=== block 1 ===
Figure 1. Routed clock nets over the placement (block 1).
Bar = 20 um.
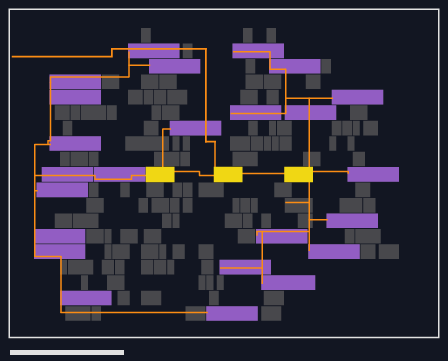

===== src/rtl/phy_reset_gen.sv =====
// phy_reset_gen: timed active-low reset for an external Ethernet PHY.
// Holds the PHY in reset for ASSERT_CYCLES, waits RELEASE_CYCLES for it to
// settle, then reports ready. A one-cycle req re-runs the sequence.
// Optional feature macro: PHY_RESET_PLL_LOCK_EN adds a pll_locked input that
// gates the assert count and forces a restart when lock is lost.
module phy_reset_gen #(
    parameter int ASSERT_CYCLES  = 250000,
    parameter int RELEASE_CYCLES = 125000,
    parameter int CNT_W          = 18
) (
    input  logic clk,
    input  logic rst_n,
    input  logic req,
`ifdef PHY_RESET_PLL_LOCK_EN
    input  logic pll_locked,
`endif
    output logic phy_rst_n,
    output logic ready,
    output logic busy,
    output logic done
);

    // Both cycle counts must be non-zero and representable in the counter.
    if ((ASSERT_CYCLES < 1) || (longint'(ASSERT_CYCLES) >= (longint'(1) << CNT_W))) begin : g_bad_assert
        $error("phy_reset_gen: ASSERT_CYCLES must be >=1 and fit in CNT_W bits");
    end
    if ((RELEASE_CYCLES < 1) || (longint'(RELEASE_CYCLES) >= (longint'(1) << CNT_W))) begin : g_bad_release
        $error("phy_reset_gen: RELEASE_CYCLES must be >=1 and fit in CNT_W bits");
    end

    localparam logic [CNT_W-1:0] A_LAST = CNT_W'(ASSERT_CYCLES - 1);
    localparam logic [CNT_W-1:0] R_LAST = CNT_W'(RELEASE_CYCLES - 1);

    typedef enum logic [1:0] {
        ST_ASSERT  = 2'd0,
        ST_RELEASE = 2'd1,
        ST_READY   = 2'd2
    } state_t;

    state_t           r_state;
    logic [CNT_W-1:0] r_cnt;
    logic             r_phy_rst_n;
    logic             r_ready;
    logic             r_busy;
    logic             r_done;
    logic             w_lock;
    logic             w_restart;

`ifdef PHY_RESET_PLL_LOCK_EN
    logic r_lock_meta;
    logic r_lock_sync;

    // Two-flop synchronizer for the asynchronous PLL lock indication.
    always_ff @(posedge clk or negedge rst_n) begin
        if (!rst_n) begin
            r_lock_meta <= 1'b0;
            r_lock_sync <= 1'b0;
        end else begin
            r_lock_meta <= pll_locked;
            r_lock_sync <= r_lock_meta;
        end
    end
    assign w_lock = r_lock_sync;
`else
    assign w_lock = 1'b1;
`endif

    // Losing lock outside ASSERT has the same effect as a restart request.
    assign w_restart = req | ~w_lock;

    // Sequencer: state, counter and all registered outputs.
    always_ff @(posedge clk or negedge rst_n) begin
        if (!rst_n) begin
            r_state     <= ST_ASSERT;
            r_cnt       <= '0;
            r_phy_rst_n <= 1'b0;
            r_ready     <= 1'b0;
            r_busy      <= 1'b1;
            r_done      <= 1'b0;
        end else begin
            r_done <= 1'b0;
            case (r_state)
                ST_ASSERT: begin
                    // req is ignored here; count only advances while locked.
                    if (w_lock) begin
                        if (r_cnt == A_LAST) begin
                            r_cnt       <= '0;
                            r_state     <= ST_RELEASE;
                            r_phy_rst_n <= 1'b1;
                        end else begin
                            r_cnt <= r_cnt + 1'b1;
                        end
                    end
                end
                ST_RELEASE: begin
                    // A restart beats the READY transition on the same edge.
                    if (w_restart) begin
                        r_cnt       <= '0;
                        r_state     <= ST_ASSERT;
                        r_phy_rst_n <= 1'b0;
                    end else if (r_cnt == R_LAST) begin
                        r_cnt   <= '0;
                        r_state <= ST_READY;
                        r_ready <= 1'b1;
                        r_busy  <= 1'b0;
                        r_done  <= 1'b1;
                    end else begin
                        r_cnt <= r_cnt + 1'b1;
                    end
                end
                ST_READY: begin
                    r_cnt <= '0;
                    if (w_restart) begin
                        r_state     <= ST_ASSERT;
                        r_phy_rst_n <= 1'b0;
                        r_ready     <= 1'b0;
                        r_busy      <= 1'b1;
                    end
                end
                default: begin
                    r_state     <= ST_ASSERT;
                    r_cnt       <= '0;
                    r_phy_rst_n <= 1'b0;
                    r_ready     <= 1'b0;
                    r_busy      <= 1'b1;
                end
            endcase
        end
    end

    assign phy_rst_n = r_phy_rst_n;
    assign ready     = r_ready;
    assign busy      = r_busy;
    assign done      = r_done;

endmodule


===== config.mk =====
export PLATFORM = sky130hd
export DESIGN_NAME = phy_reset_gen
export DESIGN_NICKNAME = d
export VERILOG_FILES = /design/src/rtl/phy_reset_gen.sv
export SDC_FILE = /design/constraint.sdc
export NUM_CORES = 1
export LEC_CHECK = 0
export CAP_MARGIN = 20
export CELL_PAD_IN_SITES_DETAIL_PLACEMENT = 0
export CELL_PAD_IN_SITES_GLOBAL_PLACEMENT = 1
export CORE_ASPECT_RATIO = 0.75
export CORE_MARGIN = 2
export CORE_UTILIZATION = 35
export DETAILED_ROUTE_END_ITERATION = 6
export GPL_TIMING_DRIVEN = 0
export PLACE_DENSITY = 0.67
export SLEW_MARGIN = 30
export SYNTH_ARGS = -nofsm -noshare
export SYNTH_HDL_FRONTEND = slang
export SYNTH_SLANG_ARGS = --single-unit
export TNS_END_PERCENT = 50

===== constraint.sdc =====
create_clock -name clk -period 2.35 [get_ports clk]
set_input_delay 0.47 -clock clk [delete_from_list [all_inputs] [get_ports clk]]
set_output_delay 0.47 -clock clk [all_outputs]
set_load 0.01 [all_outputs]

=== block 2 ===
`config.mk`:
```
export PLATFORM = sky130hd
export DESIGN_NAME = regfile_mp_flat
export DESIGN_NICKNAME = d
export VERILOG_FILES = /design/src/rtl/regfile_pkg.sv /design/src/rtl/regfile_mp_if.sv /design/src/rtl/regfile_clear_fsm.sv /design/src/rtl/regfile_mp.sv /design/src/flat_wrapper.sv
export SDC_FILE = /design/constraint.sdc
export NUM_CORES = 1
export LEC_CHECK = 0
export CAP_MARGIN = 20
export CORE_MARGIN = 2
export CORE_UTILIZATION = 35
export DETAILED_ROUTE_END_ITERATION = 6
export RECOVER_POWER = 100
export SETUP_SLACK_MARGIN = 0.02
export SLEW_MARGIN = 0
export SYNTH_ARGS = -nofsm -noshare
export SYNTH_HDL_FRONTEND = slang
export SYNTH_SLANG_ARGS = --single-unit
```
`constraint.sdc`:
```
create_clock -name clk -period 6.5 [get_ports clk]
set_input_delay 1.95 -clock clk [delete_from_list [all_inputs] [get_ports clk]]
set_output_delay 1.95 -clock clk [all_outputs]
set_load 0.02 [all_outputs]
```
`src/rtl/regfile_pkg.sv`:
```
// Shared types and default sizes for the multi-port register file.
// Optional feature macro used by the register file: REGFILE_ZERO_REG_EN.
package regfile_pkg;

  localparam int DEFAULT_DATA_W   = 16;
  localparam int DEFAULT_NUM_REGS = 16;

  typedef enum logic {
    IDLE  = 1'b0,
    CLEAR = 1'b1
  } clr_state_t;

endpackage

```
`src/rtl/regfile_mp_if.sv`:
```
// Decode/writeback-side bus of the register file: write, two reads, issue and clear.
// The issuing stage drives the master modport; the register file uses the slave modport.
interface regfile_mp_if
  import regfile_pkg::*;
#(
  parameter int DATA_W   = DEFAULT_DATA_W,
  parameter int NUM_REGS = DEFAULT_NUM_REGS
);
  localparam int ADDR_W = $clog2(NUM_REGS);

  logic              wr_en;
  logic [ADDR_W-1:0] wr_addr;
  logic [DATA_W-1:0] wr_data;
  logic              rd_en1;
  logic [ADDR_W-1:0] rd_addr1;
  logic [DATA_W-1:0] rd_data1;
  logic              rd_busy1;
  logic              rd_en2;
  logic [ADDR_W-1:0] rd_addr2;
  logic [DATA_W-1:0] rd_data2;
  logic              rd_busy2;
  logic              issue_en;
  logic [ADDR_W-1:0] issue_addr;
  logic              clr_start;
  logic              clr_busy;

  modport master (
    output wr_en, wr_addr, wr_data,
    output rd_en1, rd_addr1, rd_en2, rd_addr2,
    output issue_en, issue_addr, clr_start,
    input  rd_data1, rd_busy1, rd_data2, rd_busy2, clr_busy
  );

  modport slave (
    input  wr_en, wr_addr, wr_data,
    input  rd_en1, rd_addr1, rd_en2, rd_addr2,
    input  issue_en, issue_addr, clr_start,
    output rd_data1, rd_busy1, rd_data2, rd_busy2, clr_busy
  );

endinterface

```
`src/rtl/regfile_clear_fsm.sv`:
```
// Sequential clear engine: walks clr_idx over every register, one per cycle.
// While active it owns the write path, so normal writes, issues and restarts are dropped.
module regfile_clear_fsm
  import regfile_pkg::*;
#(
  parameter int NUM_REGS = DEFAULT_NUM_REGS,
  localparam int ADDR_W  = $clog2(NUM_REGS)
) (
  input  logic              clk,
  input  logic              reset,
  input  logic              clr_start,
  output logic              clr_busy,
  output logic              clr_we,
  output logic [ADDR_W-1:0] clr_idx
);

  localparam logic [ADDR_W-1:0] LAST_IDX = ADDR_W'(NUM_REGS - 1);

  clr_state_t        state_reg, state_next;
  logic [ADDR_W-1:0] idx_reg, idx_next;

  always_ff @(posedge clk or negedge reset) begin
    if (!reset) begin
      state_reg <= IDLE;
      idx_reg   <= '0;
    end else begin
      state_reg <= state_next;
      idx_reg   <= idx_next;
    end
  end

  always_comb begin
    state_next = state_reg;
    idx_next   = idx_reg;
    clr_busy   = 1'b0;
    clr_we     = 1'b0;
    case (state_reg)
      IDLE: begin
        if (clr_start) begin
          state_next = CLEAR;
          idx_next   = '0;
        end
      end
      CLEAR: begin
        clr_busy = 1'b1;
        clr_we   = 1'b1;
        // Natural wrap of the index leaves it at 0 for the next clear.
        idx_next = idx_reg + 1'b1;
        if (idx_reg == LAST_IDX) begin
          state_next = IDLE;
        end
      end
      default: begin
        state_next = IDLE;
        idx_next   = '0;
      end
    endcase
  end

  assign clr_idx = idx_reg;

endmodule

```
`src/rtl/regfile_mp.sv`:
```
// Two-read / one-write register file with write bypass, pending-write scoreboard and clear engine.
// Define REGFILE_ZERO_REG_EN to hardwire register 0 to zero.
module regfile_mp
  import regfile_pkg::*;
#(
  parameter int DATA_W   = DEFAULT_DATA_W,
  parameter int NUM_REGS = DEFAULT_NUM_REGS
) (
  input logic        clk,
  input logic        reset,
  regfile_mp_if.slave bus
);

  localparam int ADDR_W = $clog2(NUM_REGS);

  logic              clr_busy;
  logic              clr_we;
  logic [ADDR_W-1:0] clr_idx;

  regfile_clear_fsm #(
    .NUM_REGS (NUM_REGS)
  ) u_clear_fsm (
    .clk       (clk),
    .reset     (reset),
    .clr_start (bus.clr_start),
    .clr_busy  (clr_busy),
    .clr_we    (clr_we),
    .clr_idx   (clr_idx)
  );

  assign bus.clr_busy = clr_busy;

  logic wr_ok;
  logic issue_ok;

`ifdef REGFILE_ZERO_REG_EN
  assign wr_ok    = bus.wr_en    & ~clr_we & (bus.wr_addr    != '0);
  assign issue_ok = bus.issue_en & ~clr_we & (bus.issue_addr != '0);
`else
  assign wr_ok    = bus.wr_en    & ~clr_we;
  assign issue_ok = bus.issue_en & ~clr_we;
`endif

  // Post-edge view of every register; reads sample this so bypass falls out for free.
  logic [DATA_W-1:0]   mem_view [NUM_REGS];
  logic [NUM_REGS-1:0] busy_view;

  genvar gi;
  generate
    for (gi = 0; gi < NUM_REGS; gi++) begin : g_reg
      logic [DATA_W-1:0] mem_reg, mem_next;
      logic              busy_reg, busy_next;

      always_comb begin
        mem_next  = mem_reg;
        busy_next = busy_reg;
        if (clr_we && (clr_idx == ADDR_W'(gi))) begin
          mem_next  = '0;
          busy_next = 1'b0;
        end else begin
          if (wr_ok && (bus.wr_addr == ADDR_W'(gi))) begin
            mem_next  = bus.wr_data;
            busy_next = 1'b0;
          end
          // A same-cycle issue is a newer producer than the write, so it wins.
          if (issue_ok && (bus.issue_addr == ADDR_W'(gi))) begin
            busy_next = 1'b1;
          end
        end
      end

      always_ff @(posedge clk or negedge reset) begin
        if (!reset) begin
          mem_reg  <= '0;
          busy_reg <= 1'b0;
        end else begin
          mem_reg  <= mem_next;
          busy_reg <= busy_next;
        end
      end

      assign mem_view[gi]  = mem_next;
      assign busy_view[gi] = busy_next;
    end
  endgenerate

  logic [DATA_W-1:0] rd_data1_reg, rd_data2_reg;
  logic              rd_busy1_reg, rd_busy2_reg;

  always_ff @(posedge clk or negedge reset) begin
    if (!reset) begin
      rd_data1_reg <= '0;
      rd_busy1_reg <= 1'b0;
      rd_data2_reg <= '0;
      rd_busy2_reg <= 1'b0;
    end else begin
      if (bus.rd_en1) begin
        rd_data1_reg <= mem_view[bus.rd_addr1];
        rd_busy1_reg <= busy_view[bus.rd_addr1];
      end
      if (bus.rd_en2) begin
        rd_data2_reg <= mem_view[bus.rd_addr2];
        rd_busy2_reg <= busy_view[bus.rd_addr2];
      end
    end
  end

  assign bus.rd_data1 = rd_data1_reg;
  assign bus.rd_busy1 = rd_busy1_reg;
  assign bus.rd_data2 = rd_data2_reg;
  assign bus.rd_busy2 = rd_busy2_reg;

endmodule

```
`src/flat_wrapper.sv`:
```
// flat-port wrapper written by rule: the top's interface ports become plain ports
module regfile_mp_flat import regfile_pkg::*;
#(
  parameter int DATA_W   = DEFAULT_DATA_W,
  parameter int NUM_REGS = DEFAULT_NUM_REGS
)
  (clk, reset, bus_wr_en, bus_wr_addr, bus_wr_data, bus_rd_en1, bus_rd_addr1, bus_rd_en2, bus_rd_addr2, bus_issue_en, bus_issue_addr, bus_clr_start, bus_rd_data1, bus_rd_busy1, bus_rd_data2, bus_rd_busy2, bus_clr_busy);
  regfile_mp_if #(.DATA_W(DATA_W), .NUM_REGS(NUM_REGS)) bus_i ();
  input logic clk;
  input logic reset;
  input wire logic [$bits(bus_i.wr_en)-1:0] bus_wr_en;
  input wire logic [$bits(bus_i.wr_addr)-1:0] bus_wr_addr;
  input wire logic [$bits(bus_i.wr_data)-1:0] bus_wr_data;
  input wire logic [$bits(bus_i.rd_en1)-1:0] bus_rd_en1;
  input wire logic [$bits(bus_i.rd_addr1)-1:0] bus_rd_addr1;
  input wire logic [$bits(bus_i.rd_en2)-1:0] bus_rd_en2;
  input wire logic [$bits(bus_i.rd_addr2)-1:0] bus_rd_addr2;
  input wire logic [$bits(bus_i.issue_en)-1:0] bus_issue_en;
  input wire logic [$bits(bus_i.issue_addr)-1:0] bus_issue_addr;
  input wire logic [$bits(bus_i.clr_start)-1:0] bus_clr_start;
  output wire logic [$bits(bus_i.rd_data1)-1:0] bus_rd_data1;
  output wire logic [$bits(bus_i.rd_busy1)-1:0] bus_rd_busy1;
  output wire logic [$bits(bus_i.rd_data2)-1:0] bus_rd_data2;
  output wire logic [$bits(bus_i.rd_busy2)-1:0] bus_rd_busy2;
  output wire logic [$bits(bus_i.clr_busy)-1:0] bus_clr_busy;
  assign bus_i.wr_en = bus_wr_en;
  assign bus_i.wr_addr = bus_wr_addr;
  assign bus_i.wr_data = bus_wr_data;
  assign bus_i.rd_en1 = bus_rd_en1;
  assign bus_i.rd_addr1 = bus_rd_addr1;
  assign bus_i.rd_en2 = bus_rd_en2;
  assign bus_i.rd_addr2 = bus_rd_addr2;
  assign bus_i.issue_en = bus_issue_en;
  assign bus_i.issue_addr = bus_issue_addr;
  assign bus_i.clr_start = bus_clr_start;
  assign bus_rd_data1 = bus_i.rd_data1;
  assign bus_rd_busy1 = bus_i.rd_busy1;
  assign bus_rd_data2 = bus_i.rd_data2;
  assign bus_rd_busy2 = bus_i.rd_busy2;
  assign bus_clr_busy = bus_i.clr_busy;
  regfile_mp #(.DATA_W(DATA_W), .NUM_REGS(NUM_REGS)) u_core (.clk(clk), .reset(reset), .bus(bus_i));
endmodule
```
Figure 2. Cell placement (block 1).
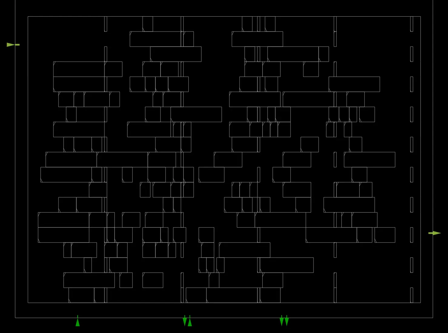
# Taps: 52
row cnt: 19
Fillers: 373

Figure 3. Power grid (block 1).
Bar = 20 um. Pins as bars on the die edge.
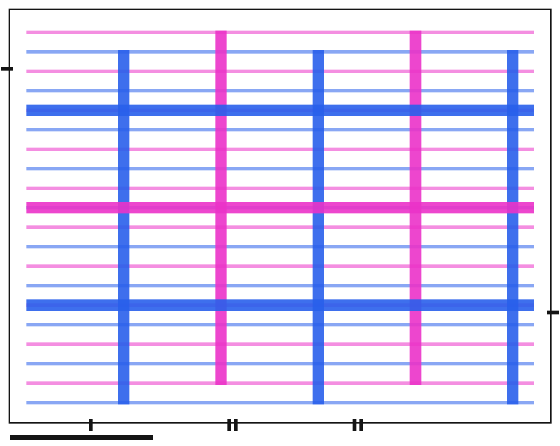
VDD -> magenta
VSS -> blue
rows = 19
met1 rails = 20
signal pins = 7
met4 straps = 5
Die W: 75.4 um
maximum vdd drop: 581 uV
Core ar.: 3660 um^2

About Figure 1:
flip-flops -> purple  # count 24
cells driving clock nets -> yellow  # count 3
clock wires -> orange  # length 321 um
routed clock nets = 4
Clock Power Share: 26.2%
Worst-Skew Late Latency: 0.26 ns
Worst Skew: 0.00497 ns

==> results.toml, block 1 <==
# implementation run metrics
[pwr]
p_leak_nw = 0.592
finalPower_mw = 1.06
p_sw_mw = 0.335
p_int_mw = 0.725

[cells_and_area]
area.share.sequential_pct = 39.8
inverters = 6
instances_no_fill = 194
antenna_cells = 0
drive_gt1_share_pct = 14.8
final_common_cell = "dfrtp_1"
area_growth_pct = 13.1
nonClkBufAreaFrac_pct = 5.30
nets = 150
logic_area_um2 = 687
seq_cells = 24
final.clkbuf_count = 4

[logic_synthesis]
ys_sh_adder_pct = 3.75
yosys_cells = 132
yosys_warnings = 0
avgSynthCellArea_um2 = 10.1
syn-cell-area_um2 = 1340
largest_area_cell = "dfrtp_1"
ys.flop_type = "dfrtp_1"
synthCells = 132
synthXorXnorAreaFrac_pct = 7.87
simple_gate_share_pct = 24.5
fp_nets = 139

[critical_path]
r2r-start = "r_cnt[0]$_DFF_PN0_"
worstSetupPathType = "flop to flop"
crit_buf_inv = 1
cp-start-kind = "flop"
cp_slowest_cell = "o21ai_2"
crit_path_end_kind = "flop"
critPathRequiredTime_ns = 2.47
arrival_ns = 2.35
cp.depth = 6
crit_chain = "ha_1 > and4bb_2 > nand3_2 > o21ai_2 > buf_2 > a21oi_1"

[routing]
via_count = 1031
wire_per_inst_um = 16.1
drtPass1Iterations = 4
first_iter_violations = 42
postRouteAntennaNets = 0
wl_met1_um = 1600

[grt]
grt.total_usage_pct = 16.7
met1_usage_pct = 23.9
grt_max_degree = 25
busiest_layer = "met2"

[sta]
period_used_pct = 94.7
drv_slew = 0
rsz0062_at_grt = "false"
worst_pin_slew_ns = 0.658
min_period_ns = 2.23
timing.fmax_ghz = 0.449
slew_headroom_pct = 55.8
hold_violations = 0

[die]
io-pin-count = 7
die-area_um2 = 4330

[outcome]
status = "completed"

[clock_network]
clock_sinks = 24
cts_hold_buf = 0
cts_max_level = 1
clkTransAtPathRegs_ns = 0.09

[place]
dp_slack_ns = 0.194
post-place-cells = 190
placed_area_um2 = 1460

[hold_path]
hold_class = "primary input to asynchronous set/reset pin"

[run]
maxCapViolations = 0
## block 1: power by group through the flow
stage / logic, mW / clock network, mW / registers, mW
after global routing: 0.229 / 0.320 / 0.587
after floorplan: 0.153 / 0 / 0.562
after CTS: 0.209 / 0.291 / 0.574
after global placement: 0.196 / 0 / 0.580
after detailed placement: 0.205 / 0 / 0.583
final: 0.206 / 0.278 / 0.576
## block 1: sequential cells by signal, indices dropped and copies added, names as in the netlist
signal	count
busy	1
done	1
phy_rst_n	1
r_cnt	18
r_state	2
ready	1
Figure 4. Placement by cell class (block 2).
Bar = 50 um.
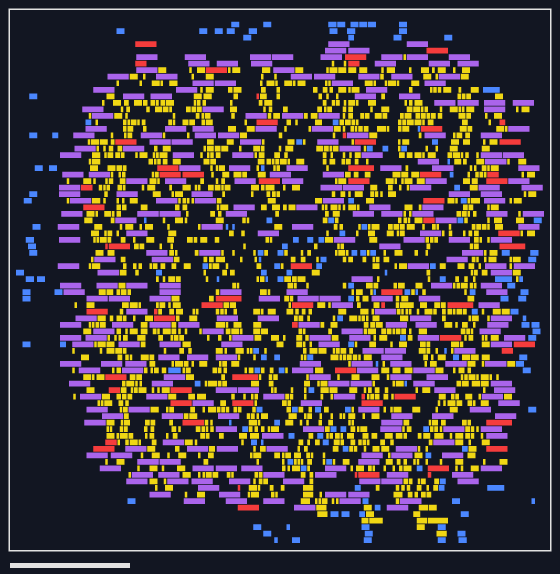
flip-flops -> purple  # cells 311, share of their area 40%
clock drivers and dummy loads -> red  # cells 66, share of their area 7.1%
all other logic -> yellow  # cells 1394, share of their area 45%
other buffers and delay cells -> blue  # cells 175, share of their area 7.5%
final core occ: 41.8%
sequential share of cell area: 38.8%
Core ar.: 47900 um^2
fin area: 20000 um^2

Figure 5. Routed clock nets over the placement (block 2).
Bar = 50 um.
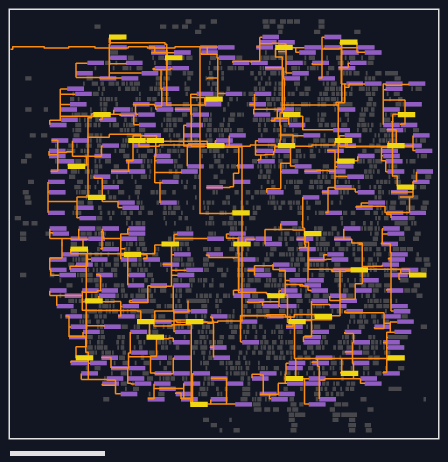
flip-flops -> purple  # count 311
cells driving clock nets -> yellow  # count 38
clock wires -> orange  # length 4620 um
routed clock nets = 39
flops lie = all over the die
Worst-Skew Late Latency: 0.57 ns
Worst Skew: 0.0219 ns
Clock Power Share: 36.2%
clk pwr: 2.36 mW

==> results.toml, block 2 <==
# implementation run metrics
[critical_path]
crit_family = "simple AND/OR/NAND/NOR gates"
critPathRequiredTime_ns = 7.00

[sta]
timing.fmax_ghz = 0.174
drv_slew = 142
setup_slack_ns = 0.761
setup_viol = 0
worst_pin_slew_ns = 3.48

[grt]
antenna_found_initial = 7

[logic_synthesis]
syn-cell-area_um2 = 17100
ys_sh_adder_pct = 0.293
ys.flop_type = "dfrtp_1"
synthXorXnorAreaFrac_pct = 0

[pwr]
vdd_drop_max_uv = 205
finalPower_mw = 6.53
power.density_nw_per_um2 = 326
powerSeq_mw = 2.38
p_comb_mw = 1.79
p_int_mw = 4.17

[cells_and_area]
seq_cells = 311
final.clkbuf_count = 53
buffers = 175
seq_area_um2 = 7780
inverters = 18
instances_no_fill = 2562
antenna_cells = 1

[die]
taps = 615
die-area_um2 = 50600

[outcome]
status = "finished, violations left"
violations = "capacitance limit, slew limit"

[run]
maxCapViolations = 2

[clock_network]
cts_tree = "done"

[routing]
maxUsedRoutingLayer = "met5"
routed_wl_um = 86300
wl_met2_um = 34800

[place]
hpwl_um = 59200
[block 2: cells in the final DEF, fill, tap and decap left out, drive strengths merged, types with 10 or more instances in the layout]
cell and count:
nand2 110, nor3 63, o221ai 32, nor2 358
nand3 28, a2111oi 10, dfrtp 311, o22ai 126
a211o 10, a22oi 14, o21ai 118, clkdlybuf4s50 30
and2 12, o311ai 10, mux2i 237, a21oi 52
buf 90, a211oi 20, o211ai 13, dlygate4sd3 38
inv 16, clkbuf 70, nor2b 10, o31ai 21

==> notes/layouts.md <==
Pictures saved along the way, in no particular order.

Signal wires by layer.
Only two layers are drawn.
shot_01.png
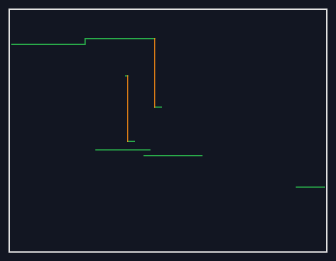
shot_02.png
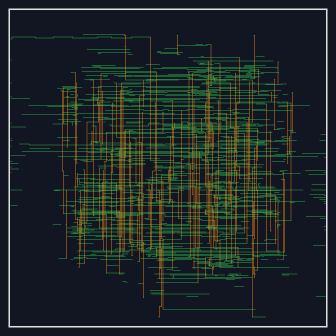
| from | picture |
|---|---|
| block 2 | shot_02.png |
| block 1 | shot_01.png |

Key to shot_02.png:
met4 -> orange  # wire length 6840 um
met3 -> green  # wire length 11800 um


=== block 3 ===
Figure 6. Placement by cell class (block 3).
Bar = 50 um.
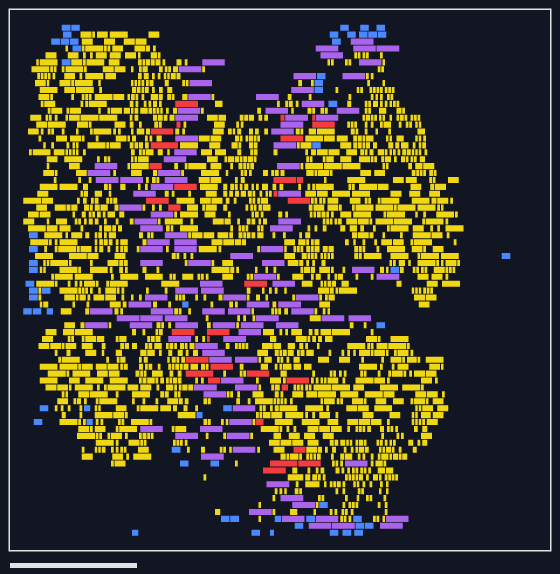

[config.mk]
export PLATFORM = sky130hd
export DESIGN_NAME = ntsc_rgb2yuv_pipe
export DESIGN_NICKNAME = d
export VERILOG_FILES = /design/src/rtl/ntsc_rgb2yuv_pipe.sv
export SDC_FILE = /design/constraint.sdc
export NUM_CORES = 1
export LEC_CHECK = 0
export ABC_AREA = 1
export CORE_MARGIN = 5
export CORE_UTILIZATION = 35
export DETAILED_ROUTE_END_ITERATION = 10
export SYNTH_ARGS = -nofsm -noshare
export SYNTH_HDL_FRONTEND = slang
export SYNTH_SLANG_ARGS = --single-unit
[constraint.sdc]
create_clock -name CK_i -period 7 [get_ports CK_i]
set_clock_uncertainty 0.2 [all_clocks]
set_input_delay 1.75 -clock CK_i [delete_from_list [all_inputs] [get_ports CK_i]]
set_output_delay 1.75 -clock CK_i [all_outputs]
set_load 0.01 [all_outputs]
[src/rtl/ntsc_rgb2yuv_pipe.sv]
// RGB to Y/U/V converter for NTSC video, 3-stage pipeline, BT.601 / BT.709 selectable per frame.
// Every register advances only on clock-enabled cycles; chroma is saturated two's complement.
module ntsc_rgb2yuv_pipe #(
   parameter int unsigned C_DW = 8
) (
   input  logic            CK_i,
   input  logic            XAR_i,
   input  logic            CK_EE_i,
   input  logic            DE_i,
   input  logic            SOF_i,
   input  logic            MODE_i,
   input  logic [C_DW-1:0] DATs_R_i,
   input  logic [C_DW-1:0] DATs_G_i,
   input  logic [C_DW-1:0] DATs_B_i,
   output logic [C_DW-1:0] YYs_o,
   output logic [C_DW-1:0] UUs_o,
   output logic [C_DW-1:0] VVs_o,
   output logic            DE_o,
   output logic            MODE_o
);

   localparam int unsigned PW = C_DW + 8;
   localparam int unsigned SW = C_DW + 10;
   localparam int          SMAX_I = (1 << (C_DW - 1)) - 1;
   localparam logic signed [SW-1:0] SMAX = SW'(SMAX_I);
   localparam logic signed [SW-1:0] SMIN = SW'(-SMAX_I - 1);

   logic              act_mode;

   // stage 1
   logic [PW-1:0]     p_r, p_g, p_b;
   logic [C_DW-1:0]   r1, b1;
   logic              de1, m1;

   // stage 2
   logic [C_DW-1:0]   y2, r2, b2;
   logic              de2, m2;

   logic              mode_cur_c;
   logic [7:0]        kyr_c, kyg_c, kyb_c, ku_c, kv_c;
   logic [PW:0]       ysum_c;
   logic [C_DW-1:0]   y_c;
   logic signed [SW-1:0] du_c, dv_c, pu_c, pv_c, us_c, vs_c;
   logic [C_DW-1:0]   u_sat_c, v_sat_c;

   function automatic logic [C_DW-1:0] sat(input logic signed [SW-1:0] x);
      if (x > SMAX)      return C_DW'(SMAX);
      else if (x < SMIN) return C_DW'(SMIN);
      else               return C_DW'(x);
   endfunction

   // The SOF cycle's pixel already uses the mode being loaded.
   always_comb begin
      mode_cur_c = SOF_i ? MODE_i : act_mode;
      kyr_c = mode_cur_c ? 8'd54  : 8'd77;
      kyg_c = mode_cur_c ? 8'd183 : 8'd150;
      kyb_c = mode_cur_c ? 8'd19  : 8'd29;
   end

   always_comb begin
      ysum_c = (PW+1)'(p_r) + (PW+1)'(p_g) + (PW+1)'(p_b) + (PW+1)'(128);
      y_c    = C_DW'(ysum_c >> 8);
   end

   // Chroma uses the mode carried alongside the pixel, never the live register.
   always_comb begin
      ku_c    = m2 ? 8'd138 : 8'd126;
      kv_c    = m2 ? 8'd163 : 8'd224;
      du_c    = SW'(b2) - SW'(y2);
      dv_c    = SW'(r2) - SW'(y2);
      pu_c    = du_c * $signed(SW'(ku_c)) + $signed(SW'(128));
      pv_c    = dv_c * $signed(SW'(kv_c)) + $signed(SW'(128));
      us_c    = pu_c >>> 8;
      vs_c    = pv_c >>> 8;
      u_sat_c = sat(us_c);
      v_sat_c = sat(vs_c);
   end

   always_ff @(posedge CK_i or negedge XAR_i) begin
      if (!XAR_i) begin
         act_mode <= 1'b0;
         p_r      <= '0;
         p_g      <= '0;
         p_b      <= '0;
         r1       <= '0;
         b1       <= '0;
         de1      <= 1'b0;
         m1       <= 1'b0;
         y2       <= '0;
         r2       <= '0;
         b2       <= '0;
         de2      <= 1'b0;
         m2       <= 1'b0;
         YYs_o    <= '0;
         UUs_o    <= '0;
         VVs_o    <= '0;
         DE_o     <= 1'b0;
         MODE_o   <= 1'b0;
      end else if (CK_EE_i) begin
         if (SOF_i) act_mode <= MODE_i;

         p_r <= PW'(DATs_R_i) * PW'(kyr_c);
         p_g <= PW'(DATs_G_i) * PW'(kyg_c);
         p_b <= PW'(DATs_B_i) * PW'(kyb_c);
         r1  <= DATs_R_i;
         b1  <= DATs_B_i;
         de1 <= DE_i;
         m1  <= mode_cur_c;

         y2  <= y_c;
         r2  <= r1;
         b2  <= b1;
         de2 <= de1;
         m2  <= m1;

         YYs_o  <= de2 ? y2      : '0;
         UUs_o  <= de2 ? u_sat_c : '0;
         VVs_o  <= de2 ? v_sat_c : '0;
         DE_o   <= de2;
         MODE_o <= m2;
      end
   end

endmodule

=== block 4 ===
<file path="src/rtl/fifo_arb_pkg.sv">
// fifo_arb_pkg: constants and state encoding shared by fifo_arbiter, its
// round-robin sub-arbiter and the 1-bit shift FIFO instance it controls.
package fifo_arb_pkg;

  // FIFO capacity and width of occupancy counters (must hold 0..DEPTH)
  localparam int DEPTH = 4;
  localparam int LVL_W = 3;

  // Controller states: INIT clears the reset-less FIFO, FLUSH clears on request
  typedef enum logic [1:0] {
    ST_INIT  = 2'd0,
    ST_RUN   = 2'd1,
    ST_FLUSH = 2'd2
  } state_t;

endpackage

</file>
<file path="src/rtl/fifo_arbiter_rr_arbiter.sv">
// rr_arbiter: combinational request vector + pointer -> one-hot grant.
// Search starts at ptr and wraps upward. With ARB_FIXED_PRIO_EN defined the
// pointer port disappears and the block is a lowest-index priority encoder.
module rr_arbiter #(
  parameter int N     = 4,
  parameter int PTR_W = (N > 1) ? $clog2(N) : 1
) (
  input  logic [N-1:0]     req,
`ifndef ARB_FIXED_PRIO_EN
  input  logic [PTR_W-1:0] ptr,
`endif
  output logic [N-1:0]     gnt,
  output logic [PTR_W-1:0] idx,
  output logic             valid
);

  logic [PTR_W-1:0] cand;

  // Pick the first requester in search order
  always_comb begin
    // NOTE: every output of a combinational block gets a default before any
    // conditional assignment; otherwise synthesis infers a latch.
    gnt   = '0;
    idx   = '0;
    valid = 1'b0;
    cand  = '0;
    for (int k = 0; k < N; k++) begin
`ifdef ARB_FIXED_PRIO_EN
      cand = PTR_W'(k);
`else
      cand = PTR_W'((int'(ptr) + k) % N);
`endif
      if (!valid && req[cand]) begin
        valid     = 1'b1;
        idx       = cand;
        gnt[cand] = 1'b1;
      end
    end
  end

endmodule

</file>
<file path="src/rtl/fifo_arbiter.sv">
// fifo_arbiter: shares a 1-bit, DEPTH-deep shift FIFO between NUM_REQ
// producers and one consumer. Issues registered push/pop/clear commands that
// the FIFO executes one edge later, and tracks exact occupancy on both sides
// of that latency (cmd_level = committed, fifo_level = actually in the FIFO).
// Build option: ARB_FIXED_PRIO_EN selects fixed lowest-index priority instead
// of round-robin.
module fifo_arbiter #(
  parameter int NUM_REQ = 4,
  parameter int DEPTH   = fifo_arb_pkg::DEPTH,
  parameter int LVL_W   = fifo_arb_pkg::LVL_W
) (
  input  logic               clk,
  input  logic               reset,
  input  logic [NUM_REQ-1:0] req,
  input  logic [NUM_REQ-1:0] req_data,
  output logic [NUM_REQ-1:0] gnt,
  input  logic               pop_req,
  output logic               rd_valid,
  output logic               rd_data,
  input  logic               flush,
  output logic               fifo_push,
  output logic               fifo_pop,
  output logic               fifo_clear,
  output logic               fifo_i,
  input  logic               fifo_p,
  input  logic               fifo_size,
  output logic [LVL_W-1:0]   level,
  output logic               full,
  output logic               empty,
  output logic               busy
);

  import fifo_arb_pkg::*;

  localparam int PTR_W = (NUM_REQ > 1) ? $clog2(NUM_REQ) : 1;

  state_t               state, state_nx;
  logic [LVL_W-1:0]     cmd_level, cmd_level_nx, fifo_level;
  logic [NUM_REQ-1:0]   arb_gnt, gnt_nx;
  logic [PTR_W-1:0]     arb_idx;
  logic                 arb_valid;
  logic                 pop_acc, push_acc, fifo_i_nx;

`ifndef ARB_FIXED_PRIO_EN
  logic [PTR_W-1:0]     rr_ptr;
`endif

  rr_arbiter #(
    .N     (NUM_REQ),
    .PTR_W (PTR_W)
  ) u_arb (
    .req   (req),
`ifndef ARB_FIXED_PRIO_EN
    .ptr   (rr_ptr),
`endif
    .gnt   (arb_gnt),
    .idx   (arb_idx),
    .valid (arb_valid)
  );

  // State register
  always_ff @(posedge clk or posedge reset) begin
    // NOTE: sequential state is always assigned with <=, so every register
    // samples pre-edge values regardless of statement order.
    if (reset) state <= ST_INIT;
    else       state <= state_nx;
  end

  // Next-state logic: INIT and FLUSH each last exactly one cycle
  always_comb begin
    state_nx = state;
    case (state)
      ST_INIT:  state_nx = ST_RUN;
      ST_RUN:   if (flush) state_nx = ST_FLUSH;
      ST_FLUSH: state_nx = ST_RUN;
      default:  state_nx = ST_INIT;
    endcase
  end

  // Output decisions: accept pop, arbitrate push, compute committed level
  always_comb begin
    pop_acc      = 1'b0;
    push_acc     = 1'b0;
    gnt_nx       = '0;
    fifo_i_nx    = fifo_i;
    cmd_level_nx = cmd_level;
    // The RUN cycle that samples flush neither grants nor pops
    if (state == ST_RUN && !flush) begin
      pop_acc  = pop_req && rd_valid;
      // A full FIFO can still take a push when a pop is accepted alongside,
      // because the FIFO pops before it pushes
      push_acc = arb_valid && ((cmd_level < LVL_W'(DEPTH)) || pop_acc);
      if (push_acc) begin
        gnt_nx    = arb_gnt;
        fifo_i_nx = req_data[arb_idx];
      end
    end
    case ({push_acc, pop_acc})
      2'b10:   cmd_level_nx = cmd_level + LVL_W'(1);
      2'b01:   cmd_level_nx = cmd_level - LVL_W'(1);
      default: cmd_level_nx = cmd_level;
    endcase
    if (state_nx == ST_FLUSH) cmd_level_nx = '0;
  end

  // Registered FIFO commands and occupancy tracking
  always_ff @(posedge clk or posedge reset) begin
    if (reset) begin
      gnt        <= '0;
      fifo_push  <= 1'b0;
      fifo_pop   <= 1'b0;
      fifo_clear <= 1'b1;
      fifo_i     <= 1'b0;
      cmd_level  <= '0;
      fifo_level <= '0;
    end else begin
      gnt        <= gnt_nx;
      fifo_push  <= push_acc;
      fifo_pop   <= pop_acc;
      fifo_clear <= (state_nx == ST_FLUSH);
      fifo_i     <= fifo_i_nx;
      cmd_level  <= cmd_level_nx;
      // The FIFO executes commands one edge late, so its content lags cmd_level
      fifo_level <= (state_nx == ST_FLUSH) ? '0 : cmd_level;
    end
  end

`ifndef ARB_FIXED_PRIO_EN
  // Round-robin pointer moves just past the winner
  always_ff @(posedge clk or posedge reset) begin
    if (reset)         rr_ptr <= '0;
    else if (push_acc) rr_ptr <= (arb_idx == PTR_W'(NUM_REQ - 1)) ? '0 : arb_idx + PTR_W'(1);
  end
`endif

  // A pop already in flight blocks the next one until the head has shifted
  assign rd_valid = (state == ST_RUN) && (fifo_level != '0) && !fifo_pop;
  assign rd_data  = fifo_p;
  assign level    = cmd_level;
  assign full     = (cmd_level == LVL_W'(DEPTH));
  assign empty    = (cmd_level == '0);
  assign busy     = (state != ST_RUN);

  // The FIFO's non-empty flag must agree with the mirrored occupancy in RUN
  a_size_consistent: assert property (@(posedge clk) disable iff (reset)
    (state == ST_RUN) |-> ((fifo_level != '0) == fifo_size));

endmodule

</file>
<file path="config.mk">
export PLATFORM = sky130hd
export DESIGN_NAME = fifo_arbiter
export DESIGN_NICKNAME = d
export VERILOG_FILES = /design/src/rtl/fifo_arb_pkg.sv /design/src/rtl/fifo_arbiter_rr_arbiter.sv /design/src/rtl/fifo_arbiter.sv
export SDC_FILE = /design/constraint.sdc
export NUM_CORES = 1
export LEC_CHECK = 0
export ABC_AREA = 1
export CAP_MARGIN = 10
export CORE_MARGIN = 2
export CORE_UTILIZATION = 40
export DETAILED_ROUTE_END_ITERATION = 16
export PLACE_DENSITY = 0.69
export SLEW_MARGIN = 5
export SYNTH_ARGS = -nofsm -noshare
export SYNTH_HDL_FRONTEND = slang
export SYNTH_SLANG_ARGS = --single-unit
</file>
<file path="constraint.sdc">
create_clock -name clk -period 3.15 [get_ports clk]
set_input_delay 0.315 -clock clk [delete_from_list [all_inputs] [get_ports clk]]
set_output_delay 0.315 -clock clk [all_outputs]
set_load 0.1 [all_outputs]
</file>
=== block 5 ===
==> src/rtl/hilo_pkg.sv <==
// Shared types and widths for the HI/LO multiply controller.
package hilo_pkg;

    localparam int CNT_W  = 4;
    localparam int HILO_W = 32;

    typedef enum logic [0:0] {
        IDLE   = 1'b0,
        SETTLE = 1'b1
    } hilo_state_t;

endpackage

==> src/rtl/mul32.sv <==
// Combinational signed 32x32 -> 64 multiplier; treated as a multicycle path.
module mul32
    import hilo_pkg::*;
(
    input  logic signed [HILO_W-1:0]   i_a,
    input  logic signed [HILO_W-1:0]   i_b,
    output logic signed [2*HILO_W-1:0] o_p
);

    // Full-width signed product
    always_comb begin
        o_p = 64'(i_a) * 64'(i_b);
    end

endmodule

==> src/rtl/hilo_mul_ctrl.sv <==
// Multicycle multiply controller with HI/LO register pair and MTHI/MTLO writes.
// Operands are held in r_a/r_b for SETTLE_CYCLES before the product is captured.
module hilo_mul_ctrl
    import hilo_pkg::*;
#(
    parameter int unsigned SETTLE_CYCLES = 2
)
(
    input  logic              clock,
    input  logic              reset,
    input  logic              start,
    input  logic [HILO_W-1:0] op_a,
    input  logic [HILO_W-1:0] op_b,
    input  logic              hi_wr,
    input  logic              lo_wr,
    input  logic [HILO_W-1:0] wr_data,
    output logic              busy,
    output logic              done,
    output logic              wr_err,
    output logic [HILO_W-1:0] hi_out,
    output logic [HILO_W-1:0] lo_out
);

    localparam logic [CNT_W-1:0] CNT_LOAD = CNT_W'(SETTLE_CYCLES - 1);

    hilo_state_t        r_state;
    logic [CNT_W-1:0]   r_cnt;
    logic [HILO_W-1:0]  r_a;
    logic [HILO_W-1:0]  r_b;
    logic [HILO_W-1:0]  r_hi;
    logic [HILO_W-1:0]  r_lo;
    logic               r_busy;
    logic               r_done;
    logic               r_wr_err;

    hilo_state_t        w_state_nxt;
    logic [CNT_W-1:0]   w_cnt_nxt;
    logic [HILO_W-1:0]  w_a_nxt;
    logic [HILO_W-1:0]  w_b_nxt;
    logic [HILO_W-1:0]  w_hi_nxt;
    logic [HILO_W-1:0]  w_lo_nxt;
    logic               w_busy_nxt;
    logic               w_done_nxt;
    logic               w_wr_err_nxt;
    logic [2*HILO_W-1:0] w_prod;

    mul32 u_mul (
        .i_a (r_a),
        .i_b (r_b),
        .o_p (w_prod)
    );

    // Next-state, counter, operand and HI/LO update logic
    always_comb begin
        w_state_nxt  = r_state;
        w_cnt_nxt    = r_cnt;
        w_a_nxt      = r_a;
        w_b_nxt      = r_b;
        w_hi_nxt     = r_hi;
        w_lo_nxt     = r_lo;
        w_busy_nxt   = 1'b0;
        w_done_nxt   = 1'b0;
        w_wr_err_nxt = 1'b0;
        case (r_state)
            IDLE: begin
                if (hi_wr) begin
                    w_hi_nxt = wr_data;
                end else begin
                    w_hi_nxt = r_hi;
                end
                if (lo_wr) begin
                    w_lo_nxt = wr_data;
                end else begin
                    w_lo_nxt = r_lo;
                end
                if (start) begin
                    w_a_nxt     = op_a;
                    w_b_nxt     = op_b;
                    w_cnt_nxt   = CNT_LOAD;
                    w_busy_nxt  = 1'b1;
                    w_state_nxt = SETTLE;
                end else begin
                    w_state_nxt = IDLE;
                end
            end
            SETTLE: begin
                // Writes while the product is settling are dropped and flagged
                w_wr_err_nxt = hi_wr | lo_wr;
                if (r_cnt != {CNT_W{1'b0}}) begin
                    w_cnt_nxt   = r_cnt - {{(CNT_W-1){1'b0}}, 1'b1};
                    w_busy_nxt  = 1'b1;
                    w_state_nxt = SETTLE;
                end else begin
                    w_hi_nxt    = w_prod[2*HILO_W-1:HILO_W];
                    w_lo_nxt    = w_prod[HILO_W-1:0];
                    w_done_nxt  = 1'b1;
                    w_state_nxt = IDLE;
                end
            end
            default: begin
                w_state_nxt = IDLE;
            end
        endcase
    end

    // State and datapath registers with synchronous reset
    always_ff @(posedge clock) begin
        if (reset) begin
            r_state  <= IDLE;
            r_cnt    <= {CNT_W{1'b0}};
            r_a      <= {HILO_W{1'b0}};
            r_b      <= {HILO_W{1'b0}};
            r_hi     <= {HILO_W{1'b0}};
            r_lo     <= {HILO_W{1'b0}};
            r_busy   <= 1'b0;
            r_done   <= 1'b0;
            r_wr_err <= 1'b0;
        end else begin
            r_state  <= w_state_nxt;
            r_cnt    <= w_cnt_nxt;
            r_a      <= w_a_nxt;
            r_b      <= w_b_nxt;
            r_hi     <= w_hi_nxt;
            r_lo     <= w_lo_nxt;
            r_busy   <= w_busy_nxt;
            r_done   <= w_done_nxt;
            r_wr_err <= w_wr_err_nxt;
        end
    end

    assign busy   = r_busy;
    assign done   = r_done;
    assign wr_err = r_wr_err;
    assign hi_out = r_hi;
    assign lo_out = r_lo;

endmodule

==> config.mk <==
export PLATFORM = sky130hd
export DESIGN_NAME = hilo_mul_ctrl
export DESIGN_NICKNAME = d
export VERILOG_FILES = /design/src/rtl/hilo_pkg.sv /design/src/rtl/mul32.sv /design/src/rtl/hilo_mul_ctrl.sv
export SDC_FILE = /design/constraint.sdc
export NUM_CORES = 2
export LEC_CHECK = 0
export CAP_MARGIN = 20
export CORE_MARGIN = 4
export CORE_UTILIZATION = 65
export CTS_CLUSTER_DIAMETER = 40
export CTS_CLUSTER_SIZE = 10
export DETAILED_ROUTE_END_ITERATION = 8
export GPL_TIMING_DRIVEN = 0
export MAX_ROUTING_LAYER = met4
export PLACE_DENSITY = 0.88
export REMOVE_ABC_BUFFERS = 1
export SLEW_MARGIN = 25
export SYNTH_ARGS = -nofsm -noshare
export SYNTH_HDL_FRONTEND = slang
export SYNTH_HIERARCHICAL = 1
export SYNTH_SLANG_ARGS = --single-unit
==> constraint.sdc <==
create_clock -name clock -period 21.1 [get_ports clock]
set_input_delay 6.33 -clock clock [delete_from_list [all_inputs] [get_ports clock]]
set_output_delay 6.33 -clock clock [all_outputs]
set_load 0.02 [all_outputs]
Figure 7. Power grid (block 4).
Bar = 20 um. Pins as bars on the die edge.
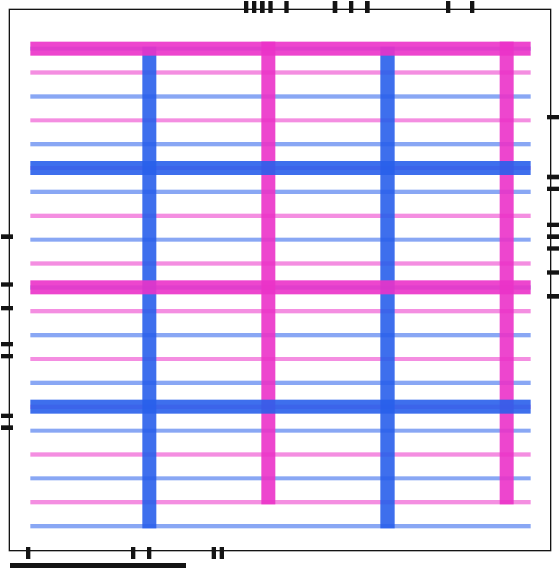
VDD -> magenta
VSS -> blue
met1 rails = 21
signal pins = 30
met4 straps = 4
Die W: 61.5 um
Core ar.: 3100 um^2

==> results.toml, block 4 <==
# implementation run metrics
[die]
rows = 20
initial_core_util_pct = 42.7
taps = 44

[cells_and_area]
fillers = 303
final.clkbuf_count = 4
logic_area_um2 = 737
seq_area_um2 = 452
logic_gates = 121
area.share.sequential_pct = 27.1
comb_share_pct = 44.2
seq_cells = 18
antenna_cells = 0
final_cell_mix = "nand2_1 (44), inv_1 (31), clkdlybuf4s50_1 (19)"
instances_no_fill = 250
largest_register = "gnt"
buffers = 26

[grt]
antenna_found_initial = 0
busiest_layer = "met2"
grt_pass1_wl_um = 4240
grt_pass1_vias = 1042
grt.total_usage_pct = 14.7

[routing]
wl_met1_um = 1160
dr_wl_met3_um = 137
via_count = 1189
drtPass1Iterations = 4
first_iter_violations = 43

[sta]
drv_slew = 0

[critical_path]
cp.depth = 14
critPathCapture = "level[2]$_DFFE_PP0P_"
worstSetupPathType = "flop to flop"
crit_path_end_kind = "flop"
cp-start-kind = "flop"
arrival_ns = 3.01
cp_max_fo = 10

[place]
gp_congestion = 0.831
dp_slack_ns = 0.352

[clock_network]
cts_tree = "done"
cts_setup_buffers = 0
root_buffer = "clkbuf_4"

[logic_synthesis]
synth_seq_share_pct = 34.1
synthAoiAreaFrac_pct = 4.54
ys_sh_adder_pct = 8.13
ys_sh_mux_pct = 0
synthXorXnorAreaFrac_pct = 1.32
synthCells = 177
top_cells_by_area = "dfrtp_1 (32%), nand2_1 (12%), inv_1 (8.8%), ha_1 (6.6%), nand2_2 (5.7%)"

[run]
warnings = 34

[outcome]
status = "completed"
## block 4: through the flow
step                      hold slack [ns]
after floorplan                     0.253
after global placement              0.423
after detailed placement            0.435
after CTS                           0.425
after global routing                0.480
final                               0.395
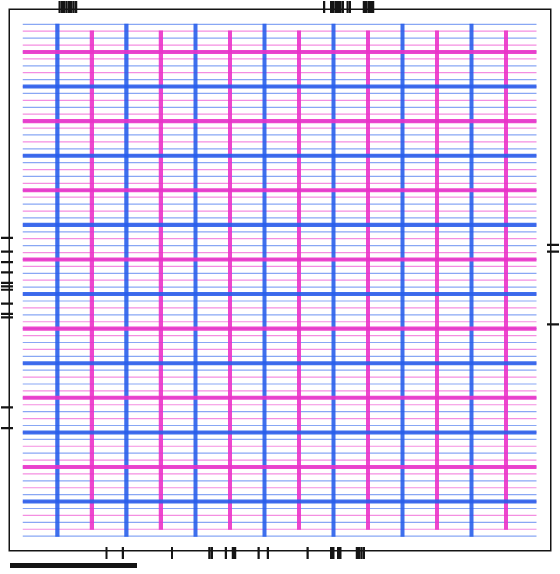
Figure 8: block 3, power grid.
Bar = 50 um. Pins as bars on the die edge.
VSS -> blue
VDD -> magenta
met5 straps = 14
rows = 74
met1 rails = 75
Core ar.: 40600 um^2
Die H: 212 um

Figure 9. Routed clock nets over the placement (block 3).
Bar = 50 um.
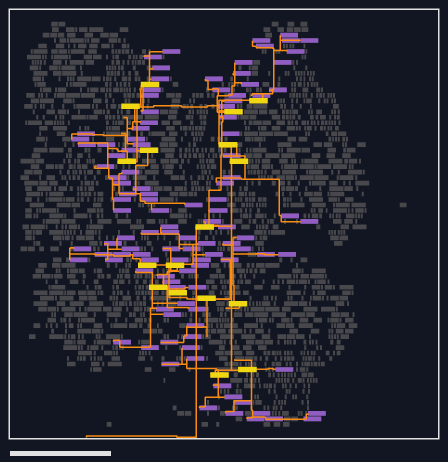
flip-flops -> purple  # count 113
cells driving clock nets -> yellow  # count 17
clock wires -> orange  # length 1800 um
routed clock nets = 18
Worst-Skew Late Latency: 0.41 ns

Notes on Figure 6 above:
all other logic -> yellow  # cells 1649, share of their area 74%
flip-flops -> purple  # cells 113, share of their area 18%
clock drivers and dummy loads -> red  # cells 32, share of their area 4.0%
other buffers and delay cells -> blue  # cells 61, share of their area 3.8%
fin area: 16000 um^2
final core occ: 39.5%

==> results.toml, block 3 <==
# implementation run metrics
[cells_and_area]
instances_no_fill = 2387
nets = 2252
largest_register = "p_g"
seq_cells = 113
final_cell_mix = "nand2_1 (426), inv_1 (337), ha_1 (250)"
largest_register_ffs = 16
top_regs = "p_g (16), p_r (15), p_b (12)"
comb_share_pct = 62.7
largestClassByArea = "logic gates"

[die]
fp.dieW_um = 212
io-pin-count = 56
initial_core_util_pct = 35.3
die-area_um2 = 45100

[hold_path]
hp-start = "de2$_DFFE_PN0P_"
holdPathStages = 2
hold_class = "flop to flop"

[critical_path]
r2r_end = "UUs_o[5]$_DFFE_PN0P_"
crit_chain = "clkdlybuf4s50_1 > or2_2 > nand2_1 > clkinv_1 > nor2_1 > fa_1 > inv_1 > fa_1 > fa_1 > inv_1 > fa_1 > ha_1 > nand2_1 > inv_1 > a21boi_1 > o21ai_1 > a21oi_1 > or2_1 > nand3_1 > nand2_1"
worst-r2r-cell-count = 26
cp_slowest_cell = "fa_1"
reg2reg_slack_ns = 0.85
cp-start-kind = "primary input"

[routing]
drtPass1Iterations = 5
wl_met1_um = 15300
wl_met2_um = 15200
first_iter_violations = 477
routed_wl_um = 31800

[logic_synthesis]
synth_seq_share_pct = 19.7
async_flop_share_pct = 100
yosys_cells = 1803
synthAoiAreaFrac_pct = 8.03
avgSynthCellArea_um2 = 7.95
edf_count = 0
ys.flop_type = "dfrtp_1"
ys_types = 48
synthCells = 1803
ys_top_logic_family = "adder cells"
syn-cell-area_um2 = 14300
synthXorXnorAreaFrac_pct = 2.69
largest_area_cell = "ha_1"

[sta]
rsz0062_at_grt = "false"
drv_slew = 0
hold_slack_ns = 0.268
setup_viol = 0
hold_violations = 0
slew_headroom_pct = 30.2

[outcome]
status = "completed"

[place]
port_buffers = 55
post-place-cells = 2355
hpwl_um = 26800
dp_slack_ns = 0.292

[grt]
grt.total_usage_pct = 14.7
grt_pass1_wl_um = 54800
use_met2_pct = 25.1
grt_use_met3_pct = 1.36

[clock_network]
root_buffer = "clkbuf_16"
cts_resized = 0
clock_sinks = 113
-- block 3: Yosys cell counts (2+ instances only) --
cell        n
a21o_1      5
nand2_1   426
ha_1      250
o21ai_1     3
o21ai_0    94
nand4_1    15
o21bai_1    8
inv_1     337
xor2_1     29
xnor2_1    15
or2_1       3
o21ai_2     2
clkbuf_1   36
fa_1      130
nand2_2    14
nand3_1    59
a21oi_1    76
and3_1      2
nor2_1    115
dfrtp_1   113
buf_1       2
a31oi_1    13
conb_1      2
buf_2       3
nor3_1     12
clkinv_1    2
inv_2       3
or2_2      12
nand3b_1    3
Figure 10. Placement by cell class (block 5).
Bar = 100 um.
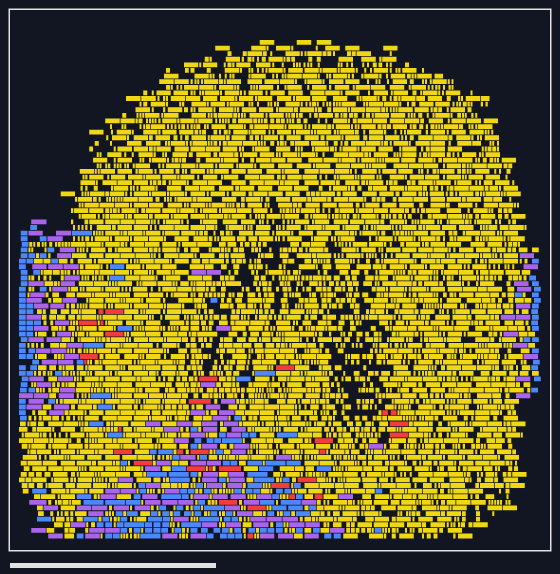
flip-flops -> purple  # cells 135, share of their area 6.3%
all other logic -> yellow  # cells 4078, share of their area 86%
other buffers and delay cells -> blue  # cells 212, share of their area 6.2%
clock drivers and dummy loads -> red  # cells 31, share of their area 1.3%
Core ar.: 63400 um^2
row cnt: 92
fin area: 45300 um^2

Figure 11. Signal wires by layer (block 5).
Only two layers are drawn.
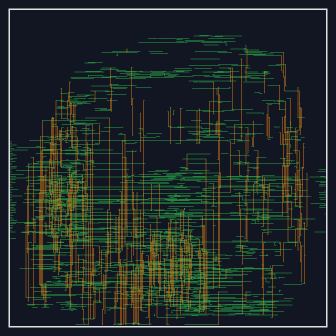
met3 -> green  # wire length 15700 um
met4 -> orange  # wire length 9900 um
Routed WL per cell: 23.7 um
All-Layer GR Usage: 39.5%
routed wire length: 126000 um
routed vias: 32800

==> results.toml, block 5 <==
# implementation run metrics
[outcome]
status = "completed"

[logic_synthesis]
ys_types = 67
async_flop_share_pct = 0
synthAoiAreaFrac_pct = 5.86
yosys_area_um2 = 41900
ys_top_logic_family = "adder cells"
simple_gate_share_pct = 16.2

[grt]
use_met2_pct = 61.8
antenna_found_initial = 6
grt_pass1_wl_um = 200000

[hold_path]
hold_class = "flop to flop"

[die]
fp.dieW_um = 262
die_y_um = 262
initial_core_util_pct = 66.1

[run]
warnings = 26
maxCapViolations = 0

[clock_network]
cts_max_level = 4
cts_hold_buf = 0
root_buffer = "clkbuf_16"
clkTransAtPathRegs_ns = 0.08
clk_latency_ns = 0.46

[critical_path]
worst-r2r-cell-count = 26
cp-start-kind = "flop"
crit_path_end_kind = "flop"
critPathMostFrequentCell = "fa_1"
cp_slowest_stage_delay_ns = 0.99
cp.depth = 26
reg2reg_slack_ns = 11.32

[place]
gp_congestion = 1.02
port_buffers = 167

[sta]
drv_slew = 0
rsz0062_at_grt = "false"
period_used_pct = 46.4
setup_slack_ns = 11.32

[cells_and_area]
inverters = 954
antenna_cells = 6
seq_cells = 135

[routing]
first_iter_violations = 3584
-- block 5: per-layer routing --
| layer | part of all wire [%] | wire length [um] |
|---|---|---|
| met1 | 33 | 41400 |
| met2 | 47 | 58900 |
| met3 | 12 | 15700 |
| met4 | 7.9 | 9900 |
| met5 | 0 | 0 |
-- block 5: flip-flops by register name (all words and copies together) (netlist names) --
name	flops
lo_out	32
r_cnt	4
hi_out	32
busy	1
r_b	32
done	1
wr_err	1
r_a	32

==> layout pictures side by side <==
Cell placement.
Plate I
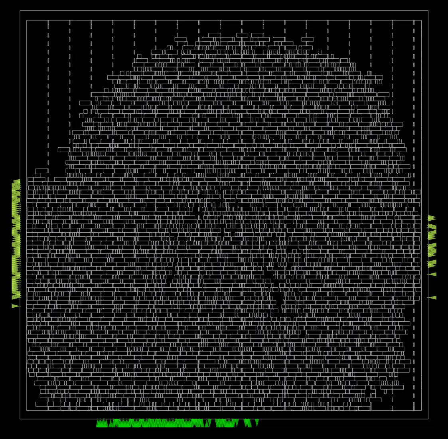
Plate II
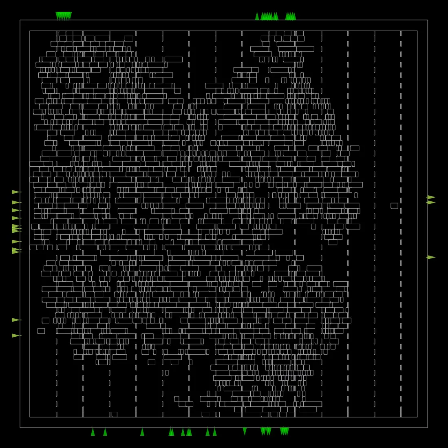
Plate III
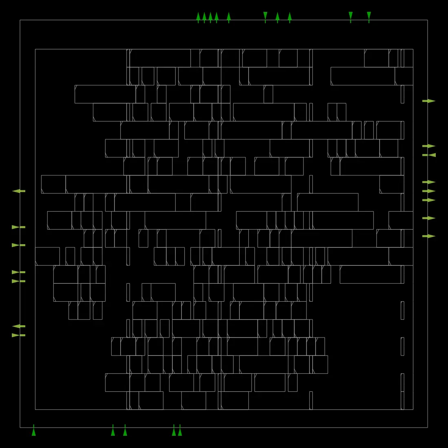
The one with the fewest cells is Plate III.
Plate III comes from block 4.
Plate II comes from block 3.
Plate I comes from block 5.


=== block 6 ===
Figure 12. Cell placement (block 6).
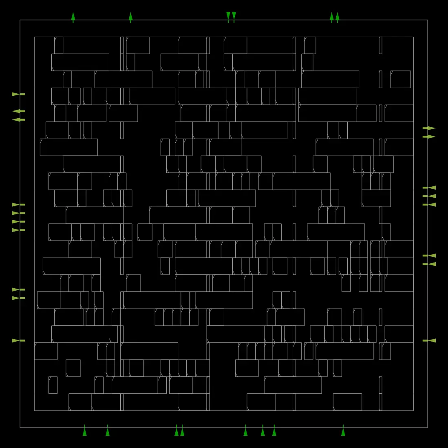

===== src/rtl/circuito_autenticador_sequencial.sv =====
// Sequential code authenticator: collects N_DIGITS digits, compares them with CODE_REF
// and pulses grant/deny. Define AUT_LOCKOUT_EN to add the timed lockout after MAX_TRIES failures.
module circuito_autenticador_sequencial #(
  parameter int DIGIT_W     = 4,
  parameter int N_DIGITS    = 4,
  parameter int MAX_TRIES   = 3,
  parameter int LOCK_CYCLES = 16
) (
  input  logic                              CLK,
  input  logic                              RST_N,
  input  logic [DIGIT_W-1:0]                DIGIT_IN,
  input  logic                              DIGIT_VALID,
  input  logic                              CLEAR,
  input  logic [N_DIGITS*DIGIT_W-1:0]       CODE_REF,
  output logic                              AUT1,
  output logic                              AUT2,
  output logic                              AUT3,
  output logic [$clog2(N_DIGITS+1)-1:0]     DIGIT_CNT,
  output logic [$clog2(MAX_TRIES+1)-1:0]    TRIES_LEFT
);

  localparam int CODE_W  = N_DIGITS * DIGIT_W;
  localparam int CNT_W   = $clog2(N_DIGITS + 1);
  localparam int TRIES_W = $clog2(MAX_TRIES + 1);

  typedef enum logic [2:0] {
    IDLE,
    ENTRY,
    CHECK,
    GRANT,
    DENY
`ifdef AUT_LOCKOUT_EN
    ,
    LOCKED
`endif
  } state_t;

  state_t               state_q;
  logic [CODE_W-1:0]    code_q;
  logic [CNT_W-1:0]     cnt_q;
  logic [TRIES_W-1:0]   tries_q;
  logic [TRIES_W-1:0]   tries_dec;
  logic                 aut1_q;
  logic                 aut2_q;

  // Saturating decrement keeps the counter at zero when no lockout ever reloads it
  assign tries_dec = (tries_q == '0) ? '0 : tries_q - TRIES_W'(1);

`ifdef AUT_LOCKOUT_EN
  localparam int LOCK_W = $clog2(LOCK_CYCLES + 1);
  logic [LOCK_W-1:0]    lock_q;
  logic                 aut3_q;
  assign AUT3 = aut3_q;
`else
  assign AUT3 = 1'b0;
`endif

  assign AUT1       = aut1_q;
  assign AUT2       = aut2_q;
  assign DIGIT_CNT  = cnt_q;
  assign TRIES_LEFT = tries_q;

  always_ff @(posedge CLK or negedge RST_N) begin
    if (!RST_N) begin
      state_q <= IDLE;
      code_q  <= '0;
      cnt_q   <= '0;
      tries_q <= TRIES_W'(MAX_TRIES);
      aut1_q  <= 1'b0;
      aut2_q  <= 1'b0;
`ifdef AUT_LOCKOUT_EN
      lock_q  <= '0;
      aut3_q  <= 1'b0;
`endif
    end else begin
      aut1_q <= 1'b0;
      aut2_q <= 1'b0;
      case (state_q)
        IDLE, ENTRY: begin
          if (CLEAR) begin
            cnt_q   <= '0;
            code_q  <= '0;
            state_q <= IDLE;
          end else if (DIGIT_VALID) begin
            code_q  <= (code_q << DIGIT_W) | CODE_W'(DIGIT_IN);
            cnt_q   <= cnt_q + CNT_W'(1);
            state_q <= (cnt_q == CNT_W'(N_DIGITS - 1)) ? CHECK : ENTRY;
          end
        end
        CHECK: begin
          state_q <= (code_q == CODE_REF) ? GRANT : DENY;
        end
        GRANT: begin
          aut1_q  <= 1'b1;
          tries_q <= TRIES_W'(MAX_TRIES);
          cnt_q   <= '0;
          code_q  <= '0;
          state_q <= IDLE;
        end
        DENY: begin
          aut2_q  <= 1'b1;
          tries_q <= tries_dec;
          cnt_q   <= '0;
          code_q  <= '0;
`ifdef AUT_LOCKOUT_EN
          state_q <= (tries_dec == '0) ? LOCKED : IDLE;
`else
          state_q <= IDLE;
`endif
        end
`ifdef AUT_LOCKOUT_EN
        // AUT3 rises one edge after the deny pulse so the two never overlap
        LOCKED: begin
          if (lock_q == LOCK_W'(LOCK_CYCLES)) begin
            aut3_q  <= 1'b0;
            lock_q  <= '0;
            tries_q <= TRIES_W'(MAX_TRIES);
            state_q <= IDLE;
          end else begin
            aut3_q <= 1'b1;
            lock_q <= lock_q + LOCK_W'(1);
          end
        end
`endif
        default: state_q <= IDLE;
      endcase
    end
  end

endmodule


===== config.mk =====
export PLATFORM = sky130hd
export DESIGN_NAME = circuito_autenticador_sequencial
export DESIGN_NICKNAME = d
export VERILOG_FILES = /design/src/rtl/circuito_autenticador_sequencial.sv
export SDC_FILE = /design/constraint.sdc
export NUM_CORES = 1
export LEC_CHECK = 0
export ABC_AREA = 1
export CAP_MARGIN = 20
export CELL_PAD_IN_SITES_DETAIL_PLACEMENT = 0
export CELL_PAD_IN_SITES_GLOBAL_PLACEMENT = 1
export CORE_MARGIN = 2
export CORE_UTILIZATION = 37
export CTS_BUF_LIST = sky130_fd_sc_hd__clkbuf_8
export DETAILED_ROUTE_END_ITERATION = 10
export PLACE_DENSITY_LB_ADDON = 0.1
export SLEW_MARGIN = 20
export SYNTH_ARGS = -nofsm -noshare
export SYNTH_HDL_FRONTEND = slang
export SYNTH_SLANG_ARGS = --single-unit

===== constraint.sdc =====
create_clock -name CLK -period 1.35 [get_ports CLK]
set_input_delay 0.3375 -clock CLK [delete_from_list [all_inputs] [get_ports CLK]]
set_output_delay 0.3375 -clock CLK [all_outputs]
set_load 0.02 [all_outputs]

=== block 7 ===
===== src/rtl/alu_pkg.sv =====
// Shared opcodes, FSM encoding and default width for the ALU
// command responder and its combinational core.
package alu_pkg;

   localparam int WIDTH_DEF = 16;

   localparam logic [3:0] OP_AND   = 4'b0000;
   localparam logic [3:0] OP_OR    = 4'b0001;
   localparam logic [3:0] OP_NOT   = 4'b0010;
   localparam logic [3:0] OP_XOR   = 4'b0011;
   localparam logic [3:0] OP_NAND  = 4'b0100;
   localparam logic [3:0] OP_NOR   = 4'b0101;
   localparam logic [3:0] OP_XNOR  = 4'b0110;
   localparam logic [3:0] OP_ADD   = 4'b1000;
   localparam logic [3:0] OP_SUB   = 4'b1001;
   localparam logic [3:0] OP_SHR   = 4'b1010;
   localparam logic [3:0] OP_SHL   = 4'b1011;
   localparam logic [3:0] OP_CLEAR = 4'b1111;

   typedef enum logic [1:0] {
      S_IDLE = 2'd0,
      S_EXEC = 2'd1,
      S_RESP = 2'd2
   } state_e;

endpackage


===== src/rtl/alu_core.sv =====
// Combinational ALU: opcode and operands to result plus flags.
// Undefined opcodes give a zero result with err set.
module alu_core
   import alu_pkg::*;
#(
   parameter int WIDTH = WIDTH_DEF
) (
   input  logic [3:0]       op,
   input  logic [WIDTH-1:0] a,
   input  logic [WIDTH-1:0] b,
   output logic [WIDTH-1:0] result,
   output logic             carry,
   output logic             overflow,
   output logic             err
);

   logic             is_sub;
   logic [WIDTH-1:0] b_eff;
   logic [WIDTH:0]   sum;

   always_comb begin
      is_sub   = (op == OP_SUB);
      b_eff    = is_sub ? ~b : b;
      sum      = {1'b0, a} + {1'b0, b_eff} + {{WIDTH{1'b0}}, is_sub};
      result   = '0;
      carry    = 1'b0;
      overflow = 1'b0;
      err      = 1'b0;
      unique case (op)
         OP_AND:   result = a & b;
         OP_OR:    result = a | b;
         OP_NOT:   result = ~a;
         OP_XOR:   result = a ^ b;
         OP_NAND:  result = ~(a & b);
         OP_NOR:   result = ~(a | b);
         OP_XNOR:  result = ~(a ^ b);
         OP_ADD, OP_SUB: begin
            result   = sum[WIDTH-1:0];
            carry    = sum[WIDTH];
            overflow = (a[WIDTH-1] == b_eff[WIDTH-1]) &&
                       (sum[WIDTH-1] != a[WIDTH-1]);
         end
         OP_SHR:   result = a >> 1;
         OP_SHL:   result = a << 1;
         OP_CLEAR: result = '0;
         default:  err = 1'b1;
      endcase
   end

endmodule


===== src/rtl/alu_cmd_responder.sv =====
// Flow-controlled ALU front end: accept a command, execute it into
// the accumulator, then hold the tagged response until consumed.
module alu_cmd_responder
   import alu_pkg::*;
#(
   parameter int WIDTH = WIDTH_DEF,
   parameter int TAG_W = 4
) (
   input  logic             clk,
   input  logic             rst_n,
   input  logic             cmd_valid,
   output logic             cmd_ready,
   input  logic [3:0]       cmd_opcode,
   input  logic [WIDTH-1:0] cmd_a,
   input  logic [WIDTH-1:0] cmd_b,
   output logic             rsp_valid,
   input  logic             rsp_ready,
   output logic [WIDTH-1:0] rsp_result,
   output logic             rsp_carry,
   output logic             rsp_overflow,
   output logic             rsp_err,
   output logic [TAG_W-1:0] rsp_tag,
   output logic             busy
);

   state_e           state_q, state_d;
   logic [3:0]       op_q, op_d;
   logic [WIDTH-1:0] a_q, a_d;
   logic [WIDTH-1:0] b_q, b_d;
   logic [WIDTH-1:0] acc_q, acc_d;
   logic             carry_q, carry_d;
   logic             ovf_q, ovf_d;
   logic             err_q, err_d;
   logic [TAG_W-1:0] tag_q, tag_d;
   logic             ready_q, ready_d;
   logic             valid_q, valid_d;
   logic             busy_q, busy_d;

   logic [WIDTH-1:0] core_res;
   logic             core_carry;
   logic             core_ovf;
   logic             core_err;

   alu_core #(.WIDTH(WIDTH)) u_core (
      .op       (op_q),
      .a        (a_q),
      .b        (b_q),
      .result   (core_res),
      .carry    (core_carry),
      .overflow (core_ovf),
      .err      (core_err)
   );

   always_comb begin
      state_d = state_q;
      op_d    = op_q;
      a_d     = a_q;
      b_d     = b_q;
      acc_d   = acc_q;
      carry_d = carry_q;
      ovf_d   = ovf_q;
      err_d   = err_q;
      tag_d   = tag_q;
      unique case (state_q)
         S_IDLE: begin
            if (cmd_valid) begin
               op_d    = cmd_opcode;
               a_d     = cmd_a;
               b_d     = cmd_b;
               state_d = S_EXEC;
            end
         end
         S_EXEC: begin
            acc_d   = core_res;
            carry_d = core_carry;
            ovf_d   = core_ovf;
            err_d   = core_err;
            state_d = S_RESP;
         end
         S_RESP: begin
            if (rsp_ready) begin
               tag_d   = tag_q + 1'b1;
               state_d = S_IDLE;
            end
         end
         default: state_d = S_IDLE;
      endcase
      // handshake outputs are registered copies of the next state
      ready_d = (state_d == S_IDLE);
      valid_d = (state_d == S_RESP);
      busy_d  = (state_d != S_IDLE);
   end

   always_ff @(posedge clk or negedge rst_n) begin
      if (!rst_n) begin
         state_q <= S_IDLE;
         op_q    <= '0;
         a_q     <= '0;
         b_q     <= '0;
         acc_q   <= '0;
         carry_q <= 1'b0;
         ovf_q   <= 1'b0;
         err_q   <= 1'b0;
         tag_q   <= '0;
         ready_q <= 1'b1;
         valid_q <= 1'b0;
         busy_q  <= 1'b0;
      end else begin
         state_q <= state_d;
         op_q    <= op_d;
         a_q     <= a_d;
         b_q     <= b_d;
         acc_q   <= acc_d;
         carry_q <= carry_d;
         ovf_q   <= ovf_d;
         err_q   <= err_d;
         tag_q   <= tag_d;
         ready_q <= ready_d;
         valid_q <= valid_d;
         busy_q  <= busy_d;
      end
   end

   assign cmd_ready    = ready_q;
   assign rsp_valid    = valid_q;
   assign rsp_result   = acc_q;
   assign rsp_carry    = carry_q;
   assign rsp_overflow = ovf_q;
   assign rsp_err      = err_q;
   assign rsp_tag      = tag_q;
   assign busy         = busy_q;

endmodule


===== config.mk =====
export PLATFORM = sky130hd
export DESIGN_NAME = alu_cmd_responder
export DESIGN_NICKNAME = d
export VERILOG_FILES = /design/src/rtl/alu_pkg.sv /design/src/rtl/alu_core.sv /design/src/rtl/alu_cmd_responder.sv
export SDC_FILE = /design/constraint.sdc
export NUM_CORES = 1
export LEC_CHECK = 0
export ABC_AREA = 1
export CORE_UTILIZATION = 55
export DETAILED_ROUTE_END_ITERATION = 10
export PLACE_DENSITY = 0.81
export SETUP_SLACK_MARGIN = 0.02
export SLEW_MARGIN = 20
export SYNTH_ARGS = -nofsm -noshare
export SYNTH_HDL_FRONTEND = slang
export SYNTH_SLANG_ARGS = --single-unit

===== constraint.sdc =====
create_clock -name clk -period 4.95 [get_ports clk]
set_input_delay 0.99 -clock clk [delete_from_list [all_inputs] [get_ports clk]]
set_output_delay 0.99 -clock clk [all_outputs]
set_load 0.01 [all_outputs]

=== block 8 ===
<file path="config.mk">
export PLATFORM = sky130hd
export DESIGN_NAME = reg_file_wb
export DESIGN_NICKNAME = d
export VERILOG_FILES = /design/src/rtl/mips_defs_pkg.sv /design/src/rtl/reg_file_wb.sv
export SDC_FILE = /design/constraint.sdc
export NUM_CORES = 2
export LEC_CHECK = 0
export CORE_MARGIN = 3
export CORE_UTILIZATION = 50
export CTS_BUF_LIST = sky130_fd_sc_hd__clkbuf_4
export CTS_CLUSTER_SIZE = 10
export DETAILED_ROUTE_END_ITERATION = 8
export HOLD_SLACK_MARGIN = 0.15
export PLACE_DENSITY = 0.77
export SYNTH_ARGS = -nofsm -noshare
export SYNTH_HDL_FRONTEND = slang
export SYNTH_SLANG_ARGS = --single-unit
export TNS_END_PERCENT = 5
</file>
<file path="constraint.sdc">
create_clock -name clk -period 3.7 [get_ports clk]
set_input_delay 0.555 -clock clk [delete_from_list [all_inputs] [get_ports clk]]
set_output_delay 0.555 -clock clk [all_outputs]
set_load 0.005 [all_outputs]
</file>
<file path="src/rtl/mips_defs_pkg.sv">
// Shared MIPS datapath definitions: register-file geometry and the hard-wired zero index.
package mips_defs_pkg;
  localparam int REG_ADDR_W = 5;
  localparam int REG_DATA_W = 32;
  localparam logic [REG_ADDR_W-1:0] REG_ZERO = 5'd0;
endpackage

</file>
<file path="src/rtl/reg_file_wb.sv">
// MIPS 32x32 register file: write-back on posedge, 3 combinational read ports, saturating write counter.
// Write visible one cycle after the edge; REGFILE_BYPASS_EN selects write-first on rs/rt. No backpressure.
module reg_file_wb
  import mips_defs_pkg::*;
#(
  parameter int DATA_W = REG_DATA_W,
  parameter int ADDR_W = REG_ADDR_W,
  parameter int CNT_W  = 16
) (
  input  logic              clk,
  input  logic              rst_n,
  input  logic [ADDR_W-1:0] rs_addr,
  input  logic [ADDR_W-1:0] rt_addr,
  output logic [DATA_W-1:0] rs_data,
  output logic [DATA_W-1:0] rt_data,
  input  logic              wr_en,
  input  logic [ADDR_W-1:0] wr_addr,
  input  logic [DATA_W-1:0] wr_data,
  input  logic [ADDR_W-1:0] dbg_addr,
  output logic [DATA_W-1:0] dbg_data,
  output logic [CNT_W-1:0]  wr_cnt,
  output logic [ADDR_W-1:0] last_wr
);

  localparam int NREG = 2 ** ADDR_W;
  localparam logic [ADDR_W-1:0] ZERO_IDX = ADDR_W'(REG_ZERO);

  logic [DATA_W-1:0] regs_q [NREG];
  logic [CNT_W-1:0]  wr_cnt_q, wr_cnt_d;
  logic [ADDR_W-1:0] last_wr_q, last_wr_d;
  logic              commit;
  logic [DATA_W-1:0] rs_stored, rt_stored;

  // Gating on rst_n keeps the bypass path quiet while reset is held.
  assign commit = rst_n && wr_en && (wr_addr != ZERO_IDX);

  always_comb begin
    wr_cnt_d  = wr_cnt_q;
    last_wr_d = last_wr_q;
    if (commit) begin
      wr_cnt_d  = (&wr_cnt_q) ? wr_cnt_q : wr_cnt_q + CNT_W'(1);
      last_wr_d = wr_addr;
    end
  end

  always_ff @(posedge clk or negedge rst_n) begin
    if (!rst_n) begin
      for (int i = 0; i < NREG; i++) regs_q[i] <= '0;
      wr_cnt_q  <= '0;
      last_wr_q <= '0;
    end else begin
      if (commit) regs_q[wr_addr] <= wr_data;
      wr_cnt_q  <= wr_cnt_d;
      last_wr_q <= last_wr_d;
    end
  end

  assign rs_stored = (rs_addr == ZERO_IDX) ? '0 : regs_q[rs_addr];
  assign rt_stored = (rt_addr == ZERO_IDX) ? '0 : regs_q[rt_addr];
  assign dbg_data  = (dbg_addr == ZERO_IDX) ? '0 : regs_q[dbg_addr];

`ifdef REGFILE_BYPASS_EN
  always_comb begin
    rs_data = rs_stored;
    rt_data = rt_stored;
    if (commit && (wr_addr == rs_addr)) rs_data = wr_data;
    if (commit && (wr_addr == rt_addr)) rt_data = wr_data;
  end
`else
  assign rs_data = rs_stored;
  assign rt_data = rt_stored;
`endif

  assign wr_cnt  = wr_cnt_q;
  assign last_wr = last_wr_q;

endmodule
</file>
=== block 9 ===
### src/rtl/inst_loader.sv
// Boot-time instruction memory loader: assembles a little-endian byte stream into
// 32-bit words, writes them at consecutive word addresses, then verifies a checksum.
//
// state | meaning
// IDLE  | waiting for start; CPU free to run
// HDR0  | accept low byte of word count N
// HDR1  | accept high byte of N; range-check it
// DATA  | accept instruction bytes into lanes 0..3
// WRITE | one-cycle memory write of the assembled word
// CSUM  | accept and compare the checksum byte
// FIN   | one-cycle done pulse
module inst_loader #(
  parameter int DEPTH_WORDS = 128,
  parameter int ADDR_W      = 32
) (
  input  logic              clk,
  input  logic              rstn,
  input  logic              start,
  input  logic              byte_valid,
  input  logic [7:0]        byte_data,
  output logic              byte_ready,
  output logic              mem_we,
  output logic [ADDR_W-1:0] mem_addr,
  output logic [31:0]       mem_wdata,
  output logic              cpu_hold,
  output logic              busy,
  output logic              done,
  output logic              err,
  output logic [15:0]       words_written
);

  typedef enum logic [2:0] {
    S_IDLE  = 3'd0,
    S_HDR0  = 3'd1,
    S_HDR1  = 3'd2,
    S_DATA  = 3'd3,
    S_WRITE = 3'd4,
    S_CSUM  = 3'd5,
    S_FIN   = 3'd6
  } state_t;

  localparam logic [15:0] DEPTH_N = 16'(DEPTH_WORDS);

  state_t      state;
  state_t      state_nxt;
  logic [15:0] n_words;
  logic [1:0]  byte_idx;
  logic [7:0]  csum;
  logic [23:0] word_buf;

  logic        accept;
  logic [15:0] hdr_n;
  logic        n_too_big;
  logic        n_zero;
  logic [15:0] ww_inc;
  logic        last_word;
  logic        csum_ok;

  assign accept    = byte_valid & byte_ready;
  assign hdr_n     = {byte_data, n_words[7:0]};
  assign n_too_big = (hdr_n > DEPTH_N);
  assign n_zero    = (hdr_n == 16'd0);
  assign ww_inc    = words_written + 16'd1;
  assign last_word = (ww_inc == n_words);
  assign csum_ok   = (byte_data == csum);

  always_ff @(posedge clk) begin
    if (!rstn) state <= S_IDLE;
    else       state <= state_nxt;
  end

  always_comb begin
    state_nxt = state;
    case (state)
      S_IDLE:  if (start) state_nxt = S_HDR0;
      S_HDR0:  if (accept) state_nxt = S_HDR1;
      S_HDR1: begin
        if (accept) begin
          if (n_too_big)   state_nxt = S_IDLE;
          else if (n_zero) state_nxt = S_CSUM;
          else             state_nxt = S_DATA;
        end
      end
      S_DATA:  if (accept && byte_idx == 2'd3) state_nxt = S_WRITE;
      S_WRITE: state_nxt = last_word ? S_CSUM : S_DATA;
      S_CSUM:  if (accept) state_nxt = csum_ok ? S_FIN : S_IDLE;
      S_FIN:   state_nxt = S_IDLE;
      default: state_nxt = S_IDLE;
    endcase
  end

  always_comb begin
    byte_ready = 1'b0;
    mem_we     = 1'b0;
    done       = 1'b0;
    busy       = (state != S_IDLE);
    case (state)
      S_HDR0, S_HDR1, S_DATA, S_CSUM: byte_ready = 1'b1;
      S_WRITE: mem_we = 1'b1;
      S_FIN:   done   = 1'b1;
      default: ;
    endcase
    cpu_hold = busy;
  end

  // Address and data are loaded on the edge entering WRITE and then held, so the
  // memory port shows the last written word whenever mem_we is low.
  always_ff @(posedge clk) begin
    if (!rstn) begin
      n_words       <= '0;
      byte_idx      <= '0;
      csum          <= '0;
      word_buf      <= '0;
      err           <= 1'b0;
      words_written <= '0;
      mem_addr      <= '0;
      mem_wdata     <= '0;
    end else begin
      case (state)
        S_IDLE: begin
          if (start) begin
            err           <= 1'b0;
            words_written <= '0;
            byte_idx      <= '0;
            csum          <= '0;
            n_words       <= '0;
          end
        end
        S_HDR0: if (accept) n_words[7:0] <= byte_data;
        S_HDR1: begin
          if (accept) begin
            n_words[15:8] <= byte_data;
            if (n_too_big) err <= 1'b1;
          end
        end
        S_DATA: begin
          if (accept) begin
            byte_idx <= byte_idx + 2'd1;
            csum     <= csum + byte_data;
            case (byte_idx)
              2'd0: word_buf[7:0]   <= byte_data;
              2'd1: word_buf[15:8]  <= byte_data;
              2'd2: word_buf[23:16] <= byte_data;
              default: begin
                mem_wdata <= {byte_data, word_buf};
                mem_addr  <= ADDR_W'({words_written, 2'b00});
              end
            endcase
          end
        end
        S_WRITE: words_written <= ww_inc;
        S_CSUM:  if (accept && !csum_ok) err <= 1'b1;
        default: ;
      endcase
    end
  end

endmodule

### config.mk
export PLATFORM = sky130hd
export DESIGN_NAME = inst_loader
export DESIGN_NICKNAME = d
export VERILOG_FILES = /design/src/rtl/inst_loader.sv
export SDC_FILE = /design/constraint.sdc
export NUM_CORES = 1
export LEC_CHECK = 0
export CORE_ASPECT_RATIO = 1.25
export CORE_MARGIN = 2
export CORE_UTILIZATION = 54
export DETAILED_ROUTE_END_ITERATION = 16
export PLACE_DENSITY = 0.88
export SETUP_SLACK_MARGIN = 0.1
export SLEW_MARGIN = 30
export SYNTH_ARGS = -nofsm -noshare
export SYNTH_HDL_FRONTEND = slang
export SYNTH_SLANG_ARGS = --single-unit
### constraint.sdc
create_clock -name clk -period 3.2 [get_ports clk]
set_clock_uncertainty 0.15 [all_clocks]
set_input_delay 0.64 -clock clk [delete_from_list [all_inputs] [get_ports clk]]
set_output_delay 0.64 -clock clk [all_outputs]
set_load 0.005 [all_outputs]
Figure 13. Cell placement (block 7).
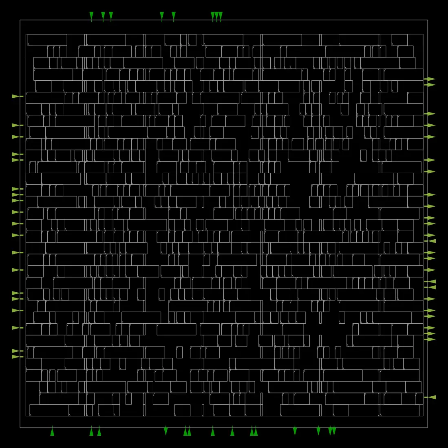
non-filler instance count after layout: 826
Fillers: 719
flop count: 64

==> results.toml, block 7 <==
# implementation run metrics
[outcome]
status = "completed"

[cells_and_area]
seq_area_um2 = 1600
drive_gt1_share_pct = 5.13
buffers = 68

[logic_synthesis]
edf_count = 0
fp_nets = 753
synthCells = 660
avgSynthCellArea_um2 = 7.33
ys_sh_mux_pct = 0.233
largest_area_cell = "dfrtp_1"

[routing]
routed_wl_um = 13300
viasPerCell = 5.68

[critical_path]
crit_family = "simple AND/OR/NAND/NOR gates"
critPathRequiredTime_ns = 5.20
arrival_ns = 3.03

[pwr]
power.share.switching_pct = 51.8
finalPower_mw = 4.16
p_int_mw = 2.01
comb_power_share_pct = 65.8
powerSeq_mw = 0.984

[hold_path]
hp-start = "rsp_result[8]$_DFFE_PN0N_"

[grt]
grt_use_met3_pct = 6.56
met1_usage_pct = 44.1
grt_pass1_vias = 4371
grt_pass1_wl_um = 21500

[sta]
min_period_ns = 2.79
drv_slew = 0
rsz0062_at_grt = "false"
period_used_pct = 56.3

[place]
port_buffers = 65

[die]
die_y_um = 95.8

[clock_network]
clkTransAtPathRegs_ns = 0.08
## block 7: how the worst min path moves through the flow
stage | cells after the start | endpoint | slack (ns)
2_1_floorplan | 1 | rsp_tag[3]$_DFFE_PN0P_ | 0.51
3_3_place_gp | 2 | rsp_result[8]$_DFFE_PN0N_ | 0.46
3_5_place_dp | 2 | rsp_result[15]$_DFFE_PN0N_ | 0.46
4_1_cts | 2 | rsp_result[15]$_DFFE_PN0N_ | 0.48
5_1_grt | 2 | rsp_result[9]$_DFFE_PN0N_ | 0.50
6_report | 2 | rsp_result[8]$_DFFE_PN0N_ | 0.48
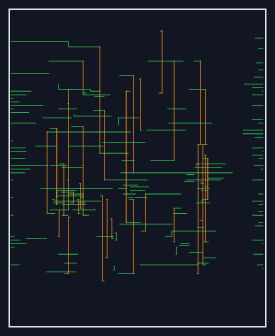
Figure 14: block 9, signal wires by layer.
Only two layers are drawn.
met4 -> orange  # wire length 778 um
met3 -> green  # wire length 993 um
Routed WL per cell: 16.7 um
All-Layer GR Usage: 27.5%

==> results.toml, block 9 <==
# implementation run metrics
[logic_synthesis]
synthCells = 731
largest_area_cell = "dfxtp_1"
simple_gate_share_pct = 25.8
top_area_share_pct = 39.8
synthAoiAreaFrac_pct = 19.7
synth.cells.most_frequent = "nand2_1 (177), dfxtp_1 (118), a21boi_0 (48), nand3_1 (47), a21boi_1 (43)"
yosys_cells = 731
ys_top_logic_family = "simple AND/OR/NAND/NOR gates"
synthXorXnorAreaFrac_pct = 4.23
avgSynthCellArea_um2 = 8.13
async_flop_share_pct = 0

[cells_and_area]
logic_gates = 548
final.clkbuf_count = 19
largest_register = "mem_wdata"
logic_area_um2 = 3240
comb_share_pct = 43.3
largest_register_ffs = 32
buffers = 114
nonClkBufAreaFrac_pct = 14.2
final_common_cell = "nand2_1"
antenna_cells = 0
largestClassByArea = "logic gates"

[grt]
antenna_found_initial = 0
use_met2_pct = 46.9
grt_overflow = 0
busiest_layer = "met2"

[clock_network]
cts_buffers = 17

[sta]
hold_violations = 0
setup_slack_ns = 0.281

[routing]
wl_met1_um = 6080
viasPerCell = 5.90

[run]
warnings = 30

[critical_path]
critPathCapture = "mem_we"
cp-start-kind = "flop"
cp_max_fo = 22
critPathRequiredTime_ns = 2.41
r2r_end = "state[1]$_SDFFE_PN0P_"
critPathMostFrequentCell = "inv_2"
cp_slowest_cell = "dfxtp_1"
worstSetupPathType = "flop to output pin"

[outcome]
status = "completed"

[pwr]
finalPower_mw = 4.39
vdd_drop_max_uv = 394

[place]
placed_area_um2 = 6880
post-place-cells = 924

[die]
initial_core_util_pct = 55.7
block 9: kinds of logic after synthesis:
kind of cell / count (synthesis)
other: 1
buffers and inverters: 80
XOR/XNOR: 27
AND/OR/NAND/NOR: 323
adder cells (fa/ha/maj): 14
flip-flops: 118
multiplexers: 4
AND-OR/OR-AND: 164
block 9: report_power, final:
part	internal [mW]	total (mW)	switching (mW)
Combinational	0.364	0.885	0.522
Clock	1.19	1.91	0.711
Sequential	1.52	1.60	0.0779
Total	3.08	4.39	1.31
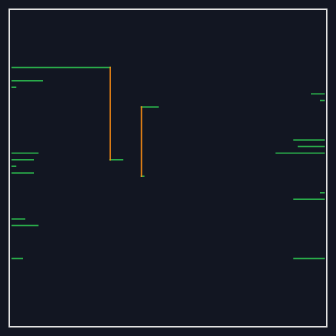
Figure 15: block 6, signal wires by layer.
Only two layers are drawn.
met4 -> orange  # wire length 33.3 um
met3 -> green  # wire length 95.7 um
Routed WL per cell: 10.4 um
All-Layer GR Usage: 15.1%
routed vias: 1203
routed wire length: 2840 um

Notes on Figure 12 above:
non-filler instance count after layout: 273
Core ar.: 3630 um^2
flop count: 26

==> results.toml, block 6 <==
# implementation run metrics
[cells_and_area]
nonClkBufAreaFrac_pct = 22.8
drive_gt1_share_pct = 18.2
logic_area_um2 = 564
area.share.sequential_pct = 33.5

[critical_path]
arrival_ns = 1.49
cp_max_fo = 19
crit_path_end_kind = "flop"
startpoint = "DIGIT_VALID"

[logic_synthesis]
ys_sh_adder_pct = 1.80
ys_top_logic_family = "simple AND/OR/NAND/NOR gates"
ys_types = 26

[grt]
grt_max_degree = 27

[routing]
viasPerCell = 4.41
drtPass1Iterations = 4

[outcome]
status = "completed"

[pwr]
comb_power_share_pct = 30.6

[hold_path]
hold_class = "primary input to asynchronous set/reset pin"

[sta]
timing.fmax_ghz = 0.769
block 6: through the flow:
stage,setup WS (ns),setup TNS (ns)
3_5_place_dp,-0.295,-5.03
4_1_cts,0.00171,0
5_1_grt,-0.00778,-0.0351
6_report,0.0496,0
2_1_floorplan,0.135,0
3_3_place_gp,-0.251,-4.35
block 6: state kept, by name, summed over array words and instances, names as in the netlist:
signal      count
AUT1            1
AUT2            1
TRIES_LEFT      2
state_q         3
code_q         16
DIGIT_CNT       3
block 6: worst max-delay path: cells and delay by family:
family                 cells  cell delay [ns]
buffers and inverters      3             0.71
and+or+nand+nor            1             0.11
AOI/OAI and AO/OA          2             0.33
Figure 16. Routed clock nets over the placement (block 8).
Bar = 100 um.
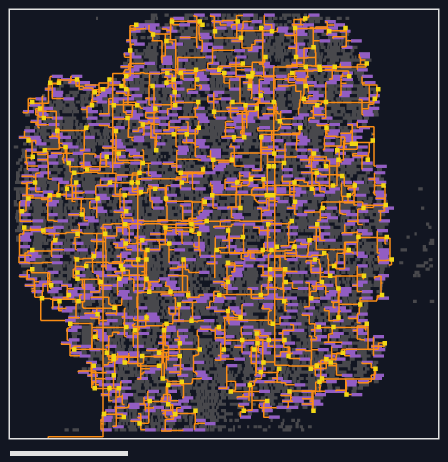
clock wires -> orange  # length 15500 um
flip-flops -> purple  # count 1045
cells driving clock nets -> yellow  # count 296
routed clock nets = 297
Worst-Skew Late Latency: 1.23 ns
clk pwr: 10.4 mW

==> results.toml, block 8 <==
# implementation run metrics
[outcome]
status = "finished, violations left"
violations = "setup timing"

[logic_synthesis]
synthXorXnorAreaFrac_pct = 0.193
top_area_share_pct = 41.3
syn-cell-area_um2 = 63400
ys_sh_mux_pct = 45.7
synthCells = 4468
avgSynthCellArea_um2 = 14.2
top_cells_by_area = "dfrtp_1 (41%), mux4_2 (21%), mux2_2 (18%), mux2i_1 (5.8%), clkbuf_1 (1.7%)"
synthAoiAreaFrac_pct = 6.19
yosys_cells = 4468
largest_area_cell = "dfrtp_1"
ys.flop_type = "dfrtp_1"
fp_nets = 4524
yosys_area_um2 = 63400
synth.most_common_cell = "dfrtp_1"
synth_flops = 1045

[pwr]
comb_power_share_pct = 23.6
power.density_nw_per_um2 = 439
p_comb_mw = 7.70
powerSeq_mw = 14.5
p_int_mw = 22.6
p_leak_nw = 32.6
power.share.switching_pct = 30.7
seqPwrFrac_pct = 44.5

[hold_path]
hold_class = "flop to flop"
hp-start = "regs_q[1008]$_DFFE_PN0P_"

[grt]
grt_pass1_vias = 49800
met1_usage_pct = 44.6
use_met2_pct = 49.3
grt_max_degree = 187
grt_pass1_wl_um = 336000
grt_overflow = 0

[critical_path]
arrival_ns = 3.30
cp-start-kind = "flop"
critPathCapture = "rs_data[10]"
startpoint = "regs_q[522]$_DFFE_PN0P_"
cp.depth = 7
reg2reg_slack_ns = 1.35
critPathRequiredTime_ns = 3.14
cp_slowest_stage_delay_ns = 0.47
cp_max_fo = 3
crit_chain = "buf_4 > mux4_2 > mux2i_1 > a32o_2 > nor4_1 > buf_4 > clkdlybuf4s50_1"

[clock_network]
cts_buffer_depth = 4
cts_tree = "done"
clkTransAtPathRegs_ns = 0.07
cts_buffers = 296
cts_resized = 343

[sta]
rsz0062_at_grt = "true"
hold_violations = 0
min_period_ns = 3.86
timing.fmax_ghz = 0.259
fin_setup_tns_ns = -1.27
slew_headroom_pct = 4.90
setup_slack_ns = -0.157
setup_viol = 17

[cells_and_area]
largest_register_ffs = 1024
final_common_cell = "dfrtp_1"
instances_no_fill = 6672

[place]
port_buffers = 171
dp_slack_ns = -0.540

[run]
warnings = 48

[routing]
postRouteAntennaNets = 0
viasPerCell = 7.27
via_count = 48500

[die]
die_y_um = 362
fp.dieW_um = 362
die-area_um2 = 131000
## block 8: layout make-up
| class | instances | area share (%) |
|---|---|---|
| inverters | 27 | 0.143 |
| clock inverters | 60 | 0.452 |
| clock buffers | 411 | 4.16 |
| repair buffers | 608 | 8.45 |
| flip-flops and latches | 1045 | 35.2 |
| multi-input cells | 2858 | 48.7 |
| well taps | 1650 | 2.78 |
| diodes | 13 | 0.0438 |
## block 8: stage by stage
step	hold WS (ns)	util, %	area (um^2)
detailed placement	0.386	55.0	69100
floorplan	0.259	-	63400
global placement	0.384	55.0	69100
CTS	0.402	58.9	74000
finish	0.406	59.0	74200
global route	0.408	59.0	74200

=== block 10 ===
`config.mk`:
```
export PLATFORM = sky130hd
export DESIGN_NAME = spi_arbiter
export DESIGN_NICKNAME = d
export VERILOG_FILES = /design/src/rtl/spi_arbiter.sv
export SDC_FILE = /design/constraint.sdc
export NUM_CORES = 1
export LEC_CHECK = 0
export CAP_MARGIN = 10
export CORE_AREA = 3 3 112 82
export DETAILED_ROUTE_END_ITERATION = 6
export DIE_AREA = 0 0 115 85
export GPL_TIMING_DRIVEN = 0
export PLACE_DENSITY_LB_ADDON = 0.3
export SLEW_MARGIN = 0
export SYNTH_ARGS = -nofsm -noshare
export SYNTH_HDL_FRONTEND = slang
export SYNTH_SLANG_ARGS = --single-unit
```
`constraint.sdc`:
```
create_clock -name clk_i -period 2.7 [get_ports clk_i]
set_clock_uncertainty 0.05 [all_clocks]
set_input_delay 0.54 -clock clk_i [delete_from_list [all_inputs] [get_ports clk_i]]
set_output_delay 0.54 -clock clk_i [all_outputs]
set_load 0.05 [all_outputs]
```
`src/rtl/spi_arbiter.sv`:
```
`default_nettype none
// +----------------------------------------------------------------------------+
// | Module      : spi_arbiter                                                  |
// | Description : Two-requester round-robin arbiter in front of a shared SPI   |
// |               engine. The winner's select/word are latched and launched;   |
// |               the engine's read word is returned with a one-cycle done.    |
// | Revision    : 1.0  initial release                                         |
// +----------------------------------------------------------------------------+
// | Ports                                                                      |
// |   clk_i        rising-edge clock                                           |
// |   reset_n_i    asynchronous active-low reset                               |
// |   req_i[1:0]   request (bit0 wishbone host, bit1 housekeeping poller)      |
// |   req_sel_i    device select per requester ([1:0] req0, [3:2] req1)        |
// |   req_dat_i    write word per requester ([31:0] req0, [63:32] req1)        |
// |   gnt_o        one-hot grant, held from launch until completion            |
// |   done_o       one-cycle completion pulse for the served requester         |
// |   err_o        one-cycle timeout pulse for the served requester            |
// |   rdat_o       read word, held until the next completion                   |
// |   busy_o       transfer in progress                                        |
// |   SPI_O / SPI_SEL_O / SPI_START_O   command to the SPI engine              |
// |   SPI_I / SPI_DONE_I                read word / ready from the SPI engine  |
// | Build option                                                               |
// |   SPI_ARB_TIMEOUT_EN  adds a transfer timeout counter and ERROR state      |
// +----------------------------------------------------------------------------+
module spi_arbiter #(
  parameter logic [15:0] TIMEOUT_CYCLES = 16'd65535
) (
  input  logic        clk_i,
  input  logic        reset_n_i,
  input  logic [1:0]  req_i,
  input  logic [3:0]  req_sel_i,
  input  logic [63:0] req_dat_i,
  output logic [1:0]  gnt_o,
  output logic [1:0]  done_o,
  output logic [1:0]  err_o,
  output logic [31:0] rdat_o,
  output logic        busy_o,
  output logic [31:0] SPI_O,
  output logic [1:0]  SPI_SEL_O,
  output logic        SPI_START_O,
  input  logic [31:0] SPI_I,
  input  logic        SPI_DONE_I
);

  typedef enum logic [2:0] {
    S_IDLE   = 3'd0,
    S_LAUNCH = 3'd1,
    S_WAIT   = 3'd2,
    S_FINISH = 3'd3
`ifdef SPI_ARB_TIMEOUT_EN
    ,S_ERROR = 3'd4
`endif
  } state_t;

  state_t      r_state, w_state_nxt;
  logic        r_last,  w_last_nxt;     // index of the requester served last
  logic        r_winner, w_winner_nxt;
  logic [1:0]  r_gnt,   w_gnt_nxt;
  logic [1:0]  r_done,  w_done_nxt;
  logic [31:0] r_rdat,  w_rdat_nxt;
  logic        r_busy,  w_busy_nxt;
  logic [31:0] r_spi_dat, w_spi_dat_nxt;
  logic [1:0]  r_spi_sel, w_spi_sel_nxt;
  logic        r_start, w_start_nxt;
  logic        w_pick;
  logic [1:0]  w_win_oh;

`ifdef SPI_ARB_TIMEOUT_EN
  logic [15:0] r_cnt, w_cnt_nxt;
  logic [1:0]  r_err, w_err_nxt;
`endif

  // Round-robin pick: a lone request always wins; on contention the
  // requester that was not served last wins.
  always_comb begin
    case (req_i)
      2'b01:   w_pick = 1'b0;
      2'b10:   w_pick = 1'b1;
      default: w_pick = ~r_last;
    endcase
  end

  assign w_win_oh = r_winner ? 2'b10 : 2'b01;

  always_comb begin
    w_state_nxt   = r_state;
    w_last_nxt    = r_last;
    w_winner_nxt  = r_winner;
    w_gnt_nxt     = r_gnt;
    w_done_nxt    = 2'b00;
    w_rdat_nxt    = r_rdat;
    w_spi_dat_nxt = r_spi_dat;
    w_spi_sel_nxt = r_spi_sel;
    w_start_nxt   = r_start;
`ifdef SPI_ARB_TIMEOUT_EN
    w_cnt_nxt     = r_cnt;
    w_err_nxt     = 2'b00;
`endif
    case (r_state)
      S_IDLE: begin
        if (|req_i) begin
          w_state_nxt   = S_LAUNCH;
          w_winner_nxt  = w_pick;
          w_gnt_nxt     = w_pick ? 2'b10 : 2'b01;
          w_spi_sel_nxt = w_pick ? req_sel_i[3:2]   : req_sel_i[1:0];
          w_spi_dat_nxt = w_pick ? req_dat_i[63:32] : req_dat_i[31:0];
          w_start_nxt   = 1'b1;
`ifdef SPI_ARB_TIMEOUT_EN
          w_cnt_nxt     = 16'd0;
`endif
        end
      end
      S_LAUNCH: begin
        // The engine acknowledges the start by dropping its ready flag.
        if (!SPI_DONE_I) begin
          w_state_nxt = S_WAIT;
          w_start_nxt = 1'b0;
        end
`ifdef SPI_ARB_TIMEOUT_EN
        w_cnt_nxt = r_cnt + 16'd1;
        if (w_cnt_nxt == TIMEOUT_CYCLES) begin
          w_state_nxt = S_ERROR;
          w_start_nxt = 1'b0;
          w_err_nxt   = w_win_oh;
          w_gnt_nxt   = 2'b00;
          w_last_nxt  = r_winner;
        end
`endif
      end
      S_WAIT: begin
`ifdef SPI_ARB_TIMEOUT_EN
        w_cnt_nxt = r_cnt + 16'd1;
`endif
        // Completion takes priority over a coincident timeout.
        if (SPI_DONE_I) begin
          w_state_nxt = S_FINISH;
          w_rdat_nxt  = SPI_I;
          w_done_nxt  = w_win_oh;
          w_gnt_nxt   = 2'b00;
          w_last_nxt  = r_winner;
        end
`ifdef SPI_ARB_TIMEOUT_EN
        else if (w_cnt_nxt == TIMEOUT_CYCLES) begin
          w_state_nxt = S_ERROR;
          w_start_nxt = 1'b0;
          w_err_nxt   = w_win_oh;
          w_gnt_nxt   = 2'b00;
          w_last_nxt  = r_winner;
        end
`endif
      end
      S_FINISH: w_state_nxt = S_IDLE;
`ifdef SPI_ARB_TIMEOUT_EN
      S_ERROR:  w_state_nxt = S_IDLE;
`endif
      default:  w_state_nxt = S_IDLE;
    endcase
    w_busy_nxt = (w_state_nxt != S_IDLE);
  end

  always_ff @(posedge clk_i or negedge reset_n_i) begin
    if (!reset_n_i) r_state <= S_IDLE;
    else            r_state <= w_state_nxt;
  end

  // Outputs are registered from the next-state decode so each one changes
  // on the same edge as the state transition that causes it.
  always_ff @(posedge clk_i or negedge reset_n_i) begin
    if (!reset_n_i) begin
      r_last    <= 1'b1;
      r_winner  <= 1'b0;
      r_gnt     <= 2'b00;
      r_done    <= 2'b00;
      r_rdat    <= 32'd0;
      r_busy    <= 1'b0;
      r_spi_dat <= 32'd0;
      r_spi_sel <= 2'b00;
      r_start   <= 1'b0;
    end else begin
      r_last    <= w_last_nxt;
      r_winner  <= w_winner_nxt;
      r_gnt     <= w_gnt_nxt;
      r_done    <= w_done_nxt;
      r_rdat    <= w_rdat_nxt;
      r_busy    <= w_busy_nxt;
      r_spi_dat <= w_spi_dat_nxt;
      r_spi_sel <= w_spi_sel_nxt;
      r_start   <= w_start_nxt;
    end
  end

`ifdef SPI_ARB_TIMEOUT_EN
  always_ff @(posedge clk_i or negedge reset_n_i) begin
    if (!reset_n_i) begin
      r_cnt <= 16'd0;
      r_err <= 2'b00;
    end else begin
      r_cnt <= w_cnt_nxt;
      r_err <= w_err_nxt;
    end
  end
  assign err_o = r_err;
`else
  logic w_unused_timeout;
  assign w_unused_timeout = ^TIMEOUT_CYCLES;
  assign err_o = 2'b00;
`endif

  assign gnt_o       = r_gnt;
  assign done_o      = r_done;
  assign rdat_o      = r_rdat;
  assign busy_o      = r_busy;
  assign SPI_O       = r_spi_dat;
  assign SPI_SEL_O   = r_spi_sel;
  assign SPI_START_O = r_start;

endmodule
`default_nettype wire
```
=== block 11 ===
**src/rtl/spi_lcd_pkg.sv**
```systemverilog
// rtl/spi_lcd_pkg.sv - opcodes, FSM states and pixel width shared by the SPI LCD receiver
package spi_lcd_pkg;

  localparam logic [7:0] CMD_CASET  = 8'h2A;
  localparam logic [7:0] CMD_RASET  = 8'h2B;
  localparam logic [7:0] CMD_RAMWR  = 8'h2C;
  localparam logic [7:0] CMD_RAMWRC = 8'h3C;

  localparam int RGB565_W = 16;

  typedef enum logic [1:0] {
    ST_SKIP,
    ST_CASET_ARG,
    ST_RASET_ARG,
    ST_RAMWR
  } state_e;

endpackage

```
**src/rtl/spi_lcd_shift.sv**
```systemverilog
// rtl/spi_lcd_shift.sv - SPI mode-0 input synchronizers and byte deserializer
module spi_lcd_shift (
  input  logic       clk,
  input  logic       rst,
  input  logic       sclk_i,
  input  logic       mosi_i,
  input  logic       cs_n_i,
  input  logic       dc_i,
  output logic [7:0] byte_o,
  output logic       dc_o,
  output logic       stb_o
);

  // sclk_q[0]/[1] are the synchronizer, sclk_q[2] the previous sample for edge detect
  logic [2:0] sclk_q;
  logic [1:0] mosi_q, cs_q, dc_q;
  logic       rise_q, bit_q, bdc_q;
  logic [2:0] cnt_q;
  logic [6:0] sr_q;
  logic [7:0] byte_q;
  logic       dco_q, stb_q;

  always_ff @(posedge clk) begin
    if (rst) begin
      sclk_q <= '0;
      mosi_q <= '0;
      cs_q   <= 2'b11;
      dc_q   <= '0;
      rise_q <= 1'b0;
      bit_q  <= 1'b0;
      bdc_q  <= 1'b0;
      cnt_q  <= '0;
      sr_q   <= '0;
      byte_q <= '0;
      dco_q  <= 1'b0;
      stb_q  <= 1'b0;
    end else begin
      sclk_q <= {sclk_q[1:0], sclk_i};
      mosi_q <= {mosi_q[0], mosi_i};
      cs_q   <= {cs_q[0], cs_n_i};
      dc_q   <= {dc_q[0], dc_i};
      rise_q <= sclk_q[1] & ~sclk_q[2] & ~cs_q[1];
      bit_q  <= mosi_q[1];
      bdc_q  <= dc_q[1];
      stb_q  <= 1'b0;
      if (cs_q[1]) begin
        cnt_q <= '0;
      end else if (rise_q) begin
        sr_q  <= {sr_q[5:0], bit_q};
        cnt_q <= cnt_q + 3'd1;
        if (cnt_q == 3'd7) begin
          byte_q <= {sr_q, bit_q};
          dco_q  <= bdc_q;
          stb_q  <= 1'b1;
        end
      end
    end
  end

  assign byte_o = byte_q;
  assign dc_o   = dco_q;
  assign stb_o  = stb_q;

endmodule

```
**src/rtl/spi_lcd_rx.sv**
```systemverilog
// rtl/spi_lcd_rx.sv - SPI LCD panel-side receiver: command FSM, address window, RGB565 pixel writes (option: SPI_LCD_RX_RAMWRC_EN)
module spi_lcd_rx #(
  parameter int ADDR_W = 8
) (
  input  logic              clk,
  input  logic              rst,
  input  logic              spi_sclk,
  input  logic              spi_mosi,
  input  logic              spi_cs_n,
  input  logic              spi_dc,
  output logic              pix_valid,
  output logic [ADDR_W-1:0] pix_x,
  output logic [ADDR_W-1:0] pix_y,
  output logic [15:0]       pix_data,
  output logic              cmd_valid,
  output logic [7:0]        cmd_byte
);
  import spi_lcd_pkg::*;

  logic [7:0] byte_w;
  logic       dc_w, stb_w;

  spi_lcd_shift u_shift (
    .clk    (clk),
    .rst    (rst),
    .sclk_i (spi_sclk),
    .mosi_i (spi_mosi),
    .cs_n_i (spi_cs_n),
    .dc_i   (spi_dc),
    .byte_o (byte_w),
    .dc_o   (dc_w),
    .stb_o  (stb_w)
  );

  state_e              state_q;
  logic                phase_q;
  logic [1:0]          arg_idx_q;
  logic [7:0]          sh0_q, sh1_q, sh2_q, hi_q;
  logic [ADDR_W-1:0]   xs_q, xe_q, ys_q, ye_q, x_q, y_q;
  logic                pix_valid_q, cmd_valid_q;
  logic [ADDR_W-1:0]   pix_x_q, pix_y_q;
  logic [RGB565_W-1:0] pix_data_q;
  logic [7:0]          cmd_byte_q;

  always_ff @(posedge clk) begin
    if (rst) begin
      state_q     <= ST_SKIP;
      phase_q     <= 1'b0;
      arg_idx_q   <= '0;
      sh0_q       <= '0;
      sh1_q       <= '0;
      sh2_q       <= '0;
      hi_q        <= '0;
      xs_q        <= '0;
      ys_q        <= '0;
      xe_q        <= '1;
      ye_q        <= '1;
      x_q         <= '0;
      y_q         <= '0;
      pix_valid_q <= 1'b0;
      cmd_valid_q <= 1'b0;
      pix_x_q     <= '0;
      pix_y_q     <= '0;
      pix_data_q  <= '0;
      cmd_byte_q  <= '0;
    end else begin
      pix_valid_q <= 1'b0;
      cmd_valid_q <= 1'b0;
      if (stb_w && !dc_w) begin
        cmd_valid_q <= 1'b1;
        cmd_byte_q  <= byte_w;
        phase_q     <= 1'b0;
        arg_idx_q   <= '0;
        case (byte_w)
          CMD_CASET: state_q <= ST_CASET_ARG;
          CMD_RASET: state_q <= ST_RASET_ARG;
          CMD_RAMWR: begin
            state_q <= ST_RAMWR;
            x_q     <= xs_q;
            y_q     <= ys_q;
          end
`ifdef SPI_LCD_RX_RAMWRC_EN
          CMD_RAMWRC: state_q <= ST_RAMWR;
`endif
          default: state_q <= ST_SKIP;
        endcase
      end else if (stb_w) begin
        case (state_q)
          ST_CASET_ARG, ST_RASET_ARG: begin
            arg_idx_q <= arg_idx_q + 2'd1;
            case (arg_idx_q)
              2'd0: sh0_q <= byte_w;
              2'd1: sh1_q <= byte_w;
              2'd2: sh2_q <= byte_w;
              default: begin
                // start and end commit together so a truncated argument list leaves the window intact
                if (state_q == ST_CASET_ARG) begin
                  xs_q <= ADDR_W'({sh0_q, sh1_q});
                  xe_q <= ADDR_W'({sh2_q, byte_w});
                end else begin
                  ys_q <= ADDR_W'({sh0_q, sh1_q});
                  ye_q <= ADDR_W'({sh2_q, byte_w});
                end
                state_q <= ST_SKIP;
              end
            endcase
          end
          ST_RAMWR: begin
            phase_q <= ~phase_q;
            if (!phase_q) begin
              hi_q <= byte_w;
            end else begin
              pix_valid_q <= 1'b1;
              pix_x_q     <= x_q;
              pix_y_q     <= y_q;
              pix_data_q  <= {hi_q, byte_w};
              if (x_q == xe_q) begin
                x_q <= xs_q;
                y_q <= (y_q == ye_q) ? ys_q : y_q + 1'b1;
              end else begin
                x_q <= x_q + 1'b1;
              end
            end
          end
          default: ;
        endcase
      end
    end
  end

  assign pix_valid = pix_valid_q;
  assign pix_x     = pix_x_q;
  assign pix_y     = pix_y_q;
  assign pix_data  = pix_data_q;
  assign cmd_valid = cmd_valid_q;
  assign cmd_byte  = cmd_byte_q;

endmodule

```
**config.mk**
```make
export PLATFORM = sky130hd
export DESIGN_NAME = spi_lcd_rx
export DESIGN_NICKNAME = d
export VERILOG_FILES = /design/src/rtl/spi_lcd_pkg.sv /design/src/rtl/spi_lcd_shift.sv /design/src/rtl/spi_lcd_rx.sv
export SDC_FILE = /design/constraint.sdc
export NUM_CORES = 1
export LEC_CHECK = 0
export ABC_CLOCK_PERIOD_IN_PS = 3200
export CELL_PAD_IN_SITES_DETAIL_PLACEMENT = 1
export CELL_PAD_IN_SITES_GLOBAL_PLACEMENT = 2
export CORE_UTILIZATION = 39
export CTS_BUF_LIST = sky130_fd_sc_hd__clkbuf_4 sky130_fd_sc_hd__clkbuf_8
export CTS_CLUSTER_DIAMETER = 60
export CTS_CLUSTER_SIZE = 24
export DETAILED_ROUTE_END_ITERATION = 10
export PLACE_DENSITY = 0.95
export SYNTH_ARGS = -nofsm -noshare
export SYNTH_HDL_FRONTEND = slang
export SYNTH_SLANG_ARGS = --single-unit
```
**constraint.sdc**
```tcl
create_clock -name clk -period 3.2 [get_ports clk]
set_clock_uncertainty 0.05 [all_clocks]
set_input_delay 0.64 -clock clk [delete_from_list [all_inputs] [get_ports clk]]
set_output_delay 0.64 -clock clk [all_outputs]
set_load 0.01 [all_outputs]
```
Figure 17. Signal wires by layer (block 10).
Only two layers are drawn.
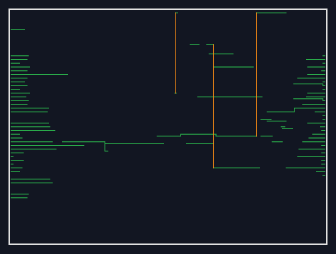
met4 -> orange  # wire length 119 um
met3 -> green  # wire length 655 um
routed vias: 3161
All-Layer GR Usage: 22.1%
routed wire length: 10400 um
Routed WL per cell: 17.1 um

==> results.toml, block 10 <==
# implementation run metrics
[outcome]
status = "completed"

[logic_synthesis]
async_flop_share_pct = 100
avgSynthCellArea_um2 = 11.0
top_area_share_pct = 56.3
synth_flops = 77

[clock_network]
cts_hold_buf = 0

[routing]
drc_errors = 0
postRouteAntennaNets = 0
maxUsedRoutingLayer = "met4"
first_iter_violations = 210
viasPerCell = 5.20

[pwr]
powerClk_mw = 1.18
p_int_mw = 3.26
p_sw_mw = 2.42
power.share.switching_pct = 42.6
seqPwrFrac_pct = 30.1
comb_power_share_pct = 49.1
power.density_nw_per_um2 = 1010

[critical_path]
arrival_ns = 2.59
critPathRequiredTime_ns = 2.89
cp_max_fo = 10
cp_slowest_stage_delay_ns = 0.46
startpoint = "req_i[0]"
critPathCapture = "SPI_O[21]$_DFFE_PN0P_"
cp.depth = 7
r2r_end = "SPI_O[10]$_DFFE_PN0P_"
crit_buf_inv = 3

[cells_and_area]
area.share.sequential_pct = 34.5
final_cell_mix = "clkdlybuf4s50_1 (175), dfrtp_1 (76), nor2_1 (40)"
buffers = 206
area_growth_pct = 65.6
nonClkBufAreaFrac_pct = 35.3
fillers = 710
instances_no_fill = 608
inverters = 2
nets = 605

[grt]
antenna_found_initial = 0

[place]
port_buffers = 176
hpwl_um = 7740

[sta]
min_period_ns = 2.40
drv_slew = 0
rsz0062_at_grt = "false"

[hold_path]
hold_class = "primary input to asynchronous set/reset pin"

[die]
taps = 105

[run]
warnings = 27
## block 10: logic make-up (layout without fill, tap and decap cells)
kind of cell | after synthesis | after routing | synth area share (%)
AND/OR/NAND/NOR | 86 | 86 | 12.1
AND-OR/OR-AND | 77 | 77 | 12.9
flip-flops | 77 | 77 | 57.1
multiplexers | 33 | 33 | 11.0
buffers and inverters | 31 | 224 | 5.81
adder cells (fa/ha/maj) | 2 | 2 | 0.741
other | 1 | 3 | 0.111
XOR/XNOR | 1 | 1 | 0.259
Figure 18. Cell placement (block 11).
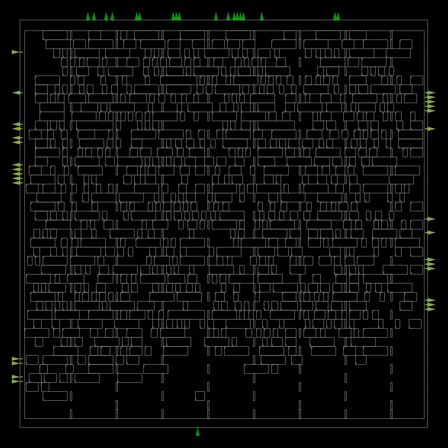
non-filler instance count after layout: 927
# Taps: 180
Core ar.: 14100 um^2

==> results.toml, block 11 <==
# implementation run metrics
[critical_path]
cp_max_fo = 24
crit_path_end_kind = "flop"
crit_family = "simple AND/OR/NAND/NOR gates"
startpoint = "state_q[0]$_SDFFE_PP0P_"

[outcome]
status = "completed"

[sta]
fin_setup_tns_ns = 0
drv_slew = 0

[place]
port_buffers = 47
post-place-cells = 895
hpwl_um = 10500

[run]
warnings = 29

[routing]
first_iter_violations = 264
via_count = 4838

[die]
die_y_um = 123
fp.dieW_um = 123

[pwr]
power-top-group = "registers"
power.density_nw_per_um2 = 517

[grt]
grt.total_usage_pct = 21.6

[logic_synthesis]
ys_sh_adder_pct = 1.97
largest_area_cell = "dfxtp_1"

[clock_network]
cts_buffer_depth = 2
block 11: area by class of cell:
cell class              instances  area, um^2
fillers                      1696        7330
flip-flops and latches        143        2860
inverters                      14        52.6
clock buffers                  20         275
well taps                     180         225
clock inverters                12         183
multi-input cells             491        2550
repair buffers                 67         618
block 11: layer usage:
metal | share of wire [%] | global-route usage (%) | vias up
li1 | - | - | 2409
met1 | 47 | 27.3 | 2350
met2 | 49 | 36.4 | 67
met3 | 2.9 | 4.94 | 12
met4 | 1.0 | 6.86 | 0
met5 | 0 | 0 | -

=== block 12 ===
`config.mk`:
```
export PLATFORM = sky130hd
export DESIGN_NAME = uart_rx
export DESIGN_NICKNAME = d
export VERILOG_FILES = /design/src/rtl/uart_rx.sv
export SDC_FILE = /design/constraint.sdc
export NUM_CORES = 1
export LEC_CHECK = 0
export ABC_AREA = 1
export CAP_MARGIN = 20
export CELL_PAD_IN_SITES_DETAIL_PLACEMENT = 0
export CELL_PAD_IN_SITES_GLOBAL_PLACEMENT = 1
export CORE_MARGIN = 2
export CORE_UTILIZATION = 40
export DETAILED_ROUTE_END_ITERATION = 7
export PLACE_DENSITY = 0.84
export SYNTH_ARGS = -nofsm -noshare
export SYNTH_HDL_FRONTEND = slang
export SYNTH_SLANG_ARGS = --single-unit
```
`constraint.sdc`:
```
create_clock -name i_clk -period 2.3 [get_ports i_clk]
set_clock_uncertainty 0.15 [all_clocks]
set_input_delay 0.575 -clock i_clk [delete_from_list [all_inputs] [get_ports i_clk]]
set_output_delay 0.575 -clock i_clk [all_outputs]
set_load 0.005 [all_outputs]
```
`src/rtl/uart_rx.sv`:
```
// UART receiver, 8N1, LSB first.
// The line is synchronized and then sampled in the middle of each bit.
// A one-entry holding register feeds a valid/ready consumer.
// A stop bit sampled low produces a framing-error pulse and then waits for the line to go idle.
// A completed byte that cannot be stored produces an overrun pulse.
module uart_rx #(
   parameter int CLK_HZ = 50000000,
   parameter int BAUD   = 115200
) (
   input  logic       i_clk,
   input  logic       i_rst,
   input  logic       i_rxd,
   output logic [7:0] o_data,
   output logic       o_valid,
   input  logic       i_ready,
   output logic       o_frame_err,
   output logic       o_overrun,
   output logic       o_busy
);

   localparam int CPB   = CLK_HZ / BAUD;
   localparam int CNT_W = $clog2(CPB);

   localparam logic [CNT_W-1:0] CNT_BIT  = CNT_W'(CPB - 1);
   localparam logic [CNT_W-1:0] CNT_HALF = CNT_W'((CPB / 2) - 1);

   typedef enum logic [2:0] {
      ST_IDLE      = 3'd0,
      ST_START     = 3'd1,
      ST_DATA      = 3'd2,
      ST_STOP      = 3'd3,
      ST_WAIT_HIGH = 3'd4
   } state_t;

   state_t           state_r;
   logic [CNT_W-1:0] cnt_r;
   logic [2:0]       idx_r;
   logic [7:0]       shift_r;
   logic             sync1_r;
   logic             rxs_r;
   logic             prev_r;
   logic [1:0]       settle_r;
   logic             fall_s;

   // A falling edge counts only once both synchronizer flops hold real line samples taken after reset.
   // prev_r resets low, so a line that is already low at release must first return high.
   assign fall_s = settle_r[1] & prev_r & ~rxs_r;

   // Two-flop synchronizer, previous-sample register, and post-reset settle tracker.
   always_ff @(posedge i_clk or posedge i_rst) begin
      if (i_rst) begin
         sync1_r  <= 1'b1;
         rxs_r    <= 1'b1;
         prev_r   <= 1'b0;
         settle_r <= 2'b00;
      end else begin
         sync1_r  <= i_rxd;
         rxs_r    <= sync1_r;
         settle_r <= {settle_r[0], 1'b1};
         if (settle_r[1]) begin
            prev_r <= rxs_r;
         end else begin
            prev_r <= 1'b0;
         end
      end
   end

   // Receive FSM together with the holding register and the registered status outputs.
   always_ff @(posedge i_clk or posedge i_rst) begin
      if (i_rst) begin
         state_r     <= ST_IDLE;
         cnt_r       <= '0;
         idx_r       <= 3'd0;
         shift_r     <= 8'h00;
         o_data      <= 8'h00;
         o_valid     <= 1'b0;
         o_frame_err <= 1'b0;
         o_overrun   <= 1'b0;
         o_busy      <= 1'b0;
      end else begin
         o_frame_err <= 1'b0;
         o_overrun   <= 1'b0;
         if (o_valid && i_ready) begin
            o_valid <= 1'b0;
         end else begin
            o_valid <= o_valid;
         end
         case (state_r)
            ST_IDLE: begin
               cnt_r <= '0;
               idx_r <= 3'd0;
               if (fall_s) begin
                  state_r <= ST_START;
                  o_busy  <= 1'b1;
               end else begin
                  o_busy  <= 1'b0;
               end
            end
            ST_START: begin
               if (cnt_r == CNT_HALF) begin
                  cnt_r <= '0;
                  idx_r <= 3'd0;
                  if (!rxs_r) begin
                     state_r <= ST_DATA;
                  end else begin
                     // Line went high again before mid-bit, so this was a glitch.
                     state_r <= ST_IDLE;
                     o_busy  <= 1'b0;
                  end
               end else begin
                  cnt_r <= cnt_r + CNT_W'(1);
               end
            end
            ST_DATA: begin
               if (cnt_r == CNT_BIT) begin
                  cnt_r          <= '0;
                  shift_r[idx_r] <= rxs_r;
                  if (idx_r == 3'd7) begin
                     state_r <= ST_STOP;
                  end else begin
                     idx_r <= idx_r + 3'd1;
                  end
               end else begin
                  cnt_r <= cnt_r + CNT_W'(1);
               end
            end
            ST_STOP: begin
               if (cnt_r == CNT_BIT) begin
                  cnt_r <= '0;
                  if (rxs_r) begin
                     state_r <= ST_IDLE;
                     o_busy  <= 1'b0;
                     if (!o_valid || i_ready) begin
                        // Holding register is empty or is being emptied this cycle.
                        o_data  <= shift_r;
                        o_valid <= 1'b1;
                     end else begin
                        o_overrun <= 1'b1;
                     end
                  end else begin
                     o_frame_err <= 1'b1;
                     state_r     <= ST_WAIT_HIGH;
                  end
               end else begin
                  cnt_r <= cnt_r + CNT_W'(1);
               end
            end
            ST_WAIT_HIGH: begin
               cnt_r <= '0;
               if (rxs_r) begin
                  state_r <= ST_IDLE;
                  o_busy  <= 1'b0;
               end else begin
                  state_r <= ST_WAIT_HIGH;
               end
            end
            default: begin
               state_r <= ST_IDLE;
               cnt_r   <= '0;
               idx_r   <= 3'd0;
               o_busy  <= 1'b0;
            end
         endcase
      end
   end

endmodule
```
Figure 19. Power grid (block 12).
Bar = 20 um. Pins as bars on the die edge.
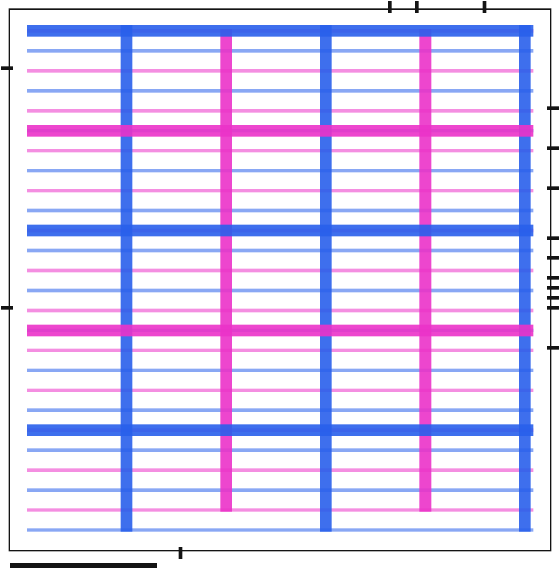
VDD -> magenta
VSS -> blue
met1 rails = 26
met5 straps = 5
Die H: 73.6 um
maximum vdd drop: 340 uV
Core ar.: 4690 um^2
Die W: 73.6 um

Figure 20. Signal wires by layer (block 12).
Only two layers are drawn.
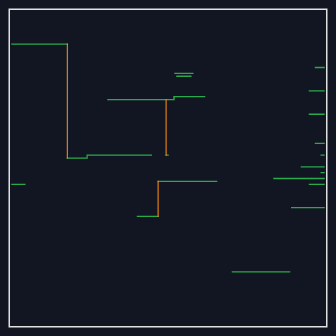
met3 -> green  # wire length 139 um
met4 -> orange  # wire length 47.6 um
routed vias: 1508
Routed WL per cell: 10.9 um
All-Layer GR Usage: 13.9%
routed wire length: 3420 um

## power groups by stage
stage               logic, mW  clock network [mW]  registers [mW]
global route            0.563               0.498           0.880
global placement        0.479                   0           0.876
floorplan               0.396                   0           0.840
detailed placement      0.485                   0           0.877
CTS                     0.486               0.478           0.864
finish                  0.477               0.456           0.868
## area by class of cell
class	count	area (um^2)	area share [%]
Tap cell	54	67.6	3.01
Clock buffer	5	68.8	3.07
Timing Repair Buffer	16	170	7.59
Sequential cell	40	1000	44.8
Multi-Input combinational cell	166	805	35.9
Inverter	29	109	4.85
Clock inverter	3	18.8	0.837
==> results.toml <==
# implementation run metrics
[run]
warnings = 28

[routing]
postRouteAntennaNets = 0
drc_errors = 0

[critical_path]
worstSetupPathType = "flop to output pin"
critPathRequiredTime_ns = 1.57
critPathCapture = "o_data[3]"
cp-start-kind = "flop"

[sta]
min_period_ns = 1.87
drv_slew = 0
setup_slack_ns = 0.427

[logic_synthesis]
synthAoiAreaFrac_pct = 1.42
yosys_warnings = 0
synth.cells.most_frequent = "nand2_1 (73), dfrtp_1 (38), nor2_1 (30), inv_1 (27), nand3_1 (25)"
ys_top_logic_family = "simple AND/OR/NAND/NOR gates"
ys_sh_adder_pct = 3.23
edf_count = 0
avgSynthCellArea_um2 = 8.10
top_cells_by_area = "dfrtp_1 (49%), nand2_1 (14%), nand3_1 (6.5%), nor2_1 (5.8%), inv_1 (5.2%)"

[grt]
grt_pass1_wl_um = 5820
busiest_layer = "met2"

[pwr]
p_int_mw = 1.14
pwr-share-clk_pct = 25.3
seqPwrFrac_pct = 48.2

[clock_network]
cts_resized = 0
clk_latency_ns = 0.29
clock_sinks = 40
cts_setup_buffers = 0
cts_buffer_depth = 2
cts_buffers = 5

[place]
dp_slack_ns = 0.426

[die]
die-area_um2 = 5410
io-pin-count = 16

[cells_and_area]
fin_area_um2 = 2240

[outcome]
status = "completed"

[hold_path]
holdPathStages = 0


## Gallery

Routed clock nets over the placement.
image #1
Bar = 20 um.
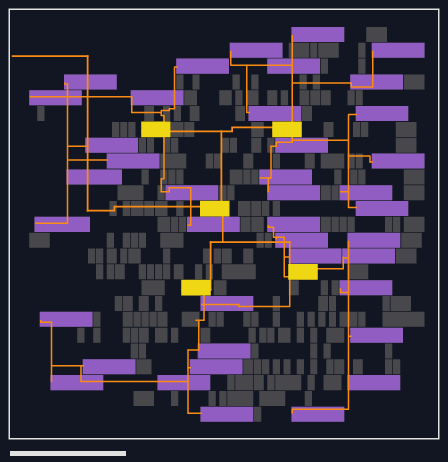
image #2
Bar = 20 um.
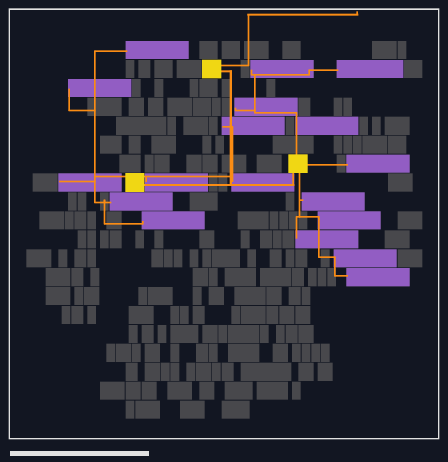
image #3
Bar = 20 um.
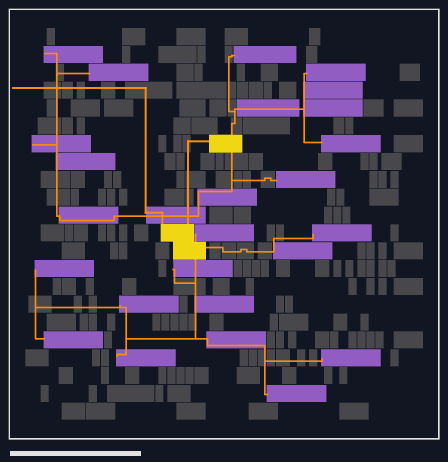
image #4
Bar = 100 um.
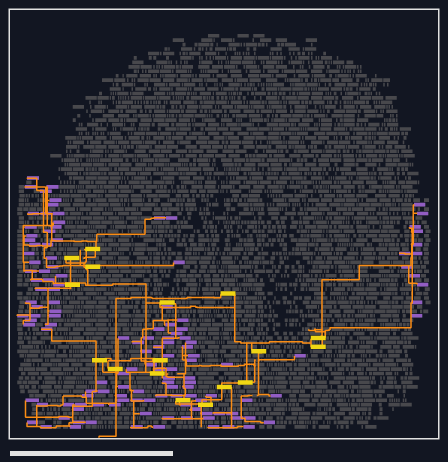
image #5
Bar = 20 um.
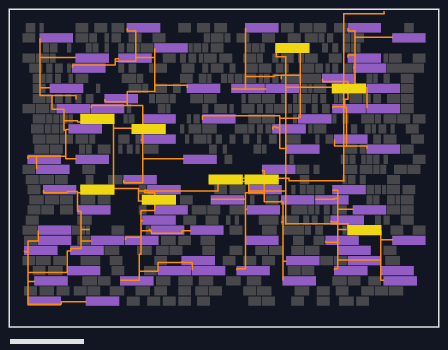
image #6
Bar = 20 um.
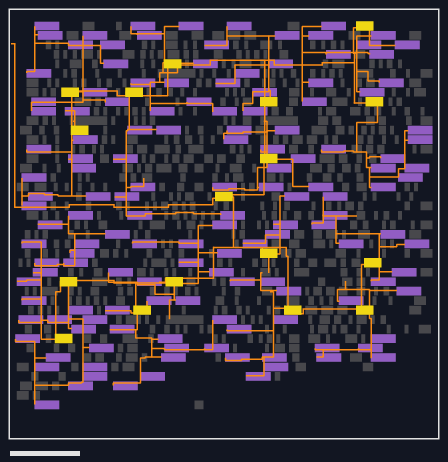
Block 4 is image #2.
Block 5 is image #4.
Block 6 is image #3.
Block 12 is image #1.
Block 11 is image #6.
Block 10 is image #5.

Key to image #1:
flip-flops -> purple  # count 40
cells driving clock nets -> yellow  # count 5
clock wires -> orange  # length 504 um
routed clock nets = 6


## Gallery

Cell placement.
(a)
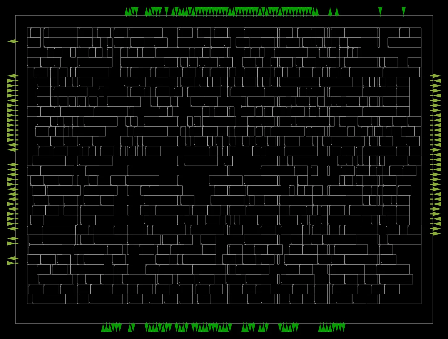
(b)
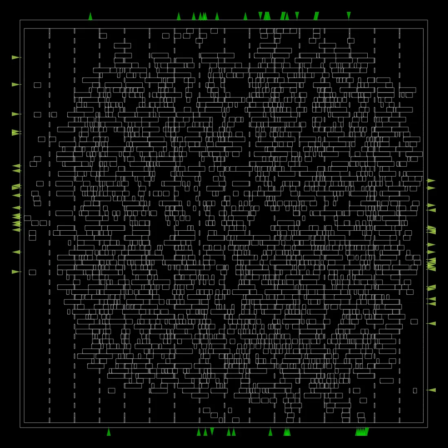
(c)
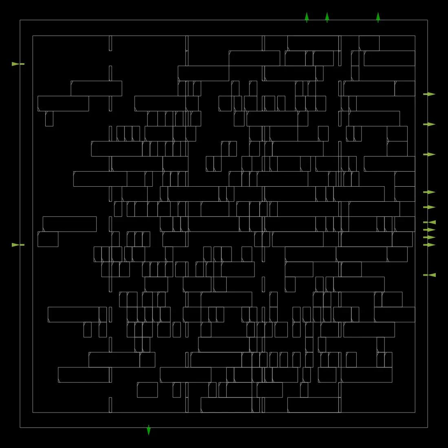
(d)
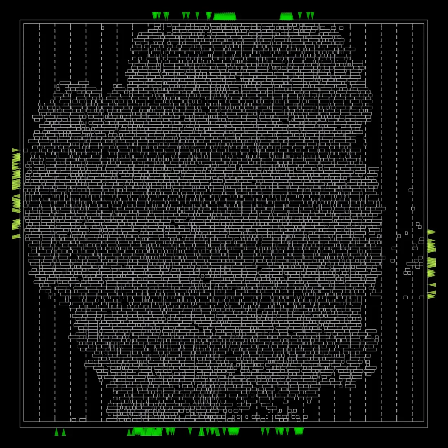
(e)
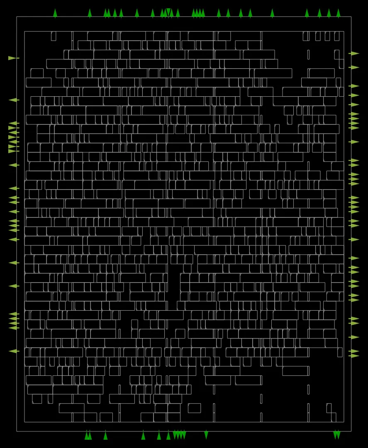
Of these, most cells: (d)
Of these, most sequential cells: (d)
| picture | from |
|---|---|
| (d) | block 8 |
| (e) | block 9 |
| (b) | block 2 |
| (a) | block 10 |
| (c) | block 12 |

No activity file was given, so power comes from the tool's default toggle rates.
